# ---- block 1 ----
Figure 1. Clock distribution (block 1).
Drawn at 4 px/um.
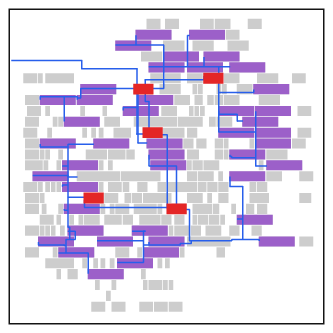

## src/rtl/serial_add_driver.sv

```systemverilog
// rtl/serial_add_driver.sv - master sequencer streaming two operands LSB-first into a bit-serial full-adder cell
module serial_add_driver #(
    parameter int WIDTH = 8
) (
    input  logic             clk,
    input  logic             rst,
    input  logic             start,
    input  logic [WIDTH-1:0] num1,
    input  logic [WIDTH-1:0] num2,
    output logic             busy,
    output logic             done,
    output logic [WIDTH-1:0] result,
    output logic             a,
    output logic             b,
    output logic             C_EN,
    output logic             adder_rst,
    input  logic             s
);

    localparam int IW = $clog2(WIDTH);
    localparam logic [IW-1:0] LAST_IDX = IW'(WIDTH - 1);

    typedef enum logic [2:0] {
        IDLE,
        CLR,
        EVAL,
        LATCH,
        DONE
    } state_t;

    state_t           state_q, state_d;
    logic [IW-1:0]    idx_q, idx_d;
    logic [WIDTH-1:0] op1_q, op1_d;
    logic [WIDTH-1:0] op2_q, op2_d;
    logic [WIDTH-1:0] shadow_q, shadow_d;
    logic [WIDTH-1:0] result_q, result_d;
    logic             busy_q, busy_d;
    logic             done_q, done_d;
    logic             a_q, a_d;
    logic             b_q, b_d;
    logic             c_en_q, c_en_d;
    logic             adder_rst_q, adder_rst_d;

    assign busy      = busy_q;
    assign done      = done_q;
    assign result    = result_q;
    assign a         = a_q;
    assign b         = b_q;
    assign C_EN      = c_en_q;
    assign adder_rst = adder_rst_q;

    // Next-state logic; outputs are decoded from the next state so they are registered yet aligned with the state
    always_comb begin
        state_d  = state_q;
        idx_d    = idx_q;
        op1_d    = op1_q;
        op2_d    = op2_q;
        shadow_d = shadow_q;

        case (state_q)
            IDLE: begin
                if (start) begin
                    op1_d   = num1;
                    op2_d   = num2;
                    idx_d   = '0;
                    state_d = CLR;
                end
            end
            CLR: state_d = EVAL;
            EVAL: begin
                shadow_d[idx_q] = s;
                state_d         = LATCH;
            end
            LATCH: begin
                if (idx_q == LAST_IDX) begin
                    state_d = DONE;
                end else begin
                    idx_d   = idx_q + 1'b1;
                    state_d = EVAL;
                end
            end
            DONE:    state_d = IDLE;
            default: state_d = IDLE;
        endcase

        busy_d      = (state_d != IDLE);
        done_d      = (state_d == DONE);
        c_en_d      = (state_d == LATCH);
        adder_rst_d = (state_d == CLR);
        // a/b only move on entry to EVAL, so they stay put through LATCH while the carry is latched
        a_d         = (state_d == EVAL) ? op1_q[idx_d] : a_q;
        b_d         = (state_d == EVAL) ? op2_q[idx_d] : b_q;
        result_d    = (state_d == DONE) ? shadow_q : result_q;
    end

    // State, datapath and output registers; async reset aborts any operation and drops the old result
    always_ff @(posedge clk or posedge rst) begin
        if (rst) begin
            state_q     <= IDLE;
            idx_q       <= '0;
            op1_q       <= '0;
            op2_q       <= '0;
            shadow_q    <= '0;
            result_q    <= '0;
            busy_q      <= 1'b0;
            done_q      <= 1'b0;
            a_q         <= 1'b0;
            b_q         <= 1'b0;
            c_en_q      <= 1'b0;
            adder_rst_q <= 1'b0;
        end else begin
            state_q     <= state_d;
            idx_q       <= idx_d;
            op1_q       <= op1_d;
            op2_q       <= op2_d;
            shadow_q    <= shadow_d;
            result_q    <= result_d;
            busy_q      <= busy_d;
            done_q      <= done_d;
            a_q         <= a_d;
            b_q         <= b_d;
            c_en_q      <= c_en_d;
            adder_rst_q <= adder_rst_d;
        end
    end

endmodule

```

## config.mk

```make
export PLATFORM = sky130hd
export DESIGN_NAME = serial_add_driver
export DESIGN_NICKNAME = d
export VERILOG_FILES = /design/src/rtl/serial_add_driver.sv
export SDC_FILE = /design/constraint.sdc
export NUM_CORES = 1
export LEC_CHECK = 0
export CORE_MARGIN = 2
export CORE_UTILIZATION = 35
export CTS_BUF_LIST = sky130_fd_sc_hd__clkbuf_8
export CTS_CLUSTER_DIAMETER = 120
export DETAILED_ROUTE_END_ITERATION = 8
export PLACE_DENSITY = 0.7
export SETUP_SLACK_MARGIN = 0.3
export SYNTH_ARGS = -nofsm -noshare
export SYNTH_HDL_FRONTEND = slang
export SYNTH_SLANG_ARGS = --single-unit
```

## constraint.sdc

```tcl
create_clock -name clk -period 1.95 [get_ports clk]
set_input_delay 0.39 -clock clk [delete_from_list [all_inputs] [get_ports clk]]
set_output_delay 0.39 -clock clk [all_outputs]
set_load 0.005 [all_outputs]
```

# ---- block 2 ----
**config.mk**
```make
export PLATFORM = sky130hd
export DESIGN_NAME = uart_rx_ctrl
export DESIGN_NICKNAME = d
export VERILOG_FILES = /design/src/rtl/uart_rx_ctrl_pkg.sv /design/src/rtl/uart_rx_sync.sv /design/src/rtl/uart_rx_ctrl.sv
export SDC_FILE = /design/constraint.sdc
export NUM_CORES = 1
export LEC_CHECK = 0
export ABC_CLOCK_PERIOD_IN_PS = 2700
export CORE_MARGIN = 3
export CORE_UTILIZATION = 54
export DETAILED_ROUTE_END_ITERATION = 16
export HOLD_SLACK_MARGIN = 0.15
export PLACE_DENSITY = 0.73
export SKIP_CTS_REPAIR_TIMING = 1
export SKIP_LAST_GASP = 1
export SLEW_MARGIN = 20
export SYNTH_ARGS = -nofsm -noshare
export SYNTH_HDL_FRONTEND = slang
export SYNTH_SLANG_ARGS = --single-unit
```
**constraint.sdc**
```tcl
create_clock -name CLK -period 2.7 [get_ports CLK]
set_input_delay 0.675 -clock CLK [delete_from_list [all_inputs] [get_ports CLK]]
set_output_delay 0.675 -clock CLK [all_outputs]
set_load 0.005 [all_outputs]
```
**src/rtl/uart_rx_ctrl_pkg.sv**
```systemverilog
// -----------------------------------------------------------------------------
// uart_rx_ctrl_pkg
//   Serial-link definitions shared by the UART receiver and transmitter:
//   FSM state encodings, the number of data bits per frame, and the default
//   bit period (100 MHz system clock, 9600 baud). Also provides the even
//   parity helper used when the parity bit is enabled.
// -----------------------------------------------------------------------------
package uart_rx_ctrl_pkg;

    localparam int DATA_BITS            = 8;
    localparam int DEFAULT_CLKS_PER_BIT = 10417;

    typedef enum logic [2:0] {
        ST_IDLE   = 3'd0,
        ST_START  = 3'd1,
        ST_DATA   = 3'd2,
        ST_PARITY = 3'd3,
        ST_STOP   = 3'd4
    } uart_state_t;

    // Even parity: the transmitted parity bit equals the XOR of the data bits.
    function automatic logic even_parity(input logic [DATA_BITS-1:0] d);
        return ^d;
    endfunction

endpackage

```
**src/rtl/uart_rx_sync.sv**
```systemverilog
// -----------------------------------------------------------------------------
// uart_rx_sync
//   Two-flop synchronizer for the asynchronous serial input. Both flops reset
//   to 1 so that the idle (high) line is never seen as a start edge coming
//   out of reset.
// Ports
//   CLK      in  system clock
//   RST_N    in  asynchronous reset, active-low
//   i_async  in  raw serial pin
//   o_sync   out synchronized serial line
// -----------------------------------------------------------------------------
module uart_rx_sync (
    input  logic CLK,
    input  logic RST_N,
    input  logic i_async,
    output logic o_sync
);

    logic r_meta;
    logic r_sync;

    always_ff @(posedge CLK or negedge RST_N) begin
        if (!RST_N) begin
            r_meta <= 1'b1;
            r_sync <= 1'b1;
        end else begin
            r_meta <= i_async;
            r_sync <= r_meta;
        end
    end

    assign o_sync = r_sync;

endmodule

```
**src/rtl/uart_rx_ctrl.sv**
```systemverilog
// -----------------------------------------------------------------------------
// uart_rx_ctrl
//   8N1 UART receiver. Samples the synchronized line at mid-bit and hands each
//   byte to the consumer on a valid/ack handshake; reports framing errors and
//   overruns.
//
//   Handshake: rx_valid rises when a byte is committed and stays high, with
//   rx_data stable, until a cycle with rx_valid & rx_ack. A byte that completes
//   while rx_valid is high and not acknowledged in that same cycle is dropped
//   and overrun is set; overrun is cleared by the next ack.
//
//   Build option: define UART_RX_PARITY_EN to add an even-parity bit between
//   the data bits and the stop bit (11-bit frame). Without it parity_err is 0.
//
// Ports
//   CLK        in   system clock
//   RST_N      in   asynchronous reset, active-low
//   UART_RX    in   serial input, asynchronous, idle high
//   rx_data    out  received byte, stable while rx_valid=1
//   rx_valid   out  byte available, held until acknowledged
//   rx_ack     in   consumer takes rx_data when rx_valid & rx_ack
//   busy       out  receiver is not idle
//   frame_err  out  1-cycle pulse when the stop bit samples 0
//   overrun    out  sticky, byte dropped because previous was not taken
//   parity_err out  1-cycle pulse on parity mismatch
//   dbg_state  out  current FSM state encoding
// -----------------------------------------------------------------------------
module uart_rx_ctrl
    import uart_rx_ctrl_pkg::*;
#(
    parameter int CLKS_PER_BIT = DEFAULT_CLKS_PER_BIT
) (
    input  logic                 CLK,
    input  logic                 RST_N,
    input  logic                 UART_RX,
    output logic [DATA_BITS-1:0] rx_data,
    output logic                 rx_valid,
    input  logic                 rx_ack,
    output logic                 busy,
    output logic                 frame_err,
    output logic                 overrun,
    output logic                 parity_err,
    output logic [2:0]           dbg_state
);

    localparam int TW = $clog2(CLKS_PER_BIT);
    localparam int IW = $clog2(DATA_BITS);
    localparam logic [TW-1:0] HALF_MAX = TW'((CLKS_PER_BIT - 1) / 2);
    localparam logic [TW-1:0] BIT_MAX  = TW'(CLKS_PER_BIT - 1);
    localparam logic [IW-1:0] LAST_IDX = IW'(DATA_BITS - 1);

    logic                 w_rx_s;
    logic                 r_rx_q;

    uart_state_t          r_state;
    uart_state_t          w_state_nxt;
    logic [TW-1:0]        r_timer;
    logic [TW-1:0]        w_timer_nxt;
    logic [IW-1:0]        r_idx;
    logic [IW-1:0]        w_idx_nxt;
    logic [DATA_BITS-1:0] r_shift;
    logic [DATA_BITS-1:0] w_shift_nxt;

    logic                 w_half;
    logic                 w_bit_done;
    logic                 w_commit;
    logic                 w_frame_err;

    logic [DATA_BITS-1:0] r_data;
    logic                 r_valid;
    logic                 r_overrun;
    logic                 r_frame_err;

`ifdef UART_RX_PARITY_EN
    logic                 r_par_bad;
    logic                 w_par_bad_nxt;
    logic                 w_parity_err;
    logic                 r_parity_err;
`endif

    uart_rx_sync u_sync (
        .CLK     (CLK),
        .RST_N   (RST_N),
        .i_async (UART_RX),
        .o_sync  (w_rx_s)
    );

    assign w_half     = (r_timer == HALF_MAX);
    assign w_bit_done = (r_timer == BIT_MAX);

    // State, timer, bit index and shift register.
    always_ff @(posedge CLK or negedge RST_N) begin
        if (!RST_N) begin
            r_rx_q  <= 1'b1;
            r_state <= ST_IDLE;
            r_timer <= '0;
            r_idx   <= '0;
            r_shift <= '0;
`ifdef UART_RX_PARITY_EN
            r_par_bad <= 1'b0;
`endif
        end else begin
            r_rx_q  <= w_rx_s;
            r_state <= w_state_nxt;
            r_timer <= w_timer_nxt;
            r_idx   <= w_idx_nxt;
            r_shift <= w_shift_nxt;
`ifdef UART_RX_PARITY_EN
            r_par_bad <= w_par_bad_nxt;
`endif
        end
    end

    always_comb begin
        w_state_nxt = r_state;
        w_timer_nxt = r_timer;
        w_idx_nxt   = r_idx;
        w_shift_nxt = r_shift;
        w_commit    = 1'b0;
        w_frame_err = 1'b0;
`ifdef UART_RX_PARITY_EN
        w_par_bad_nxt = r_par_bad;
        w_parity_err  = 1'b0;
`endif
        case (r_state)
            ST_IDLE: begin
                w_timer_nxt = '0;
                // Only a high-to-low transition arms; a held-low line does not.
                if (r_rx_q && !w_rx_s) begin
                    w_state_nxt = ST_START;
                end
            end
            ST_START: begin
                if (w_half) begin
                    w_timer_nxt = '0;
                    w_idx_nxt   = '0;
                    // Line back high at mid start bit: treat as a glitch.
                    w_state_nxt = w_rx_s ? ST_IDLE : ST_DATA;
                end else begin
                    w_timer_nxt = r_timer + TW'(1);
                end
            end
            ST_DATA: begin
                if (w_bit_done) begin
                    w_timer_nxt          = '0;
                    w_shift_nxt[r_idx]   = w_rx_s;
                    if (r_idx == LAST_IDX) begin
`ifdef UART_RX_PARITY_EN
                        w_state_nxt = ST_PARITY;
`else
                        w_state_nxt = ST_STOP;
`endif
                    end else begin
                        w_idx_nxt = r_idx + IW'(1);
                    end
                end else begin
                    w_timer_nxt = r_timer + TW'(1);
                end
            end
`ifdef UART_RX_PARITY_EN
            ST_PARITY: begin
                if (w_bit_done) begin
                    w_timer_nxt   = '0;
                    w_par_bad_nxt = (w_rx_s != even_parity(r_shift));
                    w_state_nxt   = ST_STOP;
                end else begin
                    w_timer_nxt = r_timer + TW'(1);
                end
            end
`endif
            ST_STOP: begin
                if (w_bit_done) begin
                    w_timer_nxt = '0;
                    w_state_nxt = ST_IDLE;
                    w_frame_err = !w_rx_s;
`ifdef UART_RX_PARITY_EN
                    w_parity_err = r_par_bad;
                    w_commit     = w_rx_s && !r_par_bad;
`else
                    w_commit     = w_rx_s;
`endif
                end else begin
                    w_timer_nxt = r_timer + TW'(1);
                end
            end
            default: begin
                w_state_nxt = ST_IDLE;
                w_timer_nxt = '0;
            end
        endcase
    end

    // Output register: byte hand-off, overrun and error pulses.
    always_ff @(posedge CLK or negedge RST_N) begin
        if (!RST_N) begin
            r_data      <= '0;
            r_valid     <= 1'b0;
            r_overrun   <= 1'b0;
            r_frame_err <= 1'b0;
`ifdef UART_RX_PARITY_EN
            r_parity_err <= 1'b0;
`endif
        end else begin
            r_frame_err <= w_frame_err;
`ifdef UART_RX_PARITY_EN
            r_parity_err <= w_parity_err;
`endif
            if (w_commit && (!r_valid || rx_ack)) begin
                // Slot is free (or being freed this cycle): take the new byte.
                r_data  <= r_shift;
                r_valid <= 1'b1;
                if (rx_ack) begin
                    r_overrun <= 1'b0;
                end
            end else if (w_commit) begin
                // Previous byte still pending: drop the new one.
                r_overrun <= 1'b1;
            end else if (rx_ack) begin
                r_valid   <= 1'b0;
                r_overrun <= 1'b0;
            end
        end
    end

    assign rx_data   = r_data;
    assign rx_valid  = r_valid;
    assign overrun   = r_overrun;
    assign frame_err = r_frame_err;
    assign busy      = (r_state != ST_IDLE);
    assign dbg_state = r_state;
`ifdef UART_RX_PARITY_EN
    assign parity_err = r_parity_err;
`else
    assign parity_err = 1'b0;
`endif

endmodule

```
# ---- block 3 ----
<file path="src/rtl/mem_access_unit.sv">
// Load/store access unit between the multicycle datapath and a word-wide data memory.
// Handles byte/half/word lanes, sign/zero extension, read-modify-write stores and misalignment.
module mem_access_unit #(
   parameter int MEM_LAT = 1,
   parameter int ADDR_W  = 32
) (
   input  logic              clk_i,
   input  logic              reset_i,
   input  logic              start_i,
   input  logic              is_store_i,
   input  logic [1:0]        size_i,
   input  logic              sign_ext_i,
   input  logic [ADDR_W-1:0] addr_i,
   input  logic [31:0]       wdata_i,
   output logic              busy_o,
   output logic              done_o,
   output logic              misalign_o,
   output logic [31:0]       rdata_o,
   output logic [ADDR_W-1:0] mem_addr_o,
   output logic              mem_wr_o,
   output logic [31:0]       mem_wdata_o,
   input  logic [31:0]       mem_rdata_i
);

   typedef enum logic [2:0] {IDLE, READ, WRITE, ERR, DONE} state_e;

   localparam logic [1:0] SZ_BYTE = 2'b00;
   localparam logic [1:0] SZ_HALF = 2'b01;
   localparam logic [1:0] SZ_WORD = 2'b10;
   localparam logic [1:0] LAT_M1  = 2'(MEM_LAT - 1);

   state_e            state_q, state_d;
   logic [1:0]        cnt_q;
   logic              is_store_q, sign_ext_q, err_q;
   logic [1:0]        size_q, lane_q;
   logic [15:0]       wdata_q;
   logic [31:0]       rdata_q, mem_wdata_q;
   logic [ADDR_W-1:0] mem_addr_q;

   logic        accept, mis_req, word_store;
   logic [7:0]  rd_byte;
   logic [15:0] rd_half;
   logic [31:0] load_ext, merged;

   assign accept     = (state_q == IDLE) && start_i;
   assign word_store = is_store_i && (size_i == SZ_WORD);
   assign mis_req    = (size_i == 2'b11) ||
                       ((size_i == SZ_HALF) && addr_i[0]) ||
                       ((size_i == SZ_WORD) && (addr_i[1:0] != 2'b00));

   // State register
   always_ff @(posedge clk_i) begin
      if (reset_i) state_q <= IDLE;
      else         state_q <= state_d;
   end

   // Next-state logic
   always_comb begin
      state_d = state_q;
      unique case (state_q)
         IDLE: if (start_i) begin
            if (mis_req)         state_d = ERR;
            else if (word_store) state_d = WRITE;
            else                 state_d = READ;
         end
         READ:    if (cnt_q == 2'd0) state_d = is_store_q ? WRITE : DONE;
         WRITE:   state_d = DONE;
         ERR:     state_d = DONE;
         DONE:    state_d = IDLE;
         default: state_d = IDLE;
      endcase
   end

   // Outputs decoded from state
   always_comb begin
      busy_o     = (state_q != IDLE);
      done_o     = (state_q == DONE);
      misalign_o = (state_q == DONE) && err_q;
      mem_wr_o   = (state_q == WRITE);
   end

   // Lane selection for loads and lane merge for sub-word stores
   always_comb begin
      rd_byte  = mem_rdata_i[{lane_q, 3'b000} +: 8];
      rd_half  = mem_rdata_i[{lane_q[1], 4'b0000} +: 16];
      load_ext = mem_rdata_i;
      if (size_q == SZ_BYTE)      load_ext = {{24{sign_ext_q & rd_byte[7]}}, rd_byte};
      else if (size_q == SZ_HALF) load_ext = {{16{sign_ext_q & rd_half[15]}}, rd_half};
      merged = mem_rdata_i;
      if (size_q == SZ_BYTE) merged[{lane_q, 3'b000} +: 8] = wdata_q[7:0];
      else                   merged[{lane_q[1], 4'b0000} +: 16] = wdata_q;
   end

   always_ff @(posedge clk_i) begin
      if (reset_i) begin
         cnt_q       <= '0;
         is_store_q  <= 1'b0;
         sign_ext_q  <= 1'b0;
         err_q       <= 1'b0;
         size_q      <= '0;
         lane_q      <= '0;
         wdata_q     <= '0;
         rdata_q     <= '0;
         mem_wdata_q <= '0;
         mem_addr_q  <= '0;
      end else if (accept) begin
         cnt_q      <= LAT_M1;
         is_store_q <= is_store_i;
         sign_ext_q <= sign_ext_i;
         err_q      <= mis_req;
         size_q     <= size_i;
         lane_q     <= addr_i[1:0];
         wdata_q    <= wdata_i[15:0];
         mem_addr_q <= {addr_i[ADDR_W-1:2], 2'b00};
         if (word_store) mem_wdata_q <= wdata_i;
      end else if (state_q == READ) begin
         // The final READ cycle is the one where mem_rdata is valid
         if (cnt_q != 2'd0)   cnt_q       <= cnt_q - 2'd1;
         else if (is_store_q) mem_wdata_q <= merged;
         else                 rdata_q     <= load_ext;
      end
   end

   assign rdata_o     = rdata_q;
   assign mem_wdata_o = mem_wdata_q;
   assign mem_addr_o  = mem_addr_q;

endmodule

</file>
<file path="config.mk">
export PLATFORM = sky130hd
export DESIGN_NAME = mem_access_unit
export DESIGN_NICKNAME = d
export VERILOG_FILES = /design/src/rtl/mem_access_unit.sv
export SDC_FILE = /design/constraint.sdc
export NUM_CORES = 1
export LEC_CHECK = 0
export CAP_MARGIN = 20
export CORE_ASPECT_RATIO = 0.5
export CORE_MARGIN = 1.5
export CORE_UTILIZATION = 47
export DETAILED_ROUTE_END_ITERATION = 10
export HOLD_SLACK_MARGIN = 0.12
export PLACE_DENSITY = 0.81
export SLEW_MARGIN = 25
export SYNTH_ARGS = -nofsm -noshare
export SYNTH_HDL_FRONTEND = slang
export SYNTH_SLANG_ARGS = --single-unit
</file>
<file path="constraint.sdc">
create_clock -name clk_i -period 4 [get_ports clk_i]
set_input_delay 0.4 -clock clk_i [delete_from_list [all_inputs] [get_ports clk_i]]
set_output_delay 0.4 -clock clk_i [all_outputs]
set_load 0.01 [all_outputs]
</file>
Figure 2. Sequential cells coloured by netlist name (block 1).
Drawn at 4 px/um.
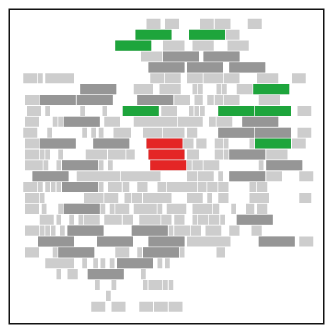
signal	colour	flops
result	green	8
idx_q	red	3
proportion of cell area occupied by registers: 39.3%
power attributed to sequential cells: 0.00157 W

## Picture notes: Figure 1
[clock wires] blue | length: 518 um
[flip-flops] purple | count: 44
[clock drivers] red | count: 5
routed clock nets	6
Clk Latency, worst-skew pair: 0.29 ns
Final Skew: 0.00498 ns

==> results.txt, block 1 <==
Flow results are below.

- The switching share of power is 31.4%, for reference.
- The count of placed standard cells in the final layout, fillers left out is 308, for reference.
- For this run, the leading register cell type out of synthesis is sky130_fd_sc_hd__dfrtp_1.
- Entering global routing, the biggest net connects 45 pins.
- After layout, the buffer instance count without clock buffers stands at 55.
- The clock-pin transition on the worst setup and hold timing paths is 0.08 ns, for reference.
- The run finished, with violations left.
- The arrival time reported for the critical path endpoint is 2.17 ns, for reference.
- From the final report, the count of setup violators was given as 2.
- The minimum setup slack in the final design is -0.0447 ns, for reference.
- The internal cell power is 0.00324 W, for reference.
- Summing the areas of all compound-gate instances in the mapped netlist gives 5.70% of the synthesized area.
- The effective utilization at floorplan is 35.7%, for reference.
- The checks that failed: setup timing.
- The routed wire length on met3 is 146 um, for reference.
- The power of the combinational group is 0.00222 W, for reference.
- The number of instances in the synthesized netlist is 178, for reference.
- The total of buffers placed on input and output ports is 33, for reference.
- Counting pins that exceed their max-slew limit in the final report gives 0.
Figure 3. Sequential cells coloured by netlist name (block 2).
Drawn at 4 px/um.
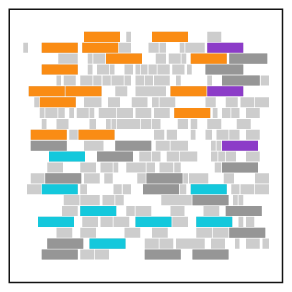
signal	colour	flops
r_shift	cyan	8
dbg_state	purple	3
r_timer	orange	14
proportion of cell area occupied by registers: 44.6%
power attributed to sequential cells: 0.000737 W

Figure 4. Clock distribution (block 2).
Drawn at 4 px/um.
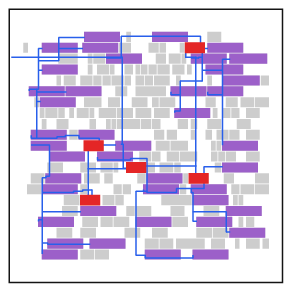
[clock wires] blue | length: 494 um
[flip-flops] purple | count: 42
[clock drivers] red | count: 5
flops lie	all over the die
Clk Latency, worst-skew pair: 0.29 ns
clock group total power: 0.000408 W
part of the total power dissipated in the clock network: 31.7%

==> results.txt, block 2 <==
Flow results are below.

- The flow ran to the end, and the final reports show no timing, DRC or antenna violations.
- The internal cell power is 0.000944 W, for reference.
- The clock-cell share of area is 3.86%, for reference.
- In this run the cell area of the synthesized design comes to 0.00207 mm^2.
- In this run, the combinational gates consume 11.1% of the power.
- The number of buffers on the longest clock path is 2, for reference.
- The launching element type of the critical path is a flop, for reference.
- The critical hold path startpoint is u_sync.r_meta, for reference.
- The length of routed met2 wiring is 1700 um, for reference.
- The first TritonRoute pass finished after 4 iterations.
- The global route stage reports its total congestion overflow as 0.
- The kind of end point of the critical path is a flop, for reference.
- The startpoint of the most critical setup path is r_timer[0], for reference.
- The horizontal die dimension is 67.9 um, for reference.
- The final timing report gives a worst setup slack of 0.377 ns.
- The worst pin sits at a relative slew slack of 39.5%.
- The top-level I/O count is 20, for reference.
- The routed wire length is 3610 um, for reference.
- By area the synthesized netlist is led by sky130_fd_sc_hd__dfrtp_1, sky130_fd_sc_hd__mux2_1, sky130_fd_sc_hd__xor2_1.
- The number of instances in the synthesized netlist is 177, for reference.
- For this run, combinational gates with multiple inputs come to 123.
- The highest metal layer used by the detailed router is met4, for reference.
- Per the area breakdown, the dominant cell category is sequential cells.
Figure 5. Nets reached from selected ports (block 3).
Drawn at 4 px/um.
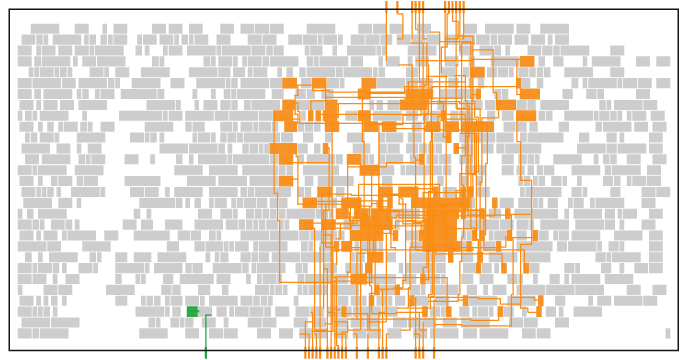
port	colour	direction	edge	end cells	buffers	wire
mem_wr_o	green	output	south	1	1	12.8 um
mem_rdata_i	orange	input	20 south, 12 north	108	32	3080 um
Top Ports: 203
count of input and output buffers: 200

==> results.txt, block 3 <==
Flow results are below.

- By area the synthesized netlist is led by sky130_fd_sc_hd__dfxtp_1, sky130_fd_sc_hd__nand2_1, sky130_fd_sc_hd__a21oi_1.
- Entering global routing, the biggest net connects 74 pins.
- The fraction of the core area covered by cells at the end of the flow is 68.8%, for reference.
- The clock network latency to the later pin of the worst-skew pair is 0.41 ns, for reference.
- The global routing report lists met2 layer usage as 45.9%.
- The number of instances in the synthesized netlist is 799, for reference.
- The initial antenna violation count is 0, for reference.
- Per the GRT congestion report, total overflow comes to 0.
- The run finished, with violations left.
- Warnings reported by Yosys during synthesis add up to 0.
- Post-CTS repair ended up resizing 0 cells.
- Of the total power, the clock network draws 39.4%.
- After layout, the setup clock skew is reported as 0.0109 ns.
- The number of buffers inserted by post-CTS setup repair is 0, for reference.
- The critical path start-end classification is flop to flop, for reference.
- The portion of synthesized cell area occupied by the leading cell type is 38.7%, for reference.
- The total power is 0.00392 W, for reference.
- The commonest cells after synthesis are sky130_fd_sc_hd__nand2_1, sky130_fd_sc_hd__dfxtp_1, sky130_fd_sc_hd__a21oi_1.
- The transition time recorded at the tightest slew-check pin is 0.945 ns.
- Per the CTS log, the root buffer master is sky130_fd_sc_hd__clkbuf_16.
- In this run the remaining antenna-violating nets after routing total 0.
- STA classifies the critical path startpoint as a flop.
- The final reports fail on DRC.
- The global routing met1 resource utilization is 40.8%, for reference.
- The top cell family by delay on the critical path is flip-flops, for reference.
- The DRC violation count after routing is 10, for reference.

# ---- block 4 ----
Figure 6. Clock distribution (block 4).
Drawn at 2 px/um.
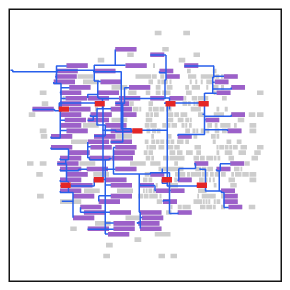

<file path="config.mk">
export PLATFORM = sky130hd
export DESIGN_NAME = gpio_in_fifo_flat
export DESIGN_NICKNAME = d
export VERILOG_FILES = /design/src/rtl/gpio_in_fifo_if.sv /design/src/rtl/gpio_in_fifo.sv /design/src/flat_wrapper.sv
export SDC_FILE = /design/constraint.sdc
export NUM_CORES = 1
export LEC_CHECK = 0
export CAP_MARGIN = 25
export CORE_MARGIN = 8
export CORE_UTILIZATION = 30
export CTS_BUF_LIST = sky130_fd_sc_hd__clkbuf_8
export DETAILED_ROUTE_END_ITERATION = 6
export SLEW_MARGIN = 15
export SYNTH_ARGS = -nofsm -noshare
export SYNTH_HDL_FRONTEND = slang
export SYNTH_SLANG_ARGS = --single-unit
</file>
<file path="constraint.sdc">
create_clock -name clk -period 3.6 [get_ports clk]
set_clock_uncertainty 0.2 [all_clocks]
set_input_delay 0.54 -clock clk [delete_from_list [all_inputs] [get_ports clk]]
set_output_delay 0.54 -clock clk [all_outputs]
set_load 0.02 [all_outputs]
</file>
<file path="src/rtl/gpio_in_fifo_if.sv">
// gpio_in_fifo_if: CPU byte-bus signals between the bus master and the input peripheral
interface gpio_in_fifo_if #(
  parameter int size_addr = 3
);
  logic [size_addr-1:0] address;
  logic [7:0] data_in;
  logic [7:0] data_out;
  logic read;
  logic write;
  logic ready_r;
  logic ready_w;
  modport master (output address, data_in, read, write, input data_out, ready_r, ready_w);
  modport slave (input address, data_in, read, write, output data_out, ready_r, ready_w);
endinterface

</file>
<file path="src/rtl/gpio_in_fifo.sv">
// gpio_in_fifo: multi-channel byte input peripheral with per-channel FIFOs popped over the CPU bus
module gpio_in_fifo #(
  parameter int size_addr = 3,
  parameter int size = 2,
  parameter int depth_log = 2
) (
  input  logic clk,
  input  logic reset,
  gpio_in_fifo_if.slave bus,
  input  logic [size-1:0] port_write,
  input  logic [size*8-1:0] port_in,
  output logic [size-1:0] nonempty
);
  localparam int depth = 2 ** depth_log;
  localparam int cw = size > 1 ? $clog2(size) : 1;
  localparam int nw = depth_log + 1;
  logic [size_addr-1:0] addr;
  int unsigned a;
  logic [7:0] mem_q [size][depth];
  logic [depth_log-1:0] wp_q [size];
  logic [depth_log-1:0] wp_d [size];
  logic [depth_log-1:0] rp_q [size];
  logic [depth_log-1:0] rp_d [size];
  logic [nw-1:0] cnt_q [size];
  logic [nw-1:0] cnt_d [size];
  logic [size-1:0] ovf_q, ovf_d, push, pop, ne_q, ne_d;
  logic pend_q, pend_d, rdy_r_q, rdy_r_d, rdy_w_q;
  logic [cw-1:0] pch_q, pch_d;
  logic [7:0] dout_q, dout_d;
  assign addr = bus.address;
  assign a = 32'(addr);
  assign bus.data_out = dout_q;
  assign bus.ready_r = rdy_r_q;
  assign bus.ready_w = rdy_w_q;
  assign nonempty = ne_q;
  always_comb begin
    pend_d = pend_q;
    pch_d = pch_q;
    rdy_r_d = 1'b0;
    dout_d = dout_q;
    pop = '0;
    if (bus.read) begin
      pend_d = 1'b0;
      rdy_r_d = 1'b1;
      dout_d = 8'h00;
      for (int i = 0; i < size; i++) begin
        if (a == i && cnt_q[i] != '0) begin
          pop[i] = 1'b1;
          dout_d = mem_q[i][rp_q[i]];
        end else if (a == i) begin
          pend_d = 1'b1;
          pch_d = cw'(i);
          rdy_r_d = 1'b0;
          dout_d = dout_q;
        end
        if (a == i + size) dout_d = {5'(cnt_q[i]), ovf_q[i], cnt_q[i] == nw'(depth), cnt_q[i] != '0};
      end
    end else if (pend_q) begin
      for (int i = 0; i < size; i++) begin
        if (32'(pch_q) == i && cnt_q[i] != '0) begin
          pop[i] = 1'b1;
          pend_d = 1'b0;
          rdy_r_d = 1'b1;
          dout_d = mem_q[i][rp_q[i]];
        end
      end
    end
    for (int i = 0; i < size; i++) begin
      push[i] = port_write[i] && (cnt_q[i] != nw'(depth) || pop[i]);
      ovf_d[i] = (port_write[i] && !push[i]) || (ovf_q[i] && !(bus.write && a == i + size && bus.data_in[2]));
      cnt_d[i] = cnt_q[i] + nw'(push[i]) - nw'(pop[i]);
      wp_d[i] = wp_q[i] + depth_log'(push[i]);
      rp_d[i] = rp_q[i] + depth_log'(pop[i]);
      ne_d[i] = cnt_d[i] != '0;
    end
  end
  always_ff @(posedge clk) begin
    if (reset) begin
      pend_q <= 1'b0;
      pch_q <= '0;
      rdy_r_q <= 1'b0;
      rdy_w_q <= 1'b0;
      dout_q <= 8'h00;
      ovf_q <= '0;
      ne_q <= '0;
      for (int i = 0; i < size; i++) begin
        wp_q[i] <= '0;
        rp_q[i] <= '0;
        cnt_q[i] <= '0;
      end
    end else begin
      pend_q <= pend_d;
      pch_q <= pch_d;
      rdy_r_q <= rdy_r_d;
      rdy_w_q <= bus.write;
      dout_q <= dout_d;
      ovf_q <= ovf_d;
      ne_q <= ne_d;
      for (int i = 0; i < size; i++) begin
        wp_q[i] <= wp_d[i];
        rp_q[i] <= rp_d[i];
        cnt_q[i] <= cnt_d[i];
      end
    end
  end
  always_ff @(posedge clk) begin
    for (int i = 0; i < size; i++) if (push[i] && !reset) mem_q[i][wp_q[i]] <= port_in[i*8 +: 8];
  end
endmodule

</file>
<file path="src/flat_wrapper.sv">
// flat-port wrapper written by rule: the top's interface ports become plain ports
module gpio_in_fifo_flat 
#(
  parameter int size_addr = 3,
  parameter int size = 2,
  parameter int depth_log = 2
)
  (clk, reset, port_write, port_in, nonempty, bus_address, bus_data_in, bus_read, bus_write, bus_data_out, bus_ready_r, bus_ready_w);
  gpio_in_fifo_if #(.size_addr(size_addr)) bus_i ();
  input  logic clk;
  input  logic reset;
  input  logic [size-1:0] port_write;
  input  logic [size*8-1:0] port_in;
  output logic [size-1:0] nonempty;
  input wire logic [$bits(bus_i.address)-1:0] bus_address;
  input wire logic [$bits(bus_i.data_in)-1:0] bus_data_in;
  input wire logic [$bits(bus_i.read)-1:0] bus_read;
  input wire logic [$bits(bus_i.write)-1:0] bus_write;
  output wire logic [$bits(bus_i.data_out)-1:0] bus_data_out;
  output wire logic [$bits(bus_i.ready_r)-1:0] bus_ready_r;
  output wire logic [$bits(bus_i.ready_w)-1:0] bus_ready_w;
  assign bus_i.address = bus_address;
  assign bus_i.data_in = bus_data_in;
  assign bus_i.read = bus_read;
  assign bus_i.write = bus_write;
  assign bus_data_out = bus_i.data_out;
  assign bus_ready_r = bus_i.ready_r;
  assign bus_ready_w = bus_i.ready_w;
  gpio_in_fifo #(.size_addr(size_addr), .size(size), .depth_log(depth_log)) u_core (.clk(clk), .reset(reset), .bus(bus_i), .port_write(port_write), .port_in(port_in), .nonempty(nonempty));
endmodule
</file>
# ---- block 5 ----
[src/rtl/freq_meter_pkg.sv]
// Shared types for the frequency meter: FSM state encoding and gate-counter sizing.
package freq_meter_pkg;

  typedef enum logic [1:0] {
    IDLE = 2'd0,
    GATE = 2'd1,
    DONE = 2'd2
  } state_e;

  function automatic int gate_cnt_width(input int gate_cycles);
    int w;
    w = $clog2(gate_cycles);
    return (w < 1) ? 1 : w;
  endfunction

endpackage

[src/rtl/freq_meter_edge_sync.sv]
// Brings an asynchronous clock into clk_i's domain and flags each rising edge for one cycle.
module freq_meter_edge_sync #(
  parameter int SYNC_STAGES = 2
) (
  input  logic clk_i,
  input  logic rst_ni,
  input  logic async_i,
  output logic rise_o
);

  logic [SYNC_STAGES-1:0] sync_q;
  logic [SYNC_STAGES-1:0] sync_d;
  logic                   hist_q;
  logic                   hist_d;

  assign sync_d = {sync_q[SYNC_STAGES-2:0], async_i};
  assign hist_d = sync_q[SYNC_STAGES-1];

  always_ff @(posedge clk_i) begin
    if (!rst_ni) begin
      sync_q <= '0;
      hist_q <= 1'b0;
    end else begin
      sync_q <= sync_d;
      hist_q <= hist_d;
    end
  end

  assign rise_o = sync_q[SYNC_STAGES-1] & ~hist_q;

endmodule

[src/rtl/freq_meter.sv]
// Counts meas_clk_i rising edges over a window of GATE_CYCLES clk_i cycles.
// Define FREQ_METER_CONTINUOUS_EN to rearm the window automatically after every result.
module freq_meter
  import freq_meter_pkg::*;
#(
  parameter int GATE_CYCLES = 1000,
  parameter int COUNT_WIDTH = 32,
  parameter int SYNC_STAGES = 2
) (
  input  logic                   clk_i,
  input  logic                   rst_ni,
  input  logic                   meas_clk_i,
  input  logic                   start_i,
  output logic                   busy_o,
  output logic                   valid_o,
  output logic [COUNT_WIDTH-1:0] count_o,
  output logic                   overflow_o
);

  localparam int                     GW        = gate_cnt_width(GATE_CYCLES);
  localparam logic [GW-1:0]          GATE_LOAD = GW'(GATE_CYCLES - 1);
  localparam logic [COUNT_WIDTH-1:0] CNT_MAX   = '1;

  state_e                 state_q, state_d;
  logic [GW-1:0]          gate_cnt_q, gate_cnt_d;
  logic [COUNT_WIDTH-1:0] edge_cnt_q, edge_cnt_d;
  logic                   ovf_q, ovf_d;
  logic [COUNT_WIDTH-1:0] count_q, count_d;
  logic                   overflow_q, overflow_d;
  logic                   valid_q, valid_d;
  logic                   rise;

  freq_meter_edge_sync #(
    .SYNC_STAGES(SYNC_STAGES)
  ) u_edge_sync (
    .clk_i  (clk_i),
    .rst_ni (rst_ni),
    .async_i(meas_clk_i),
    .rise_o (rise)
  );

  always_comb begin
    state_d    = state_q;
    gate_cnt_d = gate_cnt_q;
    edge_cnt_d = edge_cnt_q;
    ovf_d      = ovf_q;
    count_d    = count_q;
    overflow_d = overflow_q;
    valid_d    = 1'b0;
    case (state_q)
      IDLE: begin
        if (start_i) begin
          state_d    = GATE;
          gate_cnt_d = GATE_LOAD;
          edge_cnt_d = '0;
          ovf_d      = 1'b0;
        end
      end
      GATE: begin
        // The final gate cycle still counts its edge before handing over to DONE.
        if (rise) begin
          if (edge_cnt_q == CNT_MAX) begin
            ovf_d = 1'b1;
          end else begin
            edge_cnt_d = edge_cnt_q + COUNT_WIDTH'(1);
          end
        end
        if (gate_cnt_q == '0) begin
          state_d = DONE;
        end else begin
          gate_cnt_d = gate_cnt_q - GW'(1);
        end
      end
      DONE: begin
        count_d    = edge_cnt_q;
        overflow_d = ovf_q;
        valid_d    = 1'b1;
`ifdef FREQ_METER_CONTINUOUS_EN
        state_d    = GATE;
        gate_cnt_d = GATE_LOAD;
        edge_cnt_d = '0;
        ovf_d      = 1'b0;
`else
        state_d    = IDLE;
`endif
      end
      default: state_d = IDLE;
    endcase
  end

  always_ff @(posedge clk_i) begin
    if (!rst_ni) begin
      state_q    <= IDLE;
      gate_cnt_q <= '0;
      edge_cnt_q <= '0;
      ovf_q      <= 1'b0;
      count_q    <= '0;
      overflow_q <= 1'b0;
      valid_q    <= 1'b0;
    end else begin
      state_q    <= state_d;
      gate_cnt_q <= gate_cnt_d;
      edge_cnt_q <= edge_cnt_d;
      ovf_q      <= ovf_d;
      count_q    <= count_d;
      overflow_q <= overflow_d;
      valid_q    <= valid_d;
    end
  end

  assign busy_o     = (state_q != IDLE);
  assign valid_o    = valid_q;
  assign count_o    = count_q;
  assign overflow_o = overflow_q;

endmodule
[config.mk]
export PLATFORM = sky130hd
export DESIGN_NAME = freq_meter
export DESIGN_NICKNAME = d
export VERILOG_FILES = /design/src/rtl/freq_meter_pkg.sv /design/src/rtl/freq_meter_edge_sync.sv /design/src/rtl/freq_meter.sv
export SDC_FILE = /design/constraint.sdc
export NUM_CORES = 1
export LEC_CHECK = 0
export CAP_MARGIN = 20
export CORE_ASPECT_RATIO = 2
export CORE_UTILIZATION = 61
export DETAILED_ROUTE_END_ITERATION = 7
export GPL_TIMING_DRIVEN = 1
export HOLD_SLACK_MARGIN = 0.08
export PLACE_DENSITY = 0.93
export SLEW_MARGIN = 20
export SYNTH_ARGS = -nofsm -noshare
export SYNTH_HDL_FRONTEND = slang
export SYNTH_SLANG_ARGS = --single-unit
[constraint.sdc]
create_clock -name clk_i -period 5.4 [get_ports clk_i]
set_clock_uncertainty 0.2 [all_clocks]
set_input_delay 0.54 -clock clk_i [delete_from_list [all_inputs] [get_ports clk_i]]
set_output_delay 0.54 -clock clk_i [all_outputs]
set_load 0.02 [all_outputs]
# ---- block 6 ----
`src/rtl/alu_multicycle.sv`:
```
// Execution-stage ALU: single-cycle logic/arith ops plus iterative shift-add multiply and
// restoring divide, with a start/busy/done handshake for pipeline stalls.
module alu_multicycle #(
  parameter int unsigned n = 32,
  parameter int unsigned l = 4
) (
  input  logic         clk,
  input  logic         rst,
  input  logic         start,
  input  logic [l-1:0] ALU_Control,
  input  logic [n-1:0] a,
  input  logic [n-1:0] b,
  output logic         busy,
  output logic         done,
  output logic [n-1:0] result,
  output logic         zero,
  output logic         div_by_zero
);

  localparam int unsigned SW = $clog2(n);
  localparam int unsigned CW = $clog2(n);

  localparam logic [l-1:0] OpAdd0 = l'(1);
  localparam logic [l-1:0] OpSub0 = l'(2);
  localparam logic [l-1:0] OpAdd1 = l'(3);
  localparam logic [l-1:0] OpSub1 = l'(4);
  localparam logic [l-1:0] OpMul  = l'(5);
  localparam logic [l-1:0] OpDiv  = l'(6);
  localparam logic [l-1:0] OpOr   = l'(7);
  localparam logic [l-1:0] OpAnd  = l'(8);
  localparam logic [l-1:0] OpXor  = l'(9);
  localparam logic [l-1:0] OpSll  = l'(10);
  localparam logic [l-1:0] OpSrl  = l'(11);
  localparam logic [l-1:0] OpSlt  = l'(12);

  typedef enum logic [1:0] {StIdle, StIter, StFin} state_t;

  state_t        state_q;
  logic [CW-1:0] cnt_q;
  logic          is_div_q;
  // Shared iteration registers: acc = product/remainder, sh = multiplicand/quotient,
  // opd = multiplier/divisor.
  logic [n-1:0]  acc_q;
  logic [n-1:0]  sh_q;
  logic [n-1:0]  opd_q;

  logic [n-1:0]  single_res;
  logic [n-1:0]  acc_mul;
  logic [n:0]    rem_sh;
  logic [n:0]    diff;
  logic          ge;
  logic [n-1:0]  acc_d;
  logic [n-1:0]  sh_d;
  logic [n-1:0]  opd_d;
  logic [n-1:0]  iter_res;

  always_comb begin
    single_res = '0;
    case (ALU_Control)
      OpAdd0, OpAdd1: single_res = a + b;
      OpSub0, OpSub1: single_res = a - b;
      OpDiv:          single_res = '1;  // only reached with b == 0
      OpOr:           single_res = a | b;
      OpAnd:          single_res = a & b;
      OpXor:          single_res = a ^ b;
      OpSll:          single_res = a << b[SW-1:0];
      OpSrl:          single_res = a >> b[SW-1:0];
      OpSlt:          single_res = {{(n-1){1'b0}}, $signed(a) < $signed(b)};
      default:        single_res = '0;
    endcase
  end

  always_comb begin
    acc_mul = opd_q[0] ? acc_q + sh_q : acc_q;
    rem_sh  = {acc_q, sh_q[n-1]};
    // Top bit of the trial difference is set exactly when the shifted remainder < divisor.
    diff    = rem_sh - {1'b0, opd_q};
    ge      = ~diff[n];
    if (is_div_q) begin
      acc_d    = ge ? diff[n-1:0] : rem_sh[n-1:0];
      sh_d     = {sh_q[n-2:0], ge};
      opd_d    = opd_q;
      iter_res = sh_d;
    end else begin
      acc_d    = acc_mul;
      sh_d     = sh_q << 1;
      opd_d    = opd_q >> 1;
      iter_res = acc_mul;
    end
  end

  always_ff @(posedge clk or posedge rst) begin
    if (rst) begin
      state_q     <= StIdle;
      cnt_q       <= '0;
      is_div_q    <= 1'b0;
      acc_q       <= '0;
      sh_q        <= '0;
      opd_q       <= '0;
      busy        <= 1'b0;
      done        <= 1'b0;
      result      <= '0;
      zero        <= 1'b0;
      div_by_zero <= 1'b0;
    end else begin
      done <= 1'b0;
      case (state_q)
        StIdle, StFin: begin
          state_q <= StIdle;
          if (start) begin
            if (ALU_Control == OpMul || (ALU_Control == OpDiv && b != '0)) begin
              state_q  <= StIter;
              busy     <= 1'b1;
              cnt_q    <= CW'(n - 1);
              is_div_q <= (ALU_Control == OpDiv);
              acc_q    <= '0;
              sh_q     <= a;
              opd_q    <= b;
            end else begin
              result      <= single_res;
              zero        <= (single_res == '0);
              div_by_zero <= (ALU_Control == OpDiv);
              done        <= 1'b1;
            end
          end
        end
        StIter: begin
          acc_q <= acc_d;
          sh_q  <= sh_d;
          opd_q <= opd_d;
          cnt_q <= cnt_q - 1'b1;
          if (cnt_q == '0) begin
            state_q     <= StFin;
            busy        <= 1'b0;
            done        <= 1'b1;
            result      <= iter_res;
            zero        <= (iter_res == '0);
            div_by_zero <= 1'b0;
          end
        end
        default: state_q <= StIdle;
      endcase
    end
  end

endmodule

```
`config.mk`:
```
export PLATFORM = sky130hd
export DESIGN_NAME = alu_multicycle
export DESIGN_NICKNAME = d
export VERILOG_FILES = /design/src/rtl/alu_multicycle.sv
export SDC_FILE = /design/constraint.sdc
export NUM_CORES = 1
export LEC_CHECK = 0
export ABC_AREA = 0
export ABC_CLOCK_PERIOD_IN_PS = 6500
export CORE_MARGIN = 3
export CORE_UTILIZATION = 39
export DETAILED_ROUTE_END_ITERATION = 7
export PLACE_DENSITY = 0.53
export SKIP_CTS_REPAIR_TIMING = 1
export SYNTH_ARGS = -nofsm -noshare
export SYNTH_HDL_FRONTEND = slang
export SYNTH_SLANG_ARGS = --single-unit
```
`constraint.sdc`:
```
create_clock -name clk -period 6.5 [get_ports clk]
set_input_delay 1.3 -clock clk [delete_from_list [all_inputs] [get_ports clk]]
set_output_delay 1.3 -clock clk [all_outputs]
set_load 0.02 [all_outputs]
```
Figure 7. Cell placement (block 5).
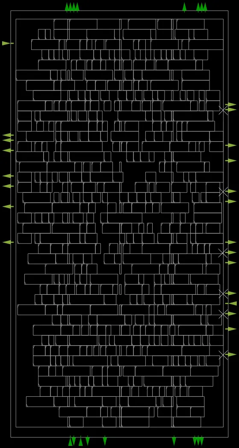
area inside the core boundary: 0.00601 mm^2
Flop Count: 82
core utilization of the finished layout: 74.0%

==> results.txt, block 5 <==
Flow results are below.

- The clock network power is 0.000595 W, for reference.
- In the final design database the tool counted 506 nets.
- Once the clock tree was built, the resizer swapped 0 gates to a different size.
- Leaving out the clock tree, the finished layout contains an inverter count of 10.
- Counting the clock-network buffers in the layout gives 12.
- The final reports fail on DRC.
- The post-layout period usage of the worst path is 53.2%, for reference.
- Dividing the detail-routed via count by the number of cells gives 6.46.
- The first TritonRoute pass finished after 7 iterations.
- The number of standard-cell rows in the floorplan is 40, for reference.
- The run finished, with violations left.
- The initial antenna violation count is 0, for reference.
- The switching share of power is 23.0%, for reference.
- The fraction of area in multi-input gates is 44.9%, for reference.
- Per the skew report, the later register of the worst-skew pair sees a clock latency of 0.34 ns.
- Counting every net in the synthesized netlist gives 480.
- The global routing met1 resource utilization is 32.9%, for reference.
- The slew of the pin with the lowest slew margin is 1.01 ns, for reference.
- The routed wire length is 9550 um, for reference.
- Before placement the cells fill 63.4% of the core.
- The data arrival time reported for the critical path is 2.94 ns.
- In the hold report, the worst path ends at u_edge_sync.sync_q[1].
- The most critical min-delay path falls under flop to flop.
- The DRC violation count after routing is 6, for reference.
- For reference, compound AND-OR and OR-AND cells occupy 18.9% of the area reported after synthesis.
- The layer carrying the most global-route usage is met2, for reference.
- Each instance of the synthesized netlist takes up on average 8.04 um^2.
- Final hold analysis gives a worst-case slack of 0.244 ns.
- Max-cap violations in this run came to 0.
- Measured on the final layout, buffering overhead outside the clock network stands at 9.07%.
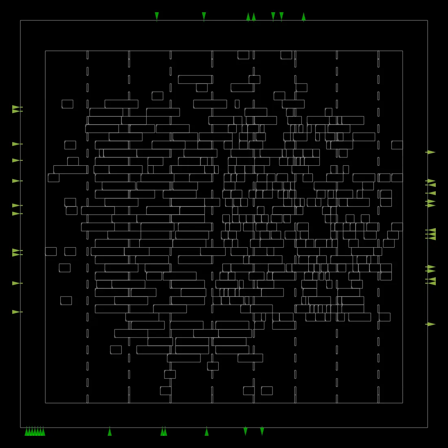
Figure 8: block 4, cell placement.
Flop Count: 94
number of fill cells: 1316
Rows: 43

Notes on Figure 6 above:
[clock wires] blue | length: 1090 um
[flip-flops] purple | count: 94
[clock drivers] red | count: 9
routed clock nets	10
part of the total power dissipated in the clock network: 28.3%
clock group total power: 0.000770 W
Clk Latency, worst-skew pair: 0.37 ns

==> results.txt, block 4 <==
Flow results are below.

- According to the Yosys statistics, the synthesized design has a chip area of 0.00427 mm^2.
- The run finished with clean final reports.
- The area share of and/or/nand/nor cells after synthesis is 12.2%, for reference.
- The largest area contributor in the netlist is sky130_fd_sc_hd__edfxtp_1, for reference.
- The tightest hold path in the finished design has a slack of 0.315 ns.
- The post-route report lists met1 wire length as 4370 um.
- The met2 usage in global routing is 16.1%, for reference.
- Per the synthesis report, the adder-cell share of the synthesized area is 3.29%.
- The number of signal-net inverters in the final layout is 11, for reference.
- The endpoint with the worst hold slack is u_core.ovf_q[0], for reference.
- The multiplexer share of the synthesized area is 10.8%, for reference.
- The setup path with the least slack is of type primary input to flop.
- The largest combinational cell category by area is simple AND/OR/NAND/NOR gates, for reference.
- The number of slew-limit violations in the final report is 0, for reference.
- The critical path starts at bus_read.
- The routed layout reports a DRC error count of 0.
- The wire length per cell after detailed routing is 17.5 um, for reference.
- In this run, placement finished with an instance count of 514.
Figure 9. Sequential cells coloured by netlist name (block 6).
Drawn at 1 px/um.
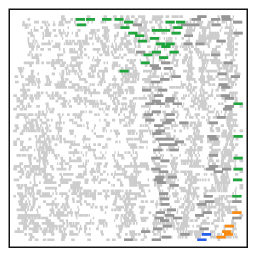
signal	colour	flops
state_q	blue	2
result	green	32
cnt_q	orange	5
not coloured	101
power attributed to sequential cells: 0.00178 W
proportion of cell area occupied by registers: 14.9%
Seq. cell area: 0.00351 mm^2
core utilization of the finished layout: 45.5%

Figure 10. Cell placement (block 6).
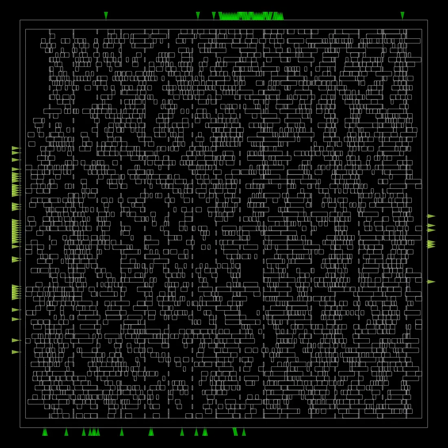
post-route insts no fill: 3575
Rows: 83
area inside the core boundary: 0.0519 mm^2
number of fill cells: 5291
tap cells: 680

==> results.txt, block 6 <==
Flow results are below.

- Static timing analysis puts the maximum clock frequency at 0.169 GHz.
- The flow ran to the end, and the final reports show no timing, DRC or antenna violations.
- Looking at the cell usage after synthesis, the top flip-flop cell is sky130_fd_sc_hd__dfrtp_1.
- The initial antenna violation count is 6, for reference.
- The number of ordinary and repair buffers in the finished layout is 259, for reference.
- For the clock group, total power comes out at 0.00106 W.
- The final HPWL from detailed placement is 87500 um, for reference.
- The global routing report lists met2 layer usage as 61.2%.
- Before placement the cells fill 39.9% of the core.
- The count of state elements after synthesis is 140, for reference.
- Per the cell usage report, the commonest logic cells after layout are sky130_fd_sc_hd__nand2_1, sky130_fd_sc_hd__nor2_1, sky130_fd_sc_hd__a21oi_1.
- The number of nets at floorplan is 3057, for reference.
- The final antenna-violating net count is 0, for reference.
- The detailed-route via count is 24211, for reference.
- In this run the critical register-to-register path is captured at zero.
- STA classifies the critical path startpoint as a primary input.
- Setup repair after global routing left no endpoint under its margin.
- The post-placement cell area is 0.0230 mm^2.
- According to the cell report, flip-flops and latches in the layout number 140.
- The largest area contributor in the netlist is sky130_fd_sc_hd__dfrtp_1, for reference.
- The number of buffers on the longest clock path is 2, for reference.
- Per the final timing report, the hold violations number 0.
- The cell area after layout is 0.0236 mm^2, for reference.
- The flow reports that sequential cells draw 16.2% of the design power.

==> gallery <==
Placed cells, one colour a class.
shot_01.png
Drawn at 3 px/um.
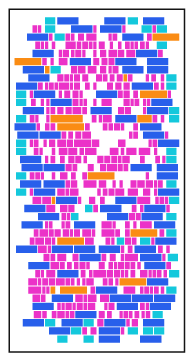
shot_02.png
Drawn at 2 px/um.
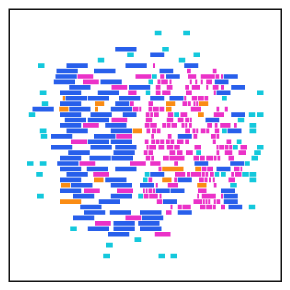
shot_03.png
Drawn at 1 px/um.
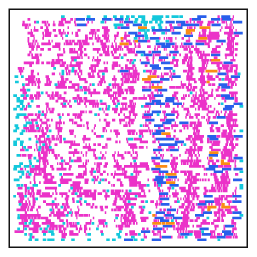
shot_01.png is block 5.
shot_03.png is block 6.
shot_02.png is block 4.

Key to shot_02.png:
class	colour	cells
clock drivers and dummy loads	orange	16
combinational and other logic	magenta	188
other buffers and delay cells	cyan	52
flops	blue	94


# ---- block 7 ----
Figure 11. Nets reached from selected ports (block 7).
Drawn at 4 px/um.
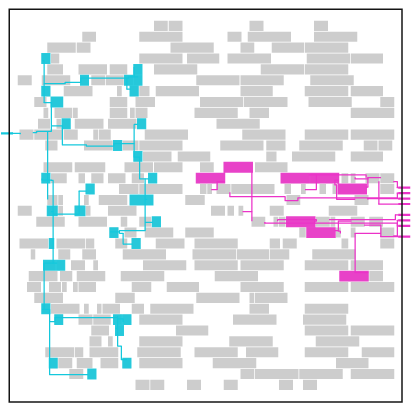

## config.mk

```make
export PLATFORM = sky130hd
export DESIGN_NAME = lane_arbiter
export DESIGN_NICKNAME = d
export VERILOG_FILES = /design/src/rtl/lane_arbiter.sv
export SDC_FILE = /design/constraint.sdc
export NUM_CORES = 1
export LEC_CHECK = 0
export CORE_MARGIN = 1.5
export CORE_UTILIZATION = 43
export DETAILED_ROUTE_END_ITERATION = 8
export PLACE_DENSITY_LB_ADDON = 0.05
export SETUP_SLACK_MARGIN = 0.3
export SYNTH_ARGS = -nofsm -noshare
export SYNTH_HDL_FRONTEND = slang
export SYNTH_SLANG_ARGS = --single-unit
```

## constraint.sdc

```tcl
create_clock -name clk_2f -period 5.15 [get_ports clk_2f]
set_input_delay 0.515 -clock clk_2f [delete_from_list [all_inputs] [get_ports clk_2f]]
set_output_delay 0.515 -clock clk_2f [all_outputs]
set_load 0.1 [all_outputs]
```

## src/rtl/lane_arbiter.sv

```systemverilog
// lane_arbiter: two-lane merge point. Each lane feeds its own small FIFO;
// a round-robin arbiter drains one word per clk_2f edge into a registered
// output, and each lane gets an almost-full pause and a sticky overflow flag.
module lane_arbiter #(
  parameter int DATA_W   = 8,
  parameter int DEPTH    = 4,
  parameter int AF_LEVEL = 3
) (
  input  logic              clk_2f,
  input  logic              reset,
  input  logic [DATA_W-1:0] data_in0,
  input  logic              valid_in0,
  input  logic [DATA_W-1:0] data_in1,
  input  logic              valid_in1,
  output logic [DATA_W-1:0] data_out,
  output logic              valid_out,
  output logic              grant,
  output logic              pause0,
  output logic              pause1,
  output logic              err0,
  output logic              err1
);

  localparam int PTR_W = (DEPTH > 1) ? $clog2(DEPTH) : 1;
  localparam int CNT_W = PTR_W + 1;
  localparam logic [CNT_W-1:0] FULL_CNT = CNT_W'(DEPTH);
  localparam logic [CNT_W-1:0] AF_CNT   = CNT_W'(AF_LEVEL);

  // Lane-indexed views of the input ports so both FIFOs come from one generate loop
  logic [1:0]        valid_in_vec;
  logic [DATA_W-1:0] data_in_arr [2];
  logic [DATA_W-1:0] head_data   [2];
  logic [1:0]        not_empty;
  logic [1:0]        pop_vec;
  logic [1:0]        pause_vec;
  logic [1:0]        err_vec;

  logic              do_pop;
  logic              serve_lane;

  logic [DATA_W-1:0] data_out_reg;
  logic              valid_out_reg;
  logic              grant_reg;
  logic              last_grant_reg;

  assign valid_in_vec   = {valid_in1, valid_in0};
  assign data_in_arr[0] = data_in0;
  assign data_in_arr[1] = data_in1;

  // Arbiter works on pre-edge occupancy: alternate under contention, else take whoever has data
  always_comb begin
    do_pop     = |not_empty;
    serve_lane = 1'b0;
    if (not_empty[0] && not_empty[1]) begin
      serve_lane = ~last_grant_reg;
    end else if (not_empty[1]) begin
      serve_lane = 1'b1;
    end
    pop_vec = 2'b00;
    if (do_pop) begin
      pop_vec = serve_lane ? 2'b10 : 2'b01;
    end
  end

  genvar gi;
  generate
    for (gi = 0; gi < 2; gi++) begin : g_lane
      logic [DATA_W-1:0] mem [DEPTH];
      logic [PTR_W-1:0]  wr_ptr_reg;
      logic [PTR_W-1:0]  rd_ptr_reg;
      logic [CNT_W-1:0]  count_reg;
      logic [CNT_W-1:0]  count_next;
      logic              full;
      logic              push;
      logic              overflow;
      logic              pause_reg;
      logic              err_reg;

      // A full FIFO refuses the word even if it is being popped this edge
      assign full     = (count_reg == FULL_CNT);
      assign push     = valid_in_vec[gi] && !full;
      assign overflow = valid_in_vec[gi] && full;

      assign not_empty[gi] = (count_reg != '0);
      assign head_data[gi] = mem[rd_ptr_reg];
      assign pause_vec[gi] = pause_reg;
      assign err_vec[gi]   = err_reg;

      // Occupancy after this edge; push and pop together leave it unchanged
      always_comb begin
        count_next = count_reg;
        case ({push, pop_vec[gi]})
          2'b10:   count_next = count_reg + CNT_W'(1);
          2'b01:   count_next = count_reg - CNT_W'(1);
          default: count_next = count_reg;
        endcase
      end

      // Storage write; reset wins so nothing is written while it is held
      always_ff @(posedge clk_2f) begin
        if (reset && push) begin
          mem[wr_ptr_reg] <= data_in_arr[gi];
        end
      end

      // Pointers, occupancy, almost-full pause and sticky overflow flag
      always_ff @(posedge clk_2f) begin
        if (!reset) begin
          wr_ptr_reg <= '0;
          rd_ptr_reg <= '0;
          count_reg  <= '0;
          pause_reg  <= 1'b0;
          err_reg    <= 1'b0;
        end else begin
          if (push) begin
            wr_ptr_reg <= wr_ptr_reg + PTR_W'(1);
          end
          if (pop_vec[gi]) begin
            rd_ptr_reg <= rd_ptr_reg + PTR_W'(1);
          end
          count_reg <= count_next;
          pause_reg <= (count_next >= AF_CNT);
          if (overflow) begin
            err_reg <= 1'b1;
          end
        end
      end
    end
  endgenerate

  // Output register: the served FIFO head lands here on the same edge it is popped
  always_ff @(posedge clk_2f) begin
    if (!reset) begin
      data_out_reg   <= '0;
      valid_out_reg  <= 1'b0;
      grant_reg      <= 1'b0;
      last_grant_reg <= 1'b1;
    end else if (do_pop) begin
      data_out_reg   <= head_data[serve_lane];
      valid_out_reg  <= 1'b1;
      grant_reg      <= serve_lane;
      last_grant_reg <= serve_lane;
    end else begin
      valid_out_reg  <= 1'b0;
    end
  end

  assign data_out  = data_out_reg;
  assign valid_out = valid_out_reg;
  assign grant     = grant_reg;
  assign pause0    = pause_vec[0];
  assign pause1    = pause_vec[1];
  assign err0      = err_vec[0];
  assign err1      = err_vec[1];

endmodule
```

# ---- block 8 ----
**src/rtl/mips_divider_pkg.sv**
```systemverilog
// -----------------------------------------------------------------------------
// mips_divider_pkg
// Shared definitions for the MIPS DIV/DIVU sequential divider: the default
// operand width and the divider control state encoding.
// -----------------------------------------------------------------------------
package mips_divider_pkg;

    localparam int DIV_WIDTH = 32;

    typedef enum logic [1:0] {
        IDLE = 2'd0,
        BUSY = 2'd1,
        FIX  = 2'd2,
        DONE = 2'd3
    } div_state_e;

endpackage

```
**src/rtl/mips_divider_wide_subtractor.sv**
```systemverilog
// -----------------------------------------------------------------------------
// wide_subtractor
// Unsigned W-bit subtract A - B with borrow-out. The divider uses it for the
// trial subtraction of each restoring step (borrow = partial remainder was
// smaller than the divisor).
//
// Ports
//   i_a      : minuend
//   i_b      : subtrahend
//   o_diff   : A - B modulo 2^W
//   o_borrow : 1 when A < B
// -----------------------------------------------------------------------------
module wide_subtractor #(
    parameter int W = 33
) (
    input  logic [W-1:0] i_a,
    input  logic [W-1:0] i_b,
    output logic [W-1:0] o_diff,
    output logic         o_borrow
);

    assign {o_borrow, o_diff} = {1'b0, i_a} - {1'b0, i_b};

endmodule

```
**src/rtl/mips_divider.sv**
```systemverilog
// -----------------------------------------------------------------------------
// mips_divider
// Multi-cycle restoring divider implementing MIPS DIV (signed, truncating) and
// DIVU. One quotient bit per cycle on operand magnitudes, followed by a sign
// fix-up cycle. Divide-by-zero bypasses the iteration loop.
//
// Ports
//   clk          : clock, rising edge
//   reset_n      : asynchronous active-low reset
//   start        : begin a divide (only honoured in IDLE)
//   is_signed    : 1 = DIV, 0 = DIVU (sampled with start)
//   dividend     : numerator (sampled with start)
//   divisor      : denominator (sampled with start)
//   flush        : abort any operation, results untouched
//   busy         : operation in progress
//   done         : one-cycle pulse when results are valid
//   div_by_zero  : last result came from a zero divisor; cleared by next start
//   quotient     : LO result, held until the next accepted start completes
//   remainder    : HI result, held likewise
//
// States
//   IDLE | waiting for start
//   BUSY | one restoring step per cycle, WIDTH cycles
//   FIX  | apply result signs, load output registers
//   DONE | results valid; divide-by-zero path loads outputs here
// -----------------------------------------------------------------------------
module mips_divider
    import mips_divider_pkg::*;
#(
    parameter int WIDTH = DIV_WIDTH
) (
    input  logic             clk,
    input  logic             reset_n,
    input  logic             start,
    input  logic             is_signed,
    input  logic [WIDTH-1:0] dividend,
    input  logic [WIDTH-1:0] divisor,
    input  logic             flush,
    output logic             busy,
    output logic             done,
    output logic             div_by_zero,
    output logic [WIDTH-1:0] quotient,
    output logic [WIDTH-1:0] remainder
);

    localparam int               CNT_W    = $clog2(WIDTH + 1);
    localparam logic [CNT_W-1:0] CNT_LOAD = CNT_W'(WIDTH);
    localparam logic [CNT_W-1:0] CNT_LAST = CNT_W'(1);

    div_state_e       r_state;
    div_state_e       w_next_state;

    logic [CNT_W-1:0] r_cnt;
    logic [WIDTH-1:0] r_work_q;
    logic [WIDTH-1:0] r_work_r;
    logic [WIDTH-1:0] r_dvs_mag;
    logic             r_neg_q;
    logic             r_neg_r;
    logic             r_dz_pend;

    logic [WIDTH-1:0] r_quotient;
    logic [WIDTH-1:0] r_remainder;
    logic             r_div_by_zero;
    logic             r_done;

    logic             w_accept;
    logic             w_step;
    logic             w_load_fix;
    logic             w_load_dz;
    logic             w_dvs_zero;
    logic [WIDTH-1:0] w_dvd_mag;
    logic [WIDTH-1:0] w_dvs_mag;
    logic [WIDTH-1:0] w_q_fixed;
    logic [WIDTH-1:0] w_r_fixed;
    logic [WIDTH:0]   w_shift;
    logic [WIDTH:0]   w_diff;
    logic             w_borrow;
    logic             w_unused;

    // Operand magnitudes; unsigned operands pass straight through.
    assign w_dvs_zero = (divisor == '0);
    assign w_dvd_mag  = (is_signed && dividend[WIDTH-1]) ? (~dividend + WIDTH'(1)) : dividend;
    assign w_dvs_mag  = (is_signed && divisor[WIDTH-1])  ? (~divisor  + WIDTH'(1)) : divisor;

    // The dividend is shifted out of r_work_q into the partial remainder one
    // bit per step while quotient bits shift in from the bottom.
    assign w_shift = {r_work_r, r_work_q[WIDTH-1]};

    wide_subtractor #(
        .W (WIDTH + 1)
    ) u_trial_sub (
        .i_a      (w_shift),
        .i_b      ({1'b0, r_dvs_mag}),
        .o_diff   (w_diff),
        .o_borrow (w_borrow)
    );

    // The remainder is always below the divisor, so the top difference bit is
    // never needed.
    assign w_unused = w_diff[WIDTH];

    // The min/-1 case falls out naturally: magnitude quotient 2^(WIDTH-1)
    // negates back to itself.
    assign w_q_fixed = r_neg_q ? (~r_work_q + WIDTH'(1)) : r_work_q;
    assign w_r_fixed = r_neg_r ? (~r_work_r + WIDTH'(1)) : r_work_r;

    always_ff @(posedge clk or negedge reset_n) begin
        if (!reset_n) begin
            r_state <= IDLE;
        end else begin
            r_state <= w_next_state;
        end
    end

    always_comb begin
        w_next_state = r_state;
        busy         = 1'b0;
        w_accept     = 1'b0;
        w_step       = 1'b0;
        w_load_fix   = 1'b0;
        w_load_dz    = 1'b0;
        case (r_state)
            IDLE: begin
                if (start) begin
                    w_accept     = 1'b1;
                    w_next_state = w_dvs_zero ? DONE : BUSY;
                end
            end
            BUSY: begin
                busy   = 1'b1;
                w_step = 1'b1;
                if (r_cnt == CNT_LAST) begin
                    w_next_state = FIX;
                end
            end
            FIX: begin
                busy         = 1'b1;
                w_load_fix   = 1'b1;
                w_next_state = DONE;
            end
            DONE: begin
                w_load_dz    = r_dz_pend;
                w_next_state = IDLE;
            end
            default: begin
                w_next_state = IDLE;
            end
        endcase
        // Flush wins over everything, including a simultaneous start.
        if (flush) begin
            w_next_state = IDLE;
            w_accept     = 1'b0;
            w_step       = 1'b0;
            w_load_fix   = 1'b0;
            w_load_dz    = 1'b0;
        end
    end

    always_ff @(posedge clk or negedge reset_n) begin
        if (!reset_n) begin
            r_cnt         <= '0;
            r_work_q      <= '0;
            r_work_r      <= '0;
            r_dvs_mag     <= '0;
            r_neg_q       <= 1'b0;
            r_neg_r       <= 1'b0;
            r_dz_pend     <= 1'b0;
            r_quotient    <= '0;
            r_remainder   <= '0;
            r_div_by_zero <= 1'b0;
            r_done        <= 1'b0;
        end else begin
            r_done <= w_load_fix | w_load_dz;

            if (w_accept) begin
                r_work_q      <= w_dvd_mag;
                // Zero divisor: park the raw dividend as the HI result.
                r_work_r      <= w_dvs_zero ? dividend : '0;
                r_dvs_mag     <= w_dvs_mag;
                r_neg_q       <= is_signed & (dividend[WIDTH-1] ^ divisor[WIDTH-1]);
                r_neg_r       <= is_signed & dividend[WIDTH-1];
                r_dz_pend     <= w_dvs_zero;
                r_cnt         <= w_dvs_zero ? '0 : CNT_LOAD;
                r_div_by_zero <= 1'b0;
            end else if (w_step) begin
                r_work_r <= w_borrow ? w_shift[WIDTH-1:0] : w_diff[WIDTH-1:0];
                r_work_q <= {r_work_q[WIDTH-2:0], ~w_borrow};
                r_cnt    <= r_cnt - CNT_W'(1);
            end else if (flush) begin
                r_cnt <= '0;
            end

            if (w_load_fix) begin
                r_quotient  <= w_q_fixed;
                r_remainder <= w_r_fixed;
            end

            if (w_load_dz) begin
                r_quotient    <= '1;
                r_remainder   <= r_work_r;
                r_div_by_zero <= 1'b1;
            end
        end
    end

    assign done        = r_done;
    assign div_by_zero = r_div_by_zero;
    assign quotient    = r_quotient;
    assign remainder   = r_remainder;

endmodule

```
**config.mk**
```make
export PLATFORM = sky130hd
export DESIGN_NAME = mips_divider
export DESIGN_NICKNAME = d
export VERILOG_FILES = /design/src/rtl/mips_divider_pkg.sv /design/src/rtl/mips_divider_wide_subtractor.sv /design/src/rtl/mips_divider.sv
export SDC_FILE = /design/constraint.sdc
export NUM_CORES = 1
export LEC_CHECK = 0
export ABC_AREA = 0
export CELL_PAD_IN_SITES_DETAIL_PLACEMENT = 1
export CELL_PAD_IN_SITES_GLOBAL_PLACEMENT = 2
export CORE_UTILIZATION = 36
export DETAILED_ROUTE_END_ITERATION = 6
export HOLD_SLACK_MARGIN = 0.1
export PLACE_DENSITY = 0.9
export REMOVE_ABC_BUFFERS = 1
export SLEW_MARGIN = 5
export SYNTH_ARGS = -nofsm -noshare
export SYNTH_HDL_FRONTEND = slang
export SYNTH_SLANG_ARGS = --single-unit
```
**constraint.sdc**
```tcl
create_clock -name clk -period 5.1 [get_ports clk]
set_input_delay 1.275 -clock clk [delete_from_list [all_inputs] [get_ports clk]]
set_output_delay 1.275 -clock clk [all_outputs]
set_load 0.03 [all_outputs]
```
# ---- block 9 ----
[config.mk]
export PLATFORM = sky130hd
export DESIGN_NAME = sel_mux_pipe_flat
export DESIGN_NICKNAME = d
export VERILOG_FILES = /design/src/rtl/sel_mux_pipe_pkg.sv /design/src/rtl/sel_mux_pipe_if.sv /design/src/rtl/sel_mux_pipe_rr_pick.sv /design/src/rtl/sel_mux_pipe.sv /design/src/flat_wrapper.sv
export SDC_FILE = /design/constraint.sdc
export NUM_CORES = 1
export LEC_CHECK = 0
export ABC_AREA = 1
export CAP_MARGIN = 10
export CORE_ASPECT_RATIO = 1.5
export CORE_UTILIZATION = 35
export CTS_CLUSTER_DIAMETER = 200
export DETAILED_ROUTE_END_ITERATION = 6
export PLACE_DENSITY = 0.68
export SKIP_LAST_GASP = 1
export SLEW_MARGIN = 25
export SYNTH_ARGS = -nofsm -noshare
export SYNTH_HDL_FRONTEND = slang
export SYNTH_SLANG_ARGS = --single-unit
[constraint.sdc]
create_clock -name clk -period 2.9 [get_ports clk]
set_input_delay 0.435 -clock clk [delete_from_list [all_inputs] [get_ports clk]]
set_output_delay 0.435 -clock clk [all_outputs]
set_load 0.02 [all_outputs]
[src/rtl/sel_mux_pipe_pkg.sv]
// Shared definitions for the sel_mux_pipe selector: mode encodings,
// size limits and the channel-slice extraction helper.
package sel_mux_pkg;

  localparam logic MODE_FIXED = 1'b0;
  localparam logic MODE_RR    = 1'b1;

  // Upper bounds the slice helper is sized for (N up to 16, WIDTH up to 32).
  localparam int MAX_N   = 16;
  localparam int MAX_W   = 32;
  localparam int MAX_BUS = MAX_N * MAX_W;

  // Returns channel idx of a packed bus of w-bit channels; caller keeps the
  // low w bits of the result.
  function automatic logic [MAX_W-1:0] chan_slice(input logic [MAX_BUS-1:0] bus,
                                                  input int unsigned       idx,
                                                  input int unsigned       w);
    logic [MAX_BUS-1:0] sh;
    sh = bus >> (idx * w);
    return sh[MAX_W-1:0];
  endfunction

endpackage

[src/rtl/sel_mux_pipe_if.sv]
// Handshake/data bundle between the channel sources, the selector and the
// consumer. slave = selector side, master = source/consumer side.
// With SEL_MUX_PIPE_PARITY_EN defined the bundle carries out_par as well.
interface sel_mux_pipe_if #(
  parameter int WIDTH = 4,
  parameter int N     = 8
);
  localparam int SEL_W = $clog2(N);

  logic                 mode;
  logic [SEL_W-1:0]     sel;
  logic [N*WIDTH-1:0]   in_data;
  logic [N-1:0]         in_valid;
  logic [N-1:0]         in_ready;
  logic [WIDTH-1:0]     out_data;
  logic [SEL_W-1:0]     out_chan;
  logic                 out_valid;
  logic                 out_ready;
`ifdef SEL_MUX_PIPE_PARITY_EN
  logic                 out_par;

  modport slave  (input  mode, sel, in_data, in_valid, out_ready,
                  output in_ready, out_data, out_chan, out_valid, out_par);
  modport master (output mode, sel, in_data, in_valid, out_ready,
                  input  in_ready, out_data, out_chan, out_valid, out_par);
`else
  modport slave  (input  mode, sel, in_data, in_valid, out_ready,
                  output in_ready, out_data, out_chan, out_valid);
  modport master (output mode, sel, in_data, in_valid, out_ready,
                  input  in_ready, out_data, out_chan, out_valid);
`endif

endinterface

[src/rtl/sel_mux_pipe_rr_pick.sv]
// Rotating-priority finder: first asserted req starting at ptr, wrapping
// N-1 -> 0. Purely combinational.
module rr_pick #(
  parameter int N = 8
) (
  input  logic [N-1:0]         req,
  input  logic [$clog2(N)-1:0] ptr,
  output logic                 gnt_valid,
  output logic [$clog2(N)-1:0] gnt_idx
);
  localparam int SEL_W = $clog2(N);

  // Scan offsets from farthest to nearest so the nearest requester wins.
  always_comb begin
    int j;
    gnt_valid = 1'b0;
    gnt_idx   = '0;
    j         = 0;
    for (int k = N - 1; k >= 0; k--) begin
      j = int'(ptr) + k;
      if (j >= N) j = j - N;
      if (req[j]) begin
        gnt_valid = 1'b1;
        gnt_idx   = SEL_W'(j);
      end
    end
  end

endmodule

[src/rtl/sel_mux_pipe.sv]
// N-to-1 selector with one registered output stage and valid/ready on both
// sides. Fixed mode picks channel sel; round-robin mode rotates over valid
// channels. Defining SEL_MUX_PIPE_PARITY_EN adds a registered even-parity
// bit (out_par) alongside out_data.
module sel_mux_pipe
  import sel_mux_pkg::*;
#(
  parameter int WIDTH = 4,
  parameter int N     = 8
) (
  input logic             clk,
  input logic             reset,
  sel_mux_pipe_if.slave   bus
);
  localparam int SEL_W = $clog2(N);

  logic             load;
  logic             fx_valid;
  logic             rr_valid;
  logic [SEL_W-1:0] rr_idx;
  logic             grant_valid;
  logic [SEL_W-1:0] grant;
  logic             xfer;
  logic [MAX_W-1:0] slice_full;
  logic [WIDTH-1:0] sel_data;

  logic [SEL_W-1:0] rr_ptr;
  logic [WIDTH-1:0] data_q;
  logic [SEL_W-1:0] chan_q;
  logic             vld_q;

  // Register is free when empty or being drained this cycle.
  assign load = !vld_q | bus.out_ready;

  // Out-of-range sel never grants (matters when N is not a power of two).
  assign fx_valid = (32'(bus.sel) < N) && bus.in_valid[bus.sel];

  rr_pick #(.N(N)) u_pick (
    .req       (bus.in_valid),
    .ptr       (rr_ptr),
    .gnt_valid (rr_valid),
    .gnt_idx   (rr_idx)
  );

  assign grant_valid = (bus.mode == MODE_RR) ? rr_valid : fx_valid;
  assign grant       = (bus.mode == MODE_RR) ? rr_idx   : bus.sel;

  // No transfer may complete while reset is asserted.
  assign xfer = load & grant_valid & !reset;

  assign slice_full = chan_slice(MAX_BUS'(bus.in_data), 32'(grant), WIDTH);
  assign sel_data   = slice_full[WIDTH-1:0];

  // One-hot ready toward the granted channel only.
  for (genvar i = 0; i < N; i++) begin : g_rdy
    assign bus.in_ready[i] = xfer & (grant == SEL_W'(i));
  end

  // Output register: reload on transfer, clear valid on a bare drain.
  always_ff @(posedge clk) begin
    if (reset) begin
      vld_q  <= 1'b0;
      data_q <= '0;
      chan_q <= '0;
    end else if (xfer) begin
      vld_q  <= 1'b1;
      data_q <= sel_data;
      chan_q <= grant;
    end else if (bus.out_ready) begin
      vld_q  <= 1'b0;
    end
  end

  // Round-robin pointer moves past the winner on round-robin transfers only.
  always_ff @(posedge clk) begin
    if (reset)
      rr_ptr <= '0;
    else if (xfer && bus.mode == MODE_RR)
      rr_ptr <= (grant == SEL_W'(N - 1)) ? '0 : grant + SEL_W'(1);
  end

  assign bus.out_data  = data_q;
  assign bus.out_chan  = chan_q;
  assign bus.out_valid = vld_q;

`ifdef SEL_MUX_PIPE_PARITY_EN
  logic par_q;

  // Parity bit travels with the data word it was computed from.
  always_ff @(posedge clk) begin
    if (reset)     par_q <= 1'b0;
    else if (xfer) par_q <= ^sel_data;
  end

  assign bus.out_par = par_q;
`endif

endmodule

[src/flat_wrapper.sv]
// flat-port wrapper written by rule: the top's interface ports become plain ports
module sel_mux_pipe_flat import sel_mux_pkg::*;
#(
  parameter int WIDTH = 4,
  parameter int N     = 8
)
  (clk, reset, bus_mode, bus_sel, bus_in_data, bus_in_valid, bus_out_ready, bus_in_ready, bus_out_data, bus_out_chan, bus_out_valid);
  sel_mux_pipe_if #(.WIDTH(WIDTH), .N(N)) bus_i ();
  input logic clk;
  input logic reset;
  input wire logic [$bits(bus_i.mode)-1:0] bus_mode;
  input wire logic [$bits(bus_i.sel)-1:0] bus_sel;
  input wire logic [$bits(bus_i.in_data)-1:0] bus_in_data;
  input wire logic [$bits(bus_i.in_valid)-1:0] bus_in_valid;
  input wire logic [$bits(bus_i.out_ready)-1:0] bus_out_ready;
  output wire logic [$bits(bus_i.in_ready)-1:0] bus_in_ready;
  output wire logic [$bits(bus_i.out_data)-1:0] bus_out_data;
  output wire logic [$bits(bus_i.out_chan)-1:0] bus_out_chan;
  output wire logic [$bits(bus_i.out_valid)-1:0] bus_out_valid;
  assign bus_i.mode = bus_mode;
  assign bus_i.sel = bus_sel;
  assign bus_i.in_data = bus_in_data;
  assign bus_i.in_valid = bus_in_valid;
  assign bus_i.out_ready = bus_out_ready;
  assign bus_in_ready = bus_i.in_ready;
  assign bus_out_data = bus_i.out_data;
  assign bus_out_chan = bus_i.out_chan;
  assign bus_out_valid = bus_i.out_valid;
  sel_mux_pipe #(.WIDTH(WIDTH), .N(N)) u_core (.clk(clk), .reset(reset), .bus(bus_i));
endmodule
# ---- block 10 ----
`src/rtl/cdb_arbiter.sv`:
```
// Common-data-bus arbiter: per-producer writeback FIFOs drained round-robin,
// one registered result per cycle onto the CDB, with flush and pause.
`ifndef ROB_WIDTH_BIT
`define ROB_WIDTH_BIT 5
`endif

module cdb_arbiter #(
    parameter int NUM_REQ    = 3,
    parameter int FIFO_DEPTH = 2,
    parameter int ID_W       = `ROB_WIDTH_BIT
) (
    input  logic                    clk_in,
    input  logic                    rst_in,
    input  logic                    rdy_in,
    input  logic                    flush_in,
    input  logic [NUM_REQ-1:0]      req_valid,
    input  logic [NUM_REQ*ID_W-1:0] req_rob_id,
    input  logic [NUM_REQ*32-1:0]   req_value,
    output logic [NUM_REQ-1:0]      req_ready,
    output logic                    cdb_valid,
    output logic [ID_W-1:0]         cdb_rob_id,
    output logic [31:0]             cdb_value,
    output logic [2:0]              cdb_src
);
    localparam int PW = $clog2(FIFO_DEPTH);
    localparam int CW = PW + 1;
    localparam int SW = $clog2(NUM_REQ);
    localparam int EW = ID_W + 32;
    localparam logic [CW-1:0] FULL_CNT = CW'(FIFO_DEPTH);

    logic [EW-1:0]      mem_q   [NUM_REQ][FIFO_DEPTH];
    logic [PW-1:0]      wptr_q  [NUM_REQ];
    logic [PW-1:0]      rptr_q  [NUM_REQ];
    logic [CW-1:0]      count_q [NUM_REQ];
    logic [SW-1:0]      rr_ptr_q;
    logic [SW-1:0]      rr_ptr_d;
    logic               cdb_valid_q;
    logic [ID_W-1:0]    cdb_rob_id_q;
    logic [31:0]        cdb_value_q;
    logic [2:0]         cdb_src_q;

    logic [NUM_REQ-1:0] push_s;
    logic [NUM_REQ-1:0] pop_s;
    logic               found_s;
    logic [SW-1:0]      win_s;
    logic [EW-1:0]      head_s;

    // Ready depends on registered counts only, so reset raises it immediately.
    always_comb begin
        req_ready = '0;
        push_s    = '0;
        for (int i = 0; i < NUM_REQ; i++) begin
            req_ready[i] = (count_q[i] != FULL_CNT);
            push_s[i]    = rdy_in & ~flush_in & req_valid[i] & req_ready[i];
        end
    end

    // Round-robin pick among non-empty FIFOs, scanning upward from rr_ptr.
    always_comb begin
        logic [SW:0]   sum;
        logic [SW-1:0] idx;
        found_s = 1'b0;
        win_s   = '0;
        sum     = '0;
        idx     = '0;
        for (int k = 0; k < NUM_REQ; k++) begin
            sum = {1'b0, rr_ptr_q} + (SW+1)'(k);
            if (sum >= (SW+1)'(NUM_REQ)) begin
                sum = sum - (SW+1)'(NUM_REQ);
            end else begin
                sum = sum;
            end
            idx = sum[SW-1:0];
            if (!found_s && (count_q[idx] != '0)) begin
                found_s = 1'b1;
                win_s   = idx;
            end else begin
                found_s = found_s;
            end
        end
    end

    // Pop strobes, winner head entry and next round-robin pointer.
    always_comb begin
        pop_s  = '0;
        head_s = mem_q[win_s][rptr_q[win_s]];
        for (int i = 0; i < NUM_REQ; i++) begin
            pop_s[i] = rdy_in & ~flush_in & found_s & (win_s == SW'(i));
        end
        if (!found_s) begin
            rr_ptr_d = rr_ptr_q;
        end else if (win_s == SW'(NUM_REQ - 1)) begin
            rr_ptr_d = '0;
        end else begin
            rr_ptr_d = win_s + SW'(1);
        end
    end

    // FIFO payload storage; data needs no reset since counts gate its use.
    always_ff @(posedge clk_in) begin
        for (int i = 0; i < NUM_REQ; i++) begin
            if (push_s[i]) begin
                mem_q[i][wptr_q[i]] <= {req_rob_id[i*ID_W +: ID_W], req_value[i*32 +: 32]};
            end
        end
    end

    // FIFO pointers and occupancy; a same-edge push and pop leaves count unchanged.
    always_ff @(posedge clk_in or negedge rst_in) begin
        if (!rst_in) begin
            for (int i = 0; i < NUM_REQ; i++) begin
                wptr_q[i]  <= '0;
                rptr_q[i]  <= '0;
                count_q[i] <= '0;
            end
        end else if (rdy_in) begin
            for (int i = 0; i < NUM_REQ; i++) begin
                if (flush_in) begin
                    wptr_q[i]  <= '0;
                    rptr_q[i]  <= '0;
                    count_q[i] <= '0;
                end else begin
                    if (push_s[i]) wptr_q[i] <= wptr_q[i] + PW'(1);
                    if (pop_s[i])  rptr_q[i] <= rptr_q[i] + PW'(1);
                    count_q[i] <= count_q[i] + CW'(push_s[i]) - CW'(pop_s[i]);
                end
            end
        end
    end

    // CDB output registers and round-robin pointer; flush keeps rr_ptr.
    always_ff @(posedge clk_in or negedge rst_in) begin
        if (!rst_in) begin
            cdb_valid_q  <= 1'b0;
            cdb_rob_id_q <= '0;
            cdb_value_q  <= 32'd0;
            cdb_src_q    <= 3'd0;
            rr_ptr_q     <= '0;
        end else if (rdy_in) begin
            if (flush_in) begin
                cdb_valid_q <= 1'b0;
            end else if (found_s) begin
                cdb_valid_q  <= 1'b1;
                cdb_rob_id_q <= head_s[EW-1:32];
                cdb_value_q  <= head_s[31:0];
                cdb_src_q    <= 3'(win_s);
                rr_ptr_q     <= rr_ptr_d;
            end else begin
                cdb_valid_q <= 1'b0;
            end
        end
    end

    assign cdb_valid  = cdb_valid_q;
    assign cdb_rob_id = cdb_rob_id_q;
    assign cdb_value  = cdb_value_q;
    assign cdb_src    = cdb_src_q;

endmodule

```
`config.mk`:
```
export PLATFORM = sky130hd
export DESIGN_NAME = cdb_arbiter
export DESIGN_NICKNAME = d
export VERILOG_FILES = /design/src/rtl/cdb_arbiter.sv
export SDC_FILE = /design/constraint.sdc
export NUM_CORES = 1
export LEC_CHECK = 0
export ABC_AREA = 1
export CELL_PAD_IN_SITES_DETAIL_PLACEMENT = 0
export CELL_PAD_IN_SITES_GLOBAL_PLACEMENT = 2
export CORE_ASPECT_RATIO = 0.6
export CORE_MARGIN = 2
export CORE_UTILIZATION = 38
export CTS_CLUSTER_SIZE = 20
export DETAILED_ROUTE_END_ITERATION = 12
export GPL_TIMING_DRIVEN = 0
export PLACE_DENSITY = 0.85
export RECOVER_POWER = 50
export SLEW_MARGIN = 10
export SYNTH_ARGS = -nofsm -noshare
export SYNTH_HDL_FRONTEND = slang
export SYNTH_SLANG_ARGS = --single-unit
```
`constraint.sdc`:
```
create_clock -name clk_in -period 4.8 [get_ports clk_in]
set_input_delay 0.96 -clock clk_in [delete_from_list [all_inputs] [get_ports clk_in]]
set_output_delay 0.96 -clock clk_in [all_outputs]
set_load 0.005 [all_outputs]
```

==> layout pictures side by side <==
Placed cells, one colour a class.
picture 1
Drawn at 1.5 px/um.
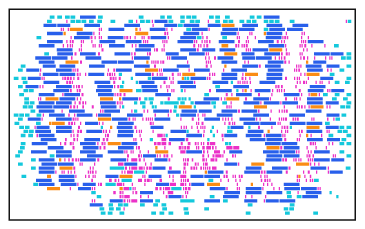
picture 2
Drawn at 3 px/um.
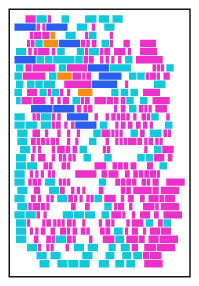
picture 3
Drawn at 1.5 px/um.
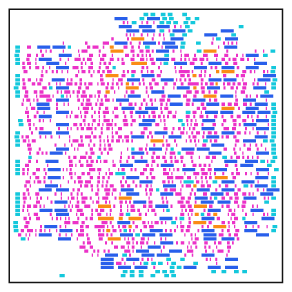
picture 4
Drawn at 3 px/um.
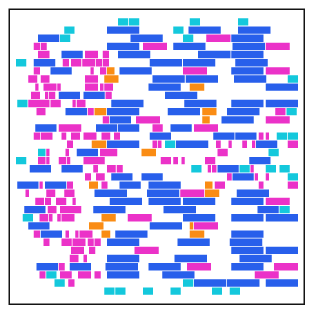
Of these, fewest cells: picture 4
Of these, highest utilization: picture 2
Block 8 is picture 3.
Block 9 is picture 2.
Block 10 is picture 1.
Block 7 is picture 4.

Key to picture 4:
class	colour	cells
clock drivers and dummy loads	orange	16
combinational and other logic	magenta	131
other buffers and delay cells	cyan	34
flops	blue	97

Figure 12. Nets reached from selected ports (block 9).
Drawn at 6 px/um.
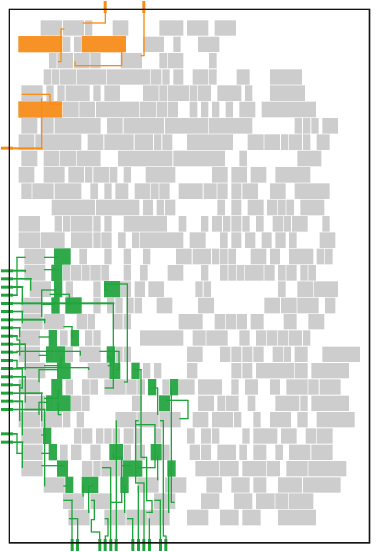
port	colour	direction	edge	end cells	buffers	wire
bus_in_data	green	input	20 west, 12 south	32	32	484 um
bus_out_chan	orange	output	2 north, 1 west	3	3	52.7 um
count of input and output buffers: 62
Top Ports: 63

==> results.txt, block 9 <==
Flow results are below.

- The total number of cells along the worst setup path is 17, for reference.
- Summed over all nets, the half-perimeter wirelength after detailed placement is 4710 um.
- In the final design, more cell area goes to multi-input combinational cells than to any other class.
- The met2 usage in global routing is 46.5%, for reference.
- The length of routed met2 wiring is 3440 um, for reference.
- The number of gates resized after CTS was 76.
- The sequential cell area in the final layout is 225 um^2, for reference.
- The final tally of setup violations is 6, for reference.
- The final timing report gives a worst setup slack of -0.0491 ns.
- For the worst setup path, the data required time is 2.47 ns.
- The portion of synthesized cell area occupied by the leading cell type is 22.5%, for reference.
- After detailed routing, the average wire length per cell comes to 12.3 um.
- The run finished, with violations left.
- The library cell used as clock root buffer is sky130_fd_sc_hd__clkbuf_8, for reference.
- The number of signal-net inverters in the final layout is 46, for reference.
- The worst-case max-slew headroom was logged as 81.1%.
- Sequential cells placed in the final layout were counted as 11.
- The worst VDD IR drop from the latest analysis is 0.000329 V.
- The layout report gives the multi-input gate share of total cell area as 49.5%.
- The checks that failed: setup timing.
- Per STA, the worst path is made up of inv_2 -> ha_4 -> nand3_2 -> nand3_4 -> nand2_4 -> buf_6 -> nor2_4 -> o21ai_1 -> nand2_1 -> nand2_1 -> nand2_1 -> nand2_2 -> nand2_4 -> nand2_8 -> buf_4 -> nor3_2 -> buf_4.
- Of the combinational cells, the family taking the most area is simple AND/OR/NAND/NOR gates.
- The aggregate global-route resource usage is 22.7%, for reference.
- The total cell area at the placement stage is 0.00280 mm^2, for reference.
- In the final report, the number of hold violations comes to 0.
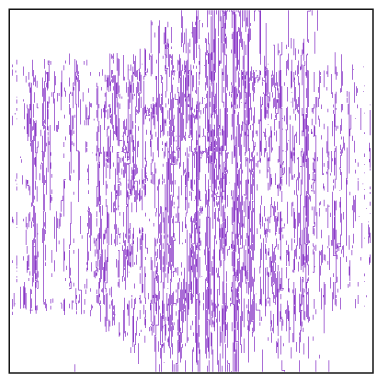
Figure 13: block 8, the metal 2 layer.
Drawn at 2 px/um.
main direction	vertical
nets with wire on the layer	1299
share of all routed wire	47%
longest straight run	72.8 um
detailed-route via count: 10530
met2 usage in global routing: 36.7%

Figure 14. Nets reached from selected ports (block 8).
Drawn at 2 px/um.
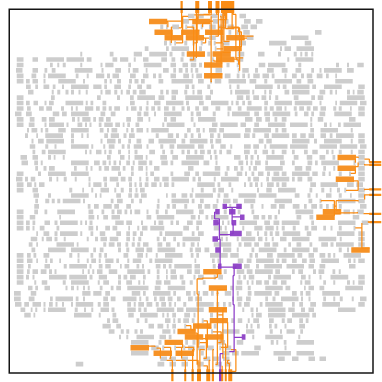
port	colour	direction	edge	end cells	buffers	wire
remainder	orange	output	14 north, 12 south, 6 east	32	32	887 um
flush	purple	input	south	13	1	138 um
count of input and output buffers: 135
Top Ports: 136

==> results.txt, block 8 <==
Flow results are below.

- The summed standard-cell area reported by yosys is 0.0116 mm^2, for reference.
- The share of the final layout cell area in sequential cells is 31.2%, for reference.
- The transition time recorded at the tightest slew-check pin is 0.942 ns.
- The clock-pin transition on the worst setup and hold timing paths is 0.07 ns, for reference.
- The cell sequence reported for the critical path is clkdlybuf4s50_1 -> or4_4 -> or4_4 -> nor3_1 -> nand2_1 -> nor4_4 -> a211oi_1 -> a31oi_1 -> o21ai_0.
- The post-layout minimum cycle time is 3.98 ns, for reference.
- 0 antenna diodes ended up in the layout.
- The cell-mix breakdown from Yosys lists the adder-cell area share as 4.72%.
- The area share of and/or/nand/nor cells after synthesis is 16.8%, for reference.
- The instance count along the most critical hold path is 2, for reference.
- Hold-check failures listed in the final report amount to 0.
- The number of standard-cell rows in the floorplan is 65, for reference.
- The run finished with clean final reports.
- According to the timing report, the data required time at the worst endpoint equals 5.41 ns.
- The number of instances in the synthesized netlist is 1375, for reference.
- STA lists the endpoint of the worst register-to-register path as r_work_r[3].
- The area overhead of the layout relative to synthesis is 20.2%, for reference.
- The total number of cells along the worst setup path is 9, for reference.
- Per the layout area report, the combinational gate area comes to 0.00674 mm^2.
- The net count reported at finish is 1589, for reference.
- By area the synthesized netlist is led by sky130_fd_sc_hd__dfrtp_1, sky130_fd_sc_hd__a21oi_1, sky130_fd_sc_hd__o21ai_0.
- The count of H-tree levels built during CTS is 4, for reference.
- The number of buffers added by the clock tree synthesis step is 17, for reference.
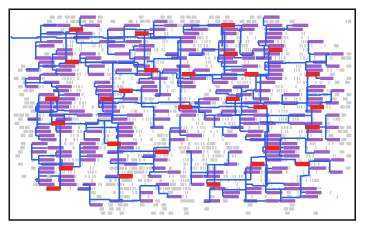
Figure 15: block 10, clock distribution.
Drawn at 1.5 px/um.
[clock drivers] red | count: 28
[flip-flops] purple | count: 276
[clock wires] blue | length: 3460 um
routed clock nets	29
flops lie	all over the die
Clk Latency, worst-skew pair: 0.55 ns
Final Skew: 0.0150 ns
clock group total power: 0.00205 W
part of the total power dissipated in the clock network: 17.5%

==> results.txt, block 10 <==
Flow results are below.

- The die is 139 um tall.
- The initial antenna violation count came to 0.
- The checks that failed: capacitance limit, slew limit.
- The max-capacitance violation count is 1, for reference.
- The run finished, with violations left.
- The class of the tightest hold or removal check is flop to flop, for reference.
- For the pin with the worst max-slew slack, the measured transition is 2.37 ns.
- Per the OpenROAD floorplan log, the area of the core is 0.0300 mm^2.
- On the critical path, the stage with the largest delay is an instance of sky130_fd_sc_hd__clkbuf_1.
- Among the non-sequential cells, simple AND/OR/NAND/NOR gates take the most area.
- Routing resource usage on met2 recorded by global route was 32.7%.
- Compared with the post-synthesis result, the final layout area differs by 27.2%.
- The number of slew-limit violations in the final report is 36, for reference.
- The timing report gives the worst reg2reg path a setup slack of 1.36 ns.
- The number of global-route vias before repair came to 8318.
- The layer carrying the most global-route usage is met1, for reference.
- The endpoint with the worst hold slack is cdb_value[1], for reference.
- The routed wire length is 34800 um, for reference.
- The warning tally printed by Yosys for this design is 0.
Figure 16. Sequential cells coloured by netlist name (block 7).
Drawn at 3 px/um.
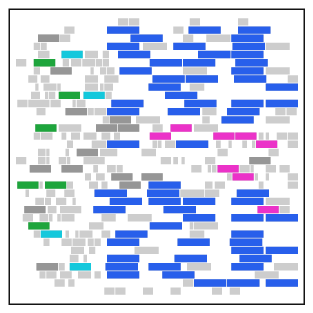
signal	colour	flops
g_lane.mem	blue	64
data_out	magenta	8
g_lane.wr_ptr_reg	cyan	4
g_lane.count_reg	green	6
power attributed to sequential cells: 0.00105 W
proportion of cell area occupied by registers: 57.7%
Seq. cell area: 0.00258 mm^2
core utilization of the finished layout: 51.3%

Notes on Figure 11 above:
port	colour	direction	edge	end cells	buffers	wire
data_out	magenta	output	east	8	8	237 um
reset	cyan	input	west	32	2	265 um
count of input and output buffers: 33
Top Ports: 34

==> results.txt, block 7 <==
Flow results are below.

- The stage-log warning count is 32, for reference.
- The number of flops mapped to enable cells by yosys is 64, for reference.
- The net count of the finished layout is 305.
- In this run the worst setup path terminates at g_lane[1].count_reg[2].
- The slowest cell on the critical path is sky130_fd_sc_hd__or3_1, for reference.
- The timing report gives the worst reg2reg path a setup slack of 2.72 ns.
- The compound-cell area share of the yosys netlist is 4.11%, for reference.
- The run finished with clean final reports.
- The switching power is 0.000927 W, for reference.
- Post-synth the commonest register cell is sky130_fd_sc_hd__edfxtp_1.
- Each instance of the synthesized netlist takes up on average 16.3 um^2.
- The total number of cells along the worst setup path is 9, for reference.
- The fraction of cell area in non-clock buffers is 7.55%, for reference.
- For reference, the critical path is launched at g_lane[1].count_reg[2].
- The number of buffers added to fix hold violations after cts is 0, for reference.
- In the Yosys stats the netlist draws on 36 distinct library cells.
- Per the detail_route log, met3 wirelength is 198 um.

# ---- block 11 ----
Figure 17. Nets reached from selected ports (block 11).
Drawn at 1.5 px/um.
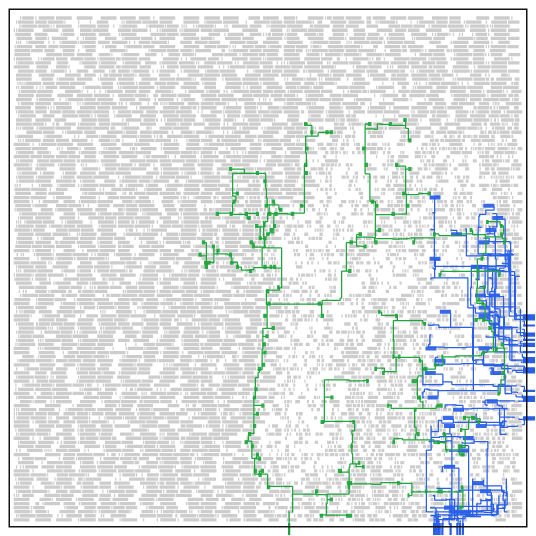

File: src/rtl/mips_multicycle_cpu.sv
// Multi-cycle MIPS-subset core with one shared word-addressed memory port (req/ready).
// Sequencer: FETCH -> DECODE -> EXEC -> (MEM) -> (WB) -> FETCH, with an absorbing HALT state.
module mips_multicycle_cpu #(
    parameter int unsigned         DATA_W   = 32,
    parameter int unsigned         ADDR_W   = 32,
    parameter logic [ADDR_W-1:0]   RESET_PC = '0
) (
    input  logic              clk,
    input  logic              rst_n,
    output logic              mem_req,
    output logic              mem_we,
    output logic [ADDR_W-1:0] mem_addr,
    output logic [DATA_W-1:0] mem_wdata,
    input  logic [DATA_W-1:0] mem_rdata,
    input  logic              mem_ready,
    output logic [ADDR_W-1:0] pc_out,
    output logic              halted,
    output logic              illegal
);

    localparam logic [2:0] StFetch  = 3'd0;
    localparam logic [2:0] StDecode = 3'd1;
    localparam logic [2:0] StExec   = 3'd2;
    localparam logic [2:0] StMem    = 3'd3;
    localparam logic [2:0] StWb     = 3'd4;
    localparam logic [2:0] StHalt   = 3'd5;

    localparam logic [5:0] OpRtype = 6'h00;
    localparam logic [5:0] OpJ     = 6'h02;
    localparam logic [5:0] OpJal   = 6'h03;
    localparam logic [5:0] OpBeq   = 6'h04;
    localparam logic [5:0] OpBne   = 6'h05;
    localparam logic [5:0] OpAddi  = 6'h08;
    localparam logic [5:0] OpLw    = 6'h23;
    localparam logic [5:0] OpSw    = 6'h2B;
    localparam logic [5:0] OpHalt  = 6'h3F;

    localparam logic [5:0] FnJr  = 6'h08;
    localparam logic [5:0] FnAdd = 6'h20;
    localparam logic [5:0] FnSub = 6'h22;
    localparam logic [5:0] FnAnd = 6'h24;
    localparam logic [5:0] FnOr  = 6'h25;
    localparam logic [5:0] FnSlt = 6'h2A;

    logic [2:0]        state;
    logic [ADDR_W-1:0] pc, pc1;
    logic [31:0]       ir;
    logic [DATA_W-1:0] a, b, aluout, mdr;
    logic [DATA_W-1:0] regs [32];

    logic [5:0]        op, funct;
    logic [4:0]        rs, rt, rd;
    logic [DATA_W-1:0] imm_ext, rs_val, rt_val, alu_res;
    logic [ADDR_W-1:0] br_target, jtarget, npc;
    logic              legal, is_jump;
    logic              rf_we;
    logic [4:0]        rf_waddr;
    logic [DATA_W-1:0] rf_wdata;
    logic              unused_shamt;

    assign op           = ir[31:26];
    assign rs           = ir[25:21];
    assign rt           = ir[20:16];
    assign rd           = ir[15:11];
    assign funct        = ir[5:0];
    assign unused_shamt = ^ir[10:6];
    assign imm_ext      = DATA_W'($signed(ir[15:0]));
    assign rs_val       = (rs == 5'd0) ? '0 : regs[rs];
    assign rt_val       = (rt == 5'd0) ? '0 : regs[rt];
    assign br_target    = pc1 + ADDR_W'(imm_ext);

    if (ADDR_W > 26) begin : g_jt_wide
        assign jtarget = {pc1[ADDR_W-1:26], ir[25:0]};
    end else begin : g_jt_narrow
        assign jtarget = ir[ADDR_W-1:0];
    end

    assign pc_out = pc;
    assign halted = (state == StHalt);

    always_comb begin
        legal = 1'b0;
        case (op)
            OpRtype: begin
                case (funct)
                    FnAdd, FnSub, FnAnd, FnOr, FnSlt, FnJr: legal = 1'b1;
                    default: legal = 1'b0;
                endcase
            end
            OpLw, OpSw, OpBeq, OpBne, OpAddi, OpJ, OpJal, OpHalt: legal = 1'b1;
            default: legal = 1'b0;
        endcase
    end

    always_comb begin
        alu_res = a + imm_ext;
        if (op == OpRtype) begin
            case (funct)
                FnSub:   alu_res = a - b;
                FnAnd:   alu_res = a & b;
                FnOr:    alu_res = a | b;
                FnSlt:   alu_res = DATA_W'($signed(a) < $signed(b));
                default: alu_res = a + b;
            endcase
        end
    end

    // Control transfers resolve in EXEC and go straight back to FETCH.
    always_comb begin
        is_jump = 1'b0;
        npc     = pc1;
        case (op)
            OpBeq: begin
                is_jump = 1'b1;
                npc     = (a == b) ? br_target : pc1;
            end
            OpBne: begin
                is_jump = 1'b1;
                npc     = (a != b) ? br_target : pc1;
            end
            OpJ, OpJal: begin
                is_jump = 1'b1;
                npc     = jtarget;
            end
            OpRtype: begin
                if (funct == FnJr) begin
                    is_jump = 1'b1;
                    npc     = ADDR_W'(a);
                end
            end
            default: ;
        endcase
    end

    always_comb begin
        rf_we    = 1'b0;
        rf_waddr = 5'd0;
        rf_wdata = aluout;
        if (state == StWb) begin
            rf_we    = 1'b1;
            rf_waddr = (op == OpRtype) ? rd : rt;
            rf_wdata = (op == OpLw) ? mdr : aluout;
        end else if (state == StExec && op == OpJal) begin
            rf_we    = 1'b1;
            rf_waddr = 5'd31;
            rf_wdata = DATA_W'(pc1);
        end
    end

    always_ff @(posedge clk) begin
        if (!rst_n) begin
            for (int i = 0; i < 32; i++) regs[i] <= '0;
        end else if (rf_we && rf_waddr != 5'd0) begin
            regs[rf_waddr] <= rf_wdata;
        end
    end

    // Memory request lines are registered; every path into FETCH/MEM loads them together.
    always_ff @(posedge clk) begin
        if (!rst_n) begin
            state     <= StFetch;
            pc        <= RESET_PC;
            pc1       <= RESET_PC;
            ir        <= '0;
            a         <= '0;
            b         <= '0;
            aluout    <= '0;
            mdr       <= '0;
            mem_req   <= 1'b0;
            mem_we    <= 1'b0;
            mem_addr  <= RESET_PC;
            mem_wdata <= '0;
            illegal   <= 1'b0;
        end else begin
            case (state)
                StFetch: begin
                    if (!mem_req) begin
                        mem_req  <= 1'b1;
                        mem_we   <= 1'b0;
                        mem_addr <= pc;
                    end else if (mem_ready) begin
                        ir      <= 32'(mem_rdata);
                        pc1     <= pc + ADDR_W'(1);
                        mem_req <= 1'b0;
                        state   <= StDecode;
                    end
                end
                StDecode: begin
                    a <= rs_val;
                    b <= rt_val;
                    if (!legal) begin
                        illegal <= 1'b1;
                        state   <= StHalt;
                    end else if (op == OpHalt) begin
                        state <= StHalt;
                    end else begin
                        state <= StExec;
                    end
                end
                StExec: begin
                    aluout <= alu_res;
                    if (is_jump) begin
                        pc       <= npc;
                        mem_req  <= 1'b1;
                        mem_we   <= 1'b0;
                        mem_addr <= npc;
                        state    <= StFetch;
                    end else if (op == OpLw || op == OpSw) begin
                        mem_req   <= 1'b1;
                        mem_we    <= (op == OpSw);
                        mem_addr  <= ADDR_W'(alu_res);
                        mem_wdata <= b;
                        state     <= StMem;
                    end else begin
                        state <= StWb;
                    end
                end
                StMem: begin
                    if (mem_ready) begin
                        mem_we <= 1'b0;
                        if (op == OpLw) begin
                            mdr     <= mem_rdata;
                            mem_req <= 1'b0;
                            state   <= StWb;
                        end else begin
                            pc       <= pc1;
                            mem_addr <= pc1;
                            state    <= StFetch;
                        end
                    end
                end
                StWb: begin
                    pc       <= pc1;
                    mem_req  <= 1'b1;
                    mem_we   <= 1'b0;
                    mem_addr <= pc1;
                    state    <= StFetch;
                end
                default: state <= StHalt;
            endcase
        end
    end

endmodule

File: config.mk
export PLATFORM = sky130hd
export DESIGN_NAME = mips_multicycle_cpu
export DESIGN_NICKNAME = d
export VERILOG_FILES = /design/src/rtl/mips_multicycle_cpu.sv
export SDC_FILE = /design/constraint.sdc
export NUM_CORES = 2
export LEC_CHECK = 0
export CORE_MARGIN = 2
export CORE_UTILIZATION = 63
export DETAILED_ROUTE_END_ITERATION = 16
export PLACE_DENSITY_LB_ADDON = 0.1
export SYNTH_ARGS = -nofsm -noshare
export SYNTH_HDL_FRONTEND = slang
export SYNTH_SLANG_ARGS = --single-unit
File: constraint.sdc
create_clock -name clk -period 5.2 [get_ports clk]
set_input_delay 0.52 -clock clk [delete_from_list [all_inputs] [get_ports clk]]
set_output_delay 0.52 -clock clk [all_outputs]
set_load 0.05 [all_outputs]
# ---- block 12 ----
### src/rtl/digit_entry_pkg.sv
// Shared types and helpers for the cursor-driven BCD digit entry block.
package digit_entry_pkg;

    localparam int unsigned DIGIT_W = 4;

    typedef enum logic [1:0] {
        StIdle,
        StEdit,
        StDone
    } state_e;

    function automatic logic [DIGIT_W-1:0] digit_max(input logic [31:0] max_vec,
                                                     input int unsigned idx);
        return max_vec[idx*DIGIT_W +: DIGIT_W];
    endfunction

    function automatic logic [DIGIT_W-1:0] clamp_digit(input logic [DIGIT_W-1:0] val,
                                                       input logic [DIGIT_W-1:0] max);
        return (val > max) ? max : val;
    endfunction

endpackage

### src/rtl/digit_entry_ctrl_key_repeat.sv
// Press-edge detection plus auto-repeat for a held button: one step on the edge,
// one after REPEAT_DELAY cycles, then one every REPEAT_PERIOD cycles while held.
module key_repeat #(
    parameter int unsigned REPEAT_DELAY  = 25_000_000,
    parameter int unsigned REPEAT_PERIOD = 5_000_000
) (
    input  logic clk,
    input  logic reset,
    input  logic level,
    output logic step
);

    localparam int unsigned CntMax = (REPEAT_DELAY > REPEAT_PERIOD) ? REPEAT_DELAY
                                                                    : REPEAT_PERIOD;
    localparam int unsigned CntW      = $clog2(CntMax + 1);
    localparam logic [CntW-1:0] DelayCnt  = CntW'(REPEAT_DELAY);
    localparam logic [CntW-1:0] PeriodCnt = CntW'(REPEAT_PERIOD);

    logic            level_q;
    logic            rep_q, rep_d;
    logic [CntW-1:0] cnt_q, cnt_d;

    always_comb begin
        step  = 1'b0;
        cnt_d = cnt_q;
        rep_d = rep_q;
        if (!level) begin
            cnt_d = '0;
            rep_d = 1'b0;
        end else if (!level_q) begin
            step  = 1'b1;
            cnt_d = CntW'(1);
            rep_d = 1'b0;
        end else if ((!rep_q && cnt_q == DelayCnt) || (rep_q && cnt_q == PeriodCnt)) begin
            // cnt_q counts cycles since the last step, so reload to 1 on every step
            step  = 1'b1;
            cnt_d = CntW'(1);
            rep_d = 1'b1;
        end else if (cnt_q != '1) begin
            cnt_d = cnt_q + 1'b1;
        end
    end

    always_ff @(posedge clk) begin
        if (reset) begin
            level_q <= 1'b0;
            rep_q   <= 1'b0;
            cnt_q   <= '0;
        end else begin
            level_q <= level;
            rep_q   <= rep_d;
            cnt_q   <= cnt_d;
        end
    end

endmodule

### src/rtl/digit_entry_ctrl.sv
// Cursor-driven BCD entry over NUM_DIGITS digits with per-digit bound, auto-repeat,
// preload and a done/ack handshake towards the countdown core.
module digit_entry_ctrl
    import digit_entry_pkg::*;
#(
    parameter int unsigned NUM_DIGITS    = 4,
    parameter logic [31:0] DIGIT_MAX     = 32'h0000_5959,
    parameter int unsigned REPEAT_DELAY  = 25_000_000,
    parameter int unsigned REPEAT_PERIOD = 5_000_000
) (
    input  logic                          clk,
    input  logic                          reset,
    input  logic                          edit_en,
    input  logic                          btn_up,
    input  logic                          btn_down,
    input  logic                          btn_left,
    input  logic                          btn_right,
    input  logic                          load,
    input  logic [DIGIT_W*NUM_DIGITS-1:0] load_value,
    input  logic                          ack,
    output logic [NUM_DIGITS-1:0]         sel,
    output logic [DIGIT_W*NUM_DIGITS-1:0] value,
    output logic                          done
);

    localparam int unsigned CurW = (NUM_DIGITS > 1) ? $clog2(NUM_DIGITS) : 1;
    localparam int unsigned ValW = DIGIT_W * NUM_DIGITS;
    localparam logic [CurW-1:0] CurTop = CurW'(NUM_DIGITS - 1);

    state_e            state_q, state_d;
    logic [CurW-1:0]   cur_q, cur_d;
    logic [ValW-1:0]   value_q, value_d;
    logic [NUM_DIGITS-1:0] sel_q, sel_d;
    logic              done_q, done_d;

    logic edit_q, left_q, right_q, armed_q;
    logic edit_rise, edit_fall, left_rise, right_rise;
    logic up_step, down_step;
    logic [DIGIT_W-1:0] cur_digit, cur_max, new_digit;

    key_repeat #(
        .REPEAT_DELAY  (REPEAT_DELAY),
        .REPEAT_PERIOD (REPEAT_PERIOD)
    ) u_up (
        .clk   (clk),
        .reset (reset),
        .level (btn_up),
        .step  (up_step)
    );

    key_repeat #(
        .REPEAT_DELAY  (REPEAT_DELAY),
        .REPEAT_PERIOD (REPEAT_PERIOD)
    ) u_down (
        .clk   (clk),
        .reset (reset),
        .level (btn_down),
        .step  (down_step)
    );

    // armed_q blocks a rise when edit_en was already high as reset released
    assign edit_rise  = edit_en & ~edit_q & armed_q;
    assign edit_fall  = ~edit_en & edit_q;
    assign left_rise  = btn_left & ~left_q;
    assign right_rise = btn_right & ~right_q;

    assign cur_digit = value_q[int'(cur_q)*DIGIT_W +: DIGIT_W];
    assign cur_max   = digit_max(DIGIT_MAX, int'(cur_q));

    always_comb begin
        state_d   = state_q;
        cur_d     = cur_q;
        value_d   = value_q;
        new_digit = cur_digit;
        unique case (state_q)
            StIdle: begin
                if (edit_rise) begin
                    state_d = StEdit;
                    cur_d   = CurTop;
                end
            end
            StEdit: begin
                if (edit_fall) begin
                    state_d = StDone;
                end else if (left_rise != right_rise) begin
                    if (left_rise) begin
                        cur_d = (cur_q == CurTop) ? '0 : cur_q + 1'b1;
                    end else begin
                        cur_d = (cur_q == '0) ? CurTop : cur_q - 1'b1;
                    end
                end else if (up_step != down_step) begin
                    if (up_step) begin
                        new_digit = (cur_digit >= cur_max) ? '0 : cur_digit + 1'b1;
                    end else begin
                        new_digit = (cur_digit == '0) ? cur_max : cur_digit - 1'b1;
                    end
                    value_d[int'(cur_q)*DIGIT_W +: DIGIT_W] = new_digit;
                end
            end
            StDone: begin
                if (edit_rise) begin
                    state_d = StEdit;
                    cur_d   = CurTop;
                end else if (ack) begin
                    state_d = StIdle;
                end
            end
            default: state_d = StIdle;
        endcase

        if (load && state_q != StEdit) begin
            for (int unsigned d = 0; d < NUM_DIGITS; d++) begin
                value_d[d*DIGIT_W +: DIGIT_W] =
                    clamp_digit(load_value[d*DIGIT_W +: DIGIT_W], digit_max(DIGIT_MAX, d));
            end
        end

        sel_d  = '0;
        done_d = (state_d == StDone);
        if (state_d == StEdit) begin
            sel_d[cur_d] = 1'b1;
        end else if (state_d == StDone) begin
            sel_d = '1;
        end
    end

    always_ff @(posedge clk) begin
        if (reset) begin
            state_q <= StIdle;
            cur_q   <= CurTop;
            value_q <= '0;
            sel_q   <= '0;
            done_q  <= 1'b0;
            edit_q  <= 1'b0;
            left_q  <= 1'b0;
            right_q <= 1'b0;
            armed_q <= ~edit_en;
        end else begin
            state_q <= state_d;
            cur_q   <= cur_d;
            value_q <= value_d;
            sel_q   <= sel_d;
            done_q  <= done_d;
            edit_q  <= edit_en;
            left_q  <= btn_left;
            right_q <= btn_right;
            armed_q <= armed_q | ~edit_en;
        end
    end

    assign sel   = sel_q;
    assign value = value_q;
    assign done  = done_q;

endmodule

### config.mk
export PLATFORM = sky130hd
export DESIGN_NAME = digit_entry_ctrl
export DESIGN_NICKNAME = d
export VERILOG_FILES = /design/src/rtl/digit_entry_pkg.sv /design/src/rtl/digit_entry_ctrl_key_repeat.sv /design/src/rtl/digit_entry_ctrl.sv
export SDC_FILE = /design/constraint.sdc
export NUM_CORES = 1
export LEC_CHECK = 0
export CORE_MARGIN = 5
export CORE_UTILIZATION = 45
export CTS_BUF_LIST = sky130_fd_sc_hd__clkbuf_2 sky130_fd_sc_hd__clkbuf_4 sky130_fd_sc_hd__clkbuf_8
export DETAILED_ROUTE_END_ITERATION = 16
export PLACE_DENSITY = 0.79
export SYNTH_ARGS = -nofsm -noshare
export SYNTH_HDL_FRONTEND = slang
export SYNTH_SLANG_ARGS = --single-unit
### constraint.sdc
create_clock -name clk -period 2.6 [get_ports clk]
set_input_delay 0.39 -clock clk [delete_from_list [all_inputs] [get_ports clk]]
set_output_delay 0.39 -clock clk [all_outputs]
set_load 0.05 [all_outputs]

==> screenshots <==
Clock distribution.
Plate I
Drawn at 2 px/um.
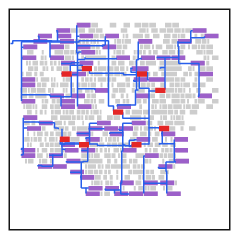
Plate II
Drawn at 1 px/um.
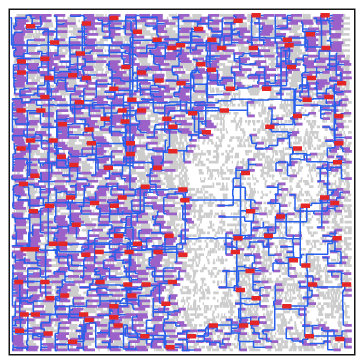
Plate I comes from block 12.
Plate II comes from block 11.
Of these, most sequential cells: Plate II

Key to Plate I:
[clock drivers] red | count: 9
[flip-flops] purple | count: 83
[clock wires] blue | length: 971 um
routed clock nets	10
flops lie	all over the die

Figure 18. Nets reached from selected ports (block 12).
Drawn at 4 px/um.
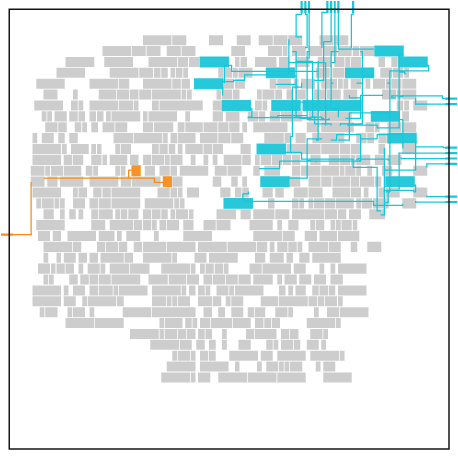
port	colour	direction	edge	end cells	buffers	wire
value	cyan	output	8 east, 8 north	16	17	808 um
btn_left	orange	input	west	2	1	51.8 um
count of input and output buffers: 45
Top Ports: 46

==> results.txt, block 12 <==
Flow results are below.

- The total power is 0.00294 W, for reference.
- The clock network power reported by the tool is 0.00107 W.
- The post-layout minimum cycle time is 2.50 ns, for reference.
- Per the final timing report, the hold violations number 0.
- The flow ran to the end, and the final reports show no timing, DRC or antenna violations.
- The script extracted a total leakage power of 2.06 nW.
- The clock-cell share of area is 4.17%, for reference.
- Signal nets in the final route climb as high as met4.
- The mapped netlist covers 0.00446 mm^2.
- The synthesized netlist devotes 9.23% of its cell area to XOR and XNOR gates.
- The adder-cell share of the synthesized area is 3.93%, for reference.
- The wire length recorded after detailed routing is 10900 um.
- The number of maximum-capacitance violations recorded for the run is 0.
- Warnings raised by the tools during the run amount to 34.
- After Yosys synthesis, and, or, nand and nor cells account for 27.2% of the synthesized area.
- The count of distinct cell types in the synthesized netlist is 67, for reference.
- Looking at the VDD voltage map, the peak drop is 0.000257 V.
- After synthesis the netlist holds a flip-flop and latch count of 83.
- STA reports a reg2reg setup slack of 0.10 ns.
- The instance count along the most critical hold path is 2, for reference.
- Detailed routing placed a total of 590 um of wire on met3.
Figure 19. Cell placement (block 11).
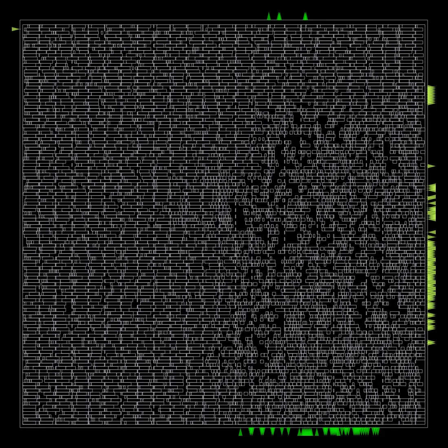
proportion of cell area occupied by registers: 45.3%
number of fill cells: 7759
area inside the core boundary: 0.115 mm^2

Figure 20. Placed cells, one colour a class (block 11).
Drawn at 1 px/um.
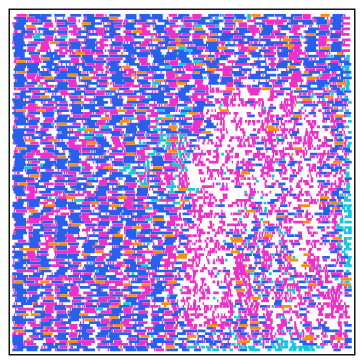
class	colour	cells
flops	blue	1328
other buffers and delay cells	cyan	376
clock drivers and dummy loads	orange	258
combinational and other logic	magenta	4206
Finished Cell Area: 0.0814 mm^2
core utilization of the finished layout: 71.0%
Rows: 124

Notes on Figure 17 above:
port	colour	direction	edge	end cells	buffers	wire
pc_out	blue	output	22 east, 10 south	32	32	3190 um
rst_n	green	input	south	161	3	2150 um
Top Ports: 135
count of input and output buffers: 134

==> results.txt, block 11 <==
Flow results are below.

- For reference, full adder, half adder and majority cells occupy 2.84% of the area reported after synthesis.
- The power share of the clock group is 28.8%, for reference.
- The largest total area in the synthesized netlist belongs to sky130_fd_sc_hd__edfxtp_1.
- The max-capacitance violation count is 0, for reference.
- According to the report, the first pass of detailed routing completed in 6 iterations.
- The total cell area at the placement stage is 0.0768 mm^2, for reference.
- The post-layout minimum cycle time is 4.89 ns, for reference.
- Data on the critical path is required at its endpoint by 5.86 ns.
- The leakage component of the power is 26.9 nW, for reference.
- The largest share of the power goes to registers.
- Endpoints with negative setup slack in the final report add up to 0.
- The largest stage delay on the critical path is 0.80 ns, for reference.
- Clock tree synthesis selected as its root buffer the cell sky130_fd_sc_hd__clkbuf_16.
- The run finished with clean final reports.
- The number of sinks handled by clock tree synthesis is 1328, for reference.


==> gallery <==
Clock distribution.
panel A
Drawn at 3 px/um.
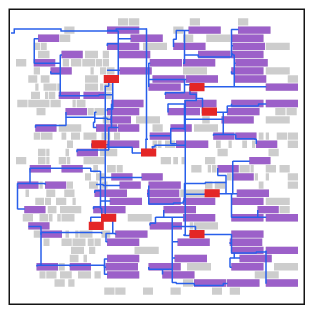
panel B
Drawn at 1 px/um.
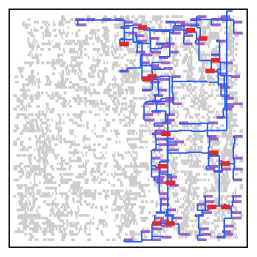
panel C
Drawn at 3 px/um.
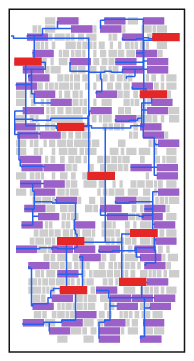
panel D
Drawn at 1.5 px/um.
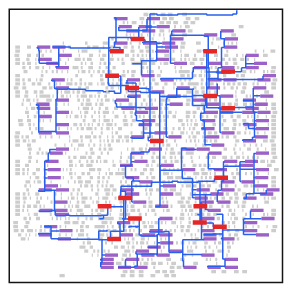
panel E
Drawn at 2 px/um.
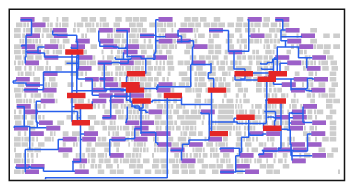
panel F
Drawn at 3 px/um.
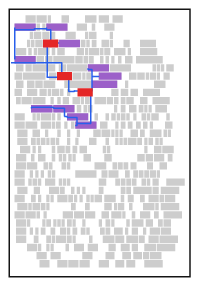
| picture | from |
|---|---|
| panel D | block 8 |
| panel C | block 5 |
| panel F | block 9 |
| panel E | block 3 |
| panel B | block 6 |
| panel A | block 7 |
- most sequential cells: panel D
- smallest die: panel F


==> notes/layouts.md <==
Pictures saved along the way, in no particular order.

Cell placement.
(a)
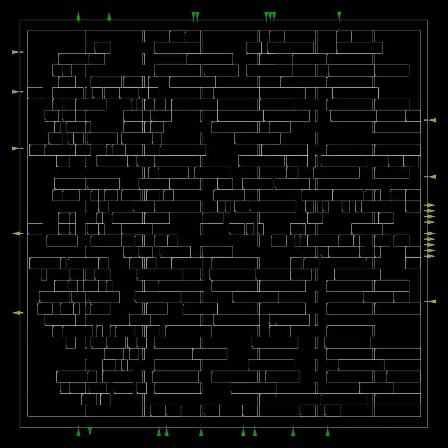
(b)
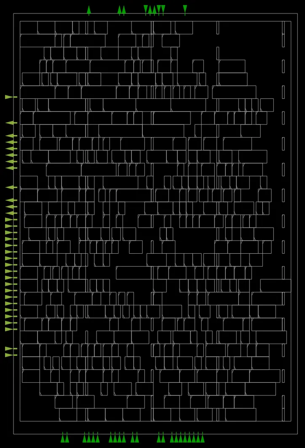
(c)
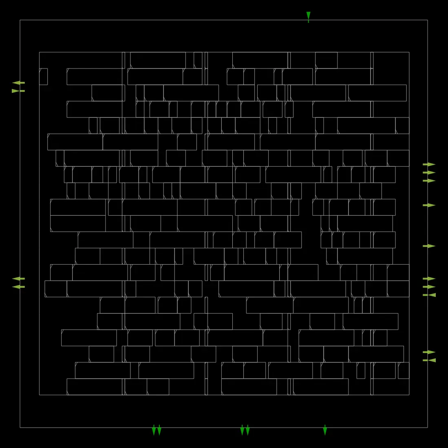
(d)
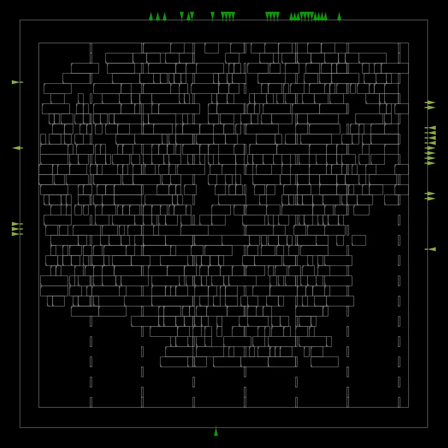
(e)
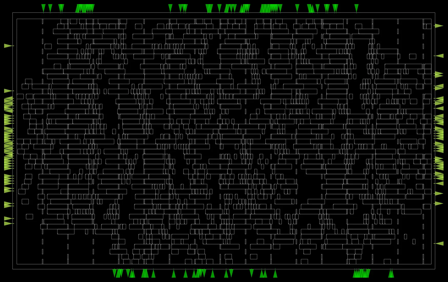
(f)
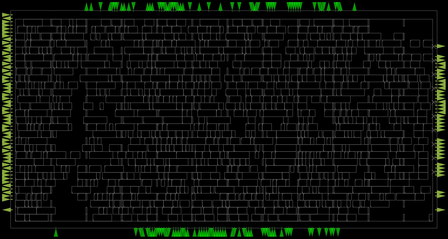
(e) comes from block 10.
(b) comes from block 9.
(c) comes from block 2.
(f) comes from block 3.
(a) comes from block 7.
(d) comes from block 12.
- fewest sequential cells: (b)
- most cells: (e)

Power is estimated from default activity; no workload was simulated.
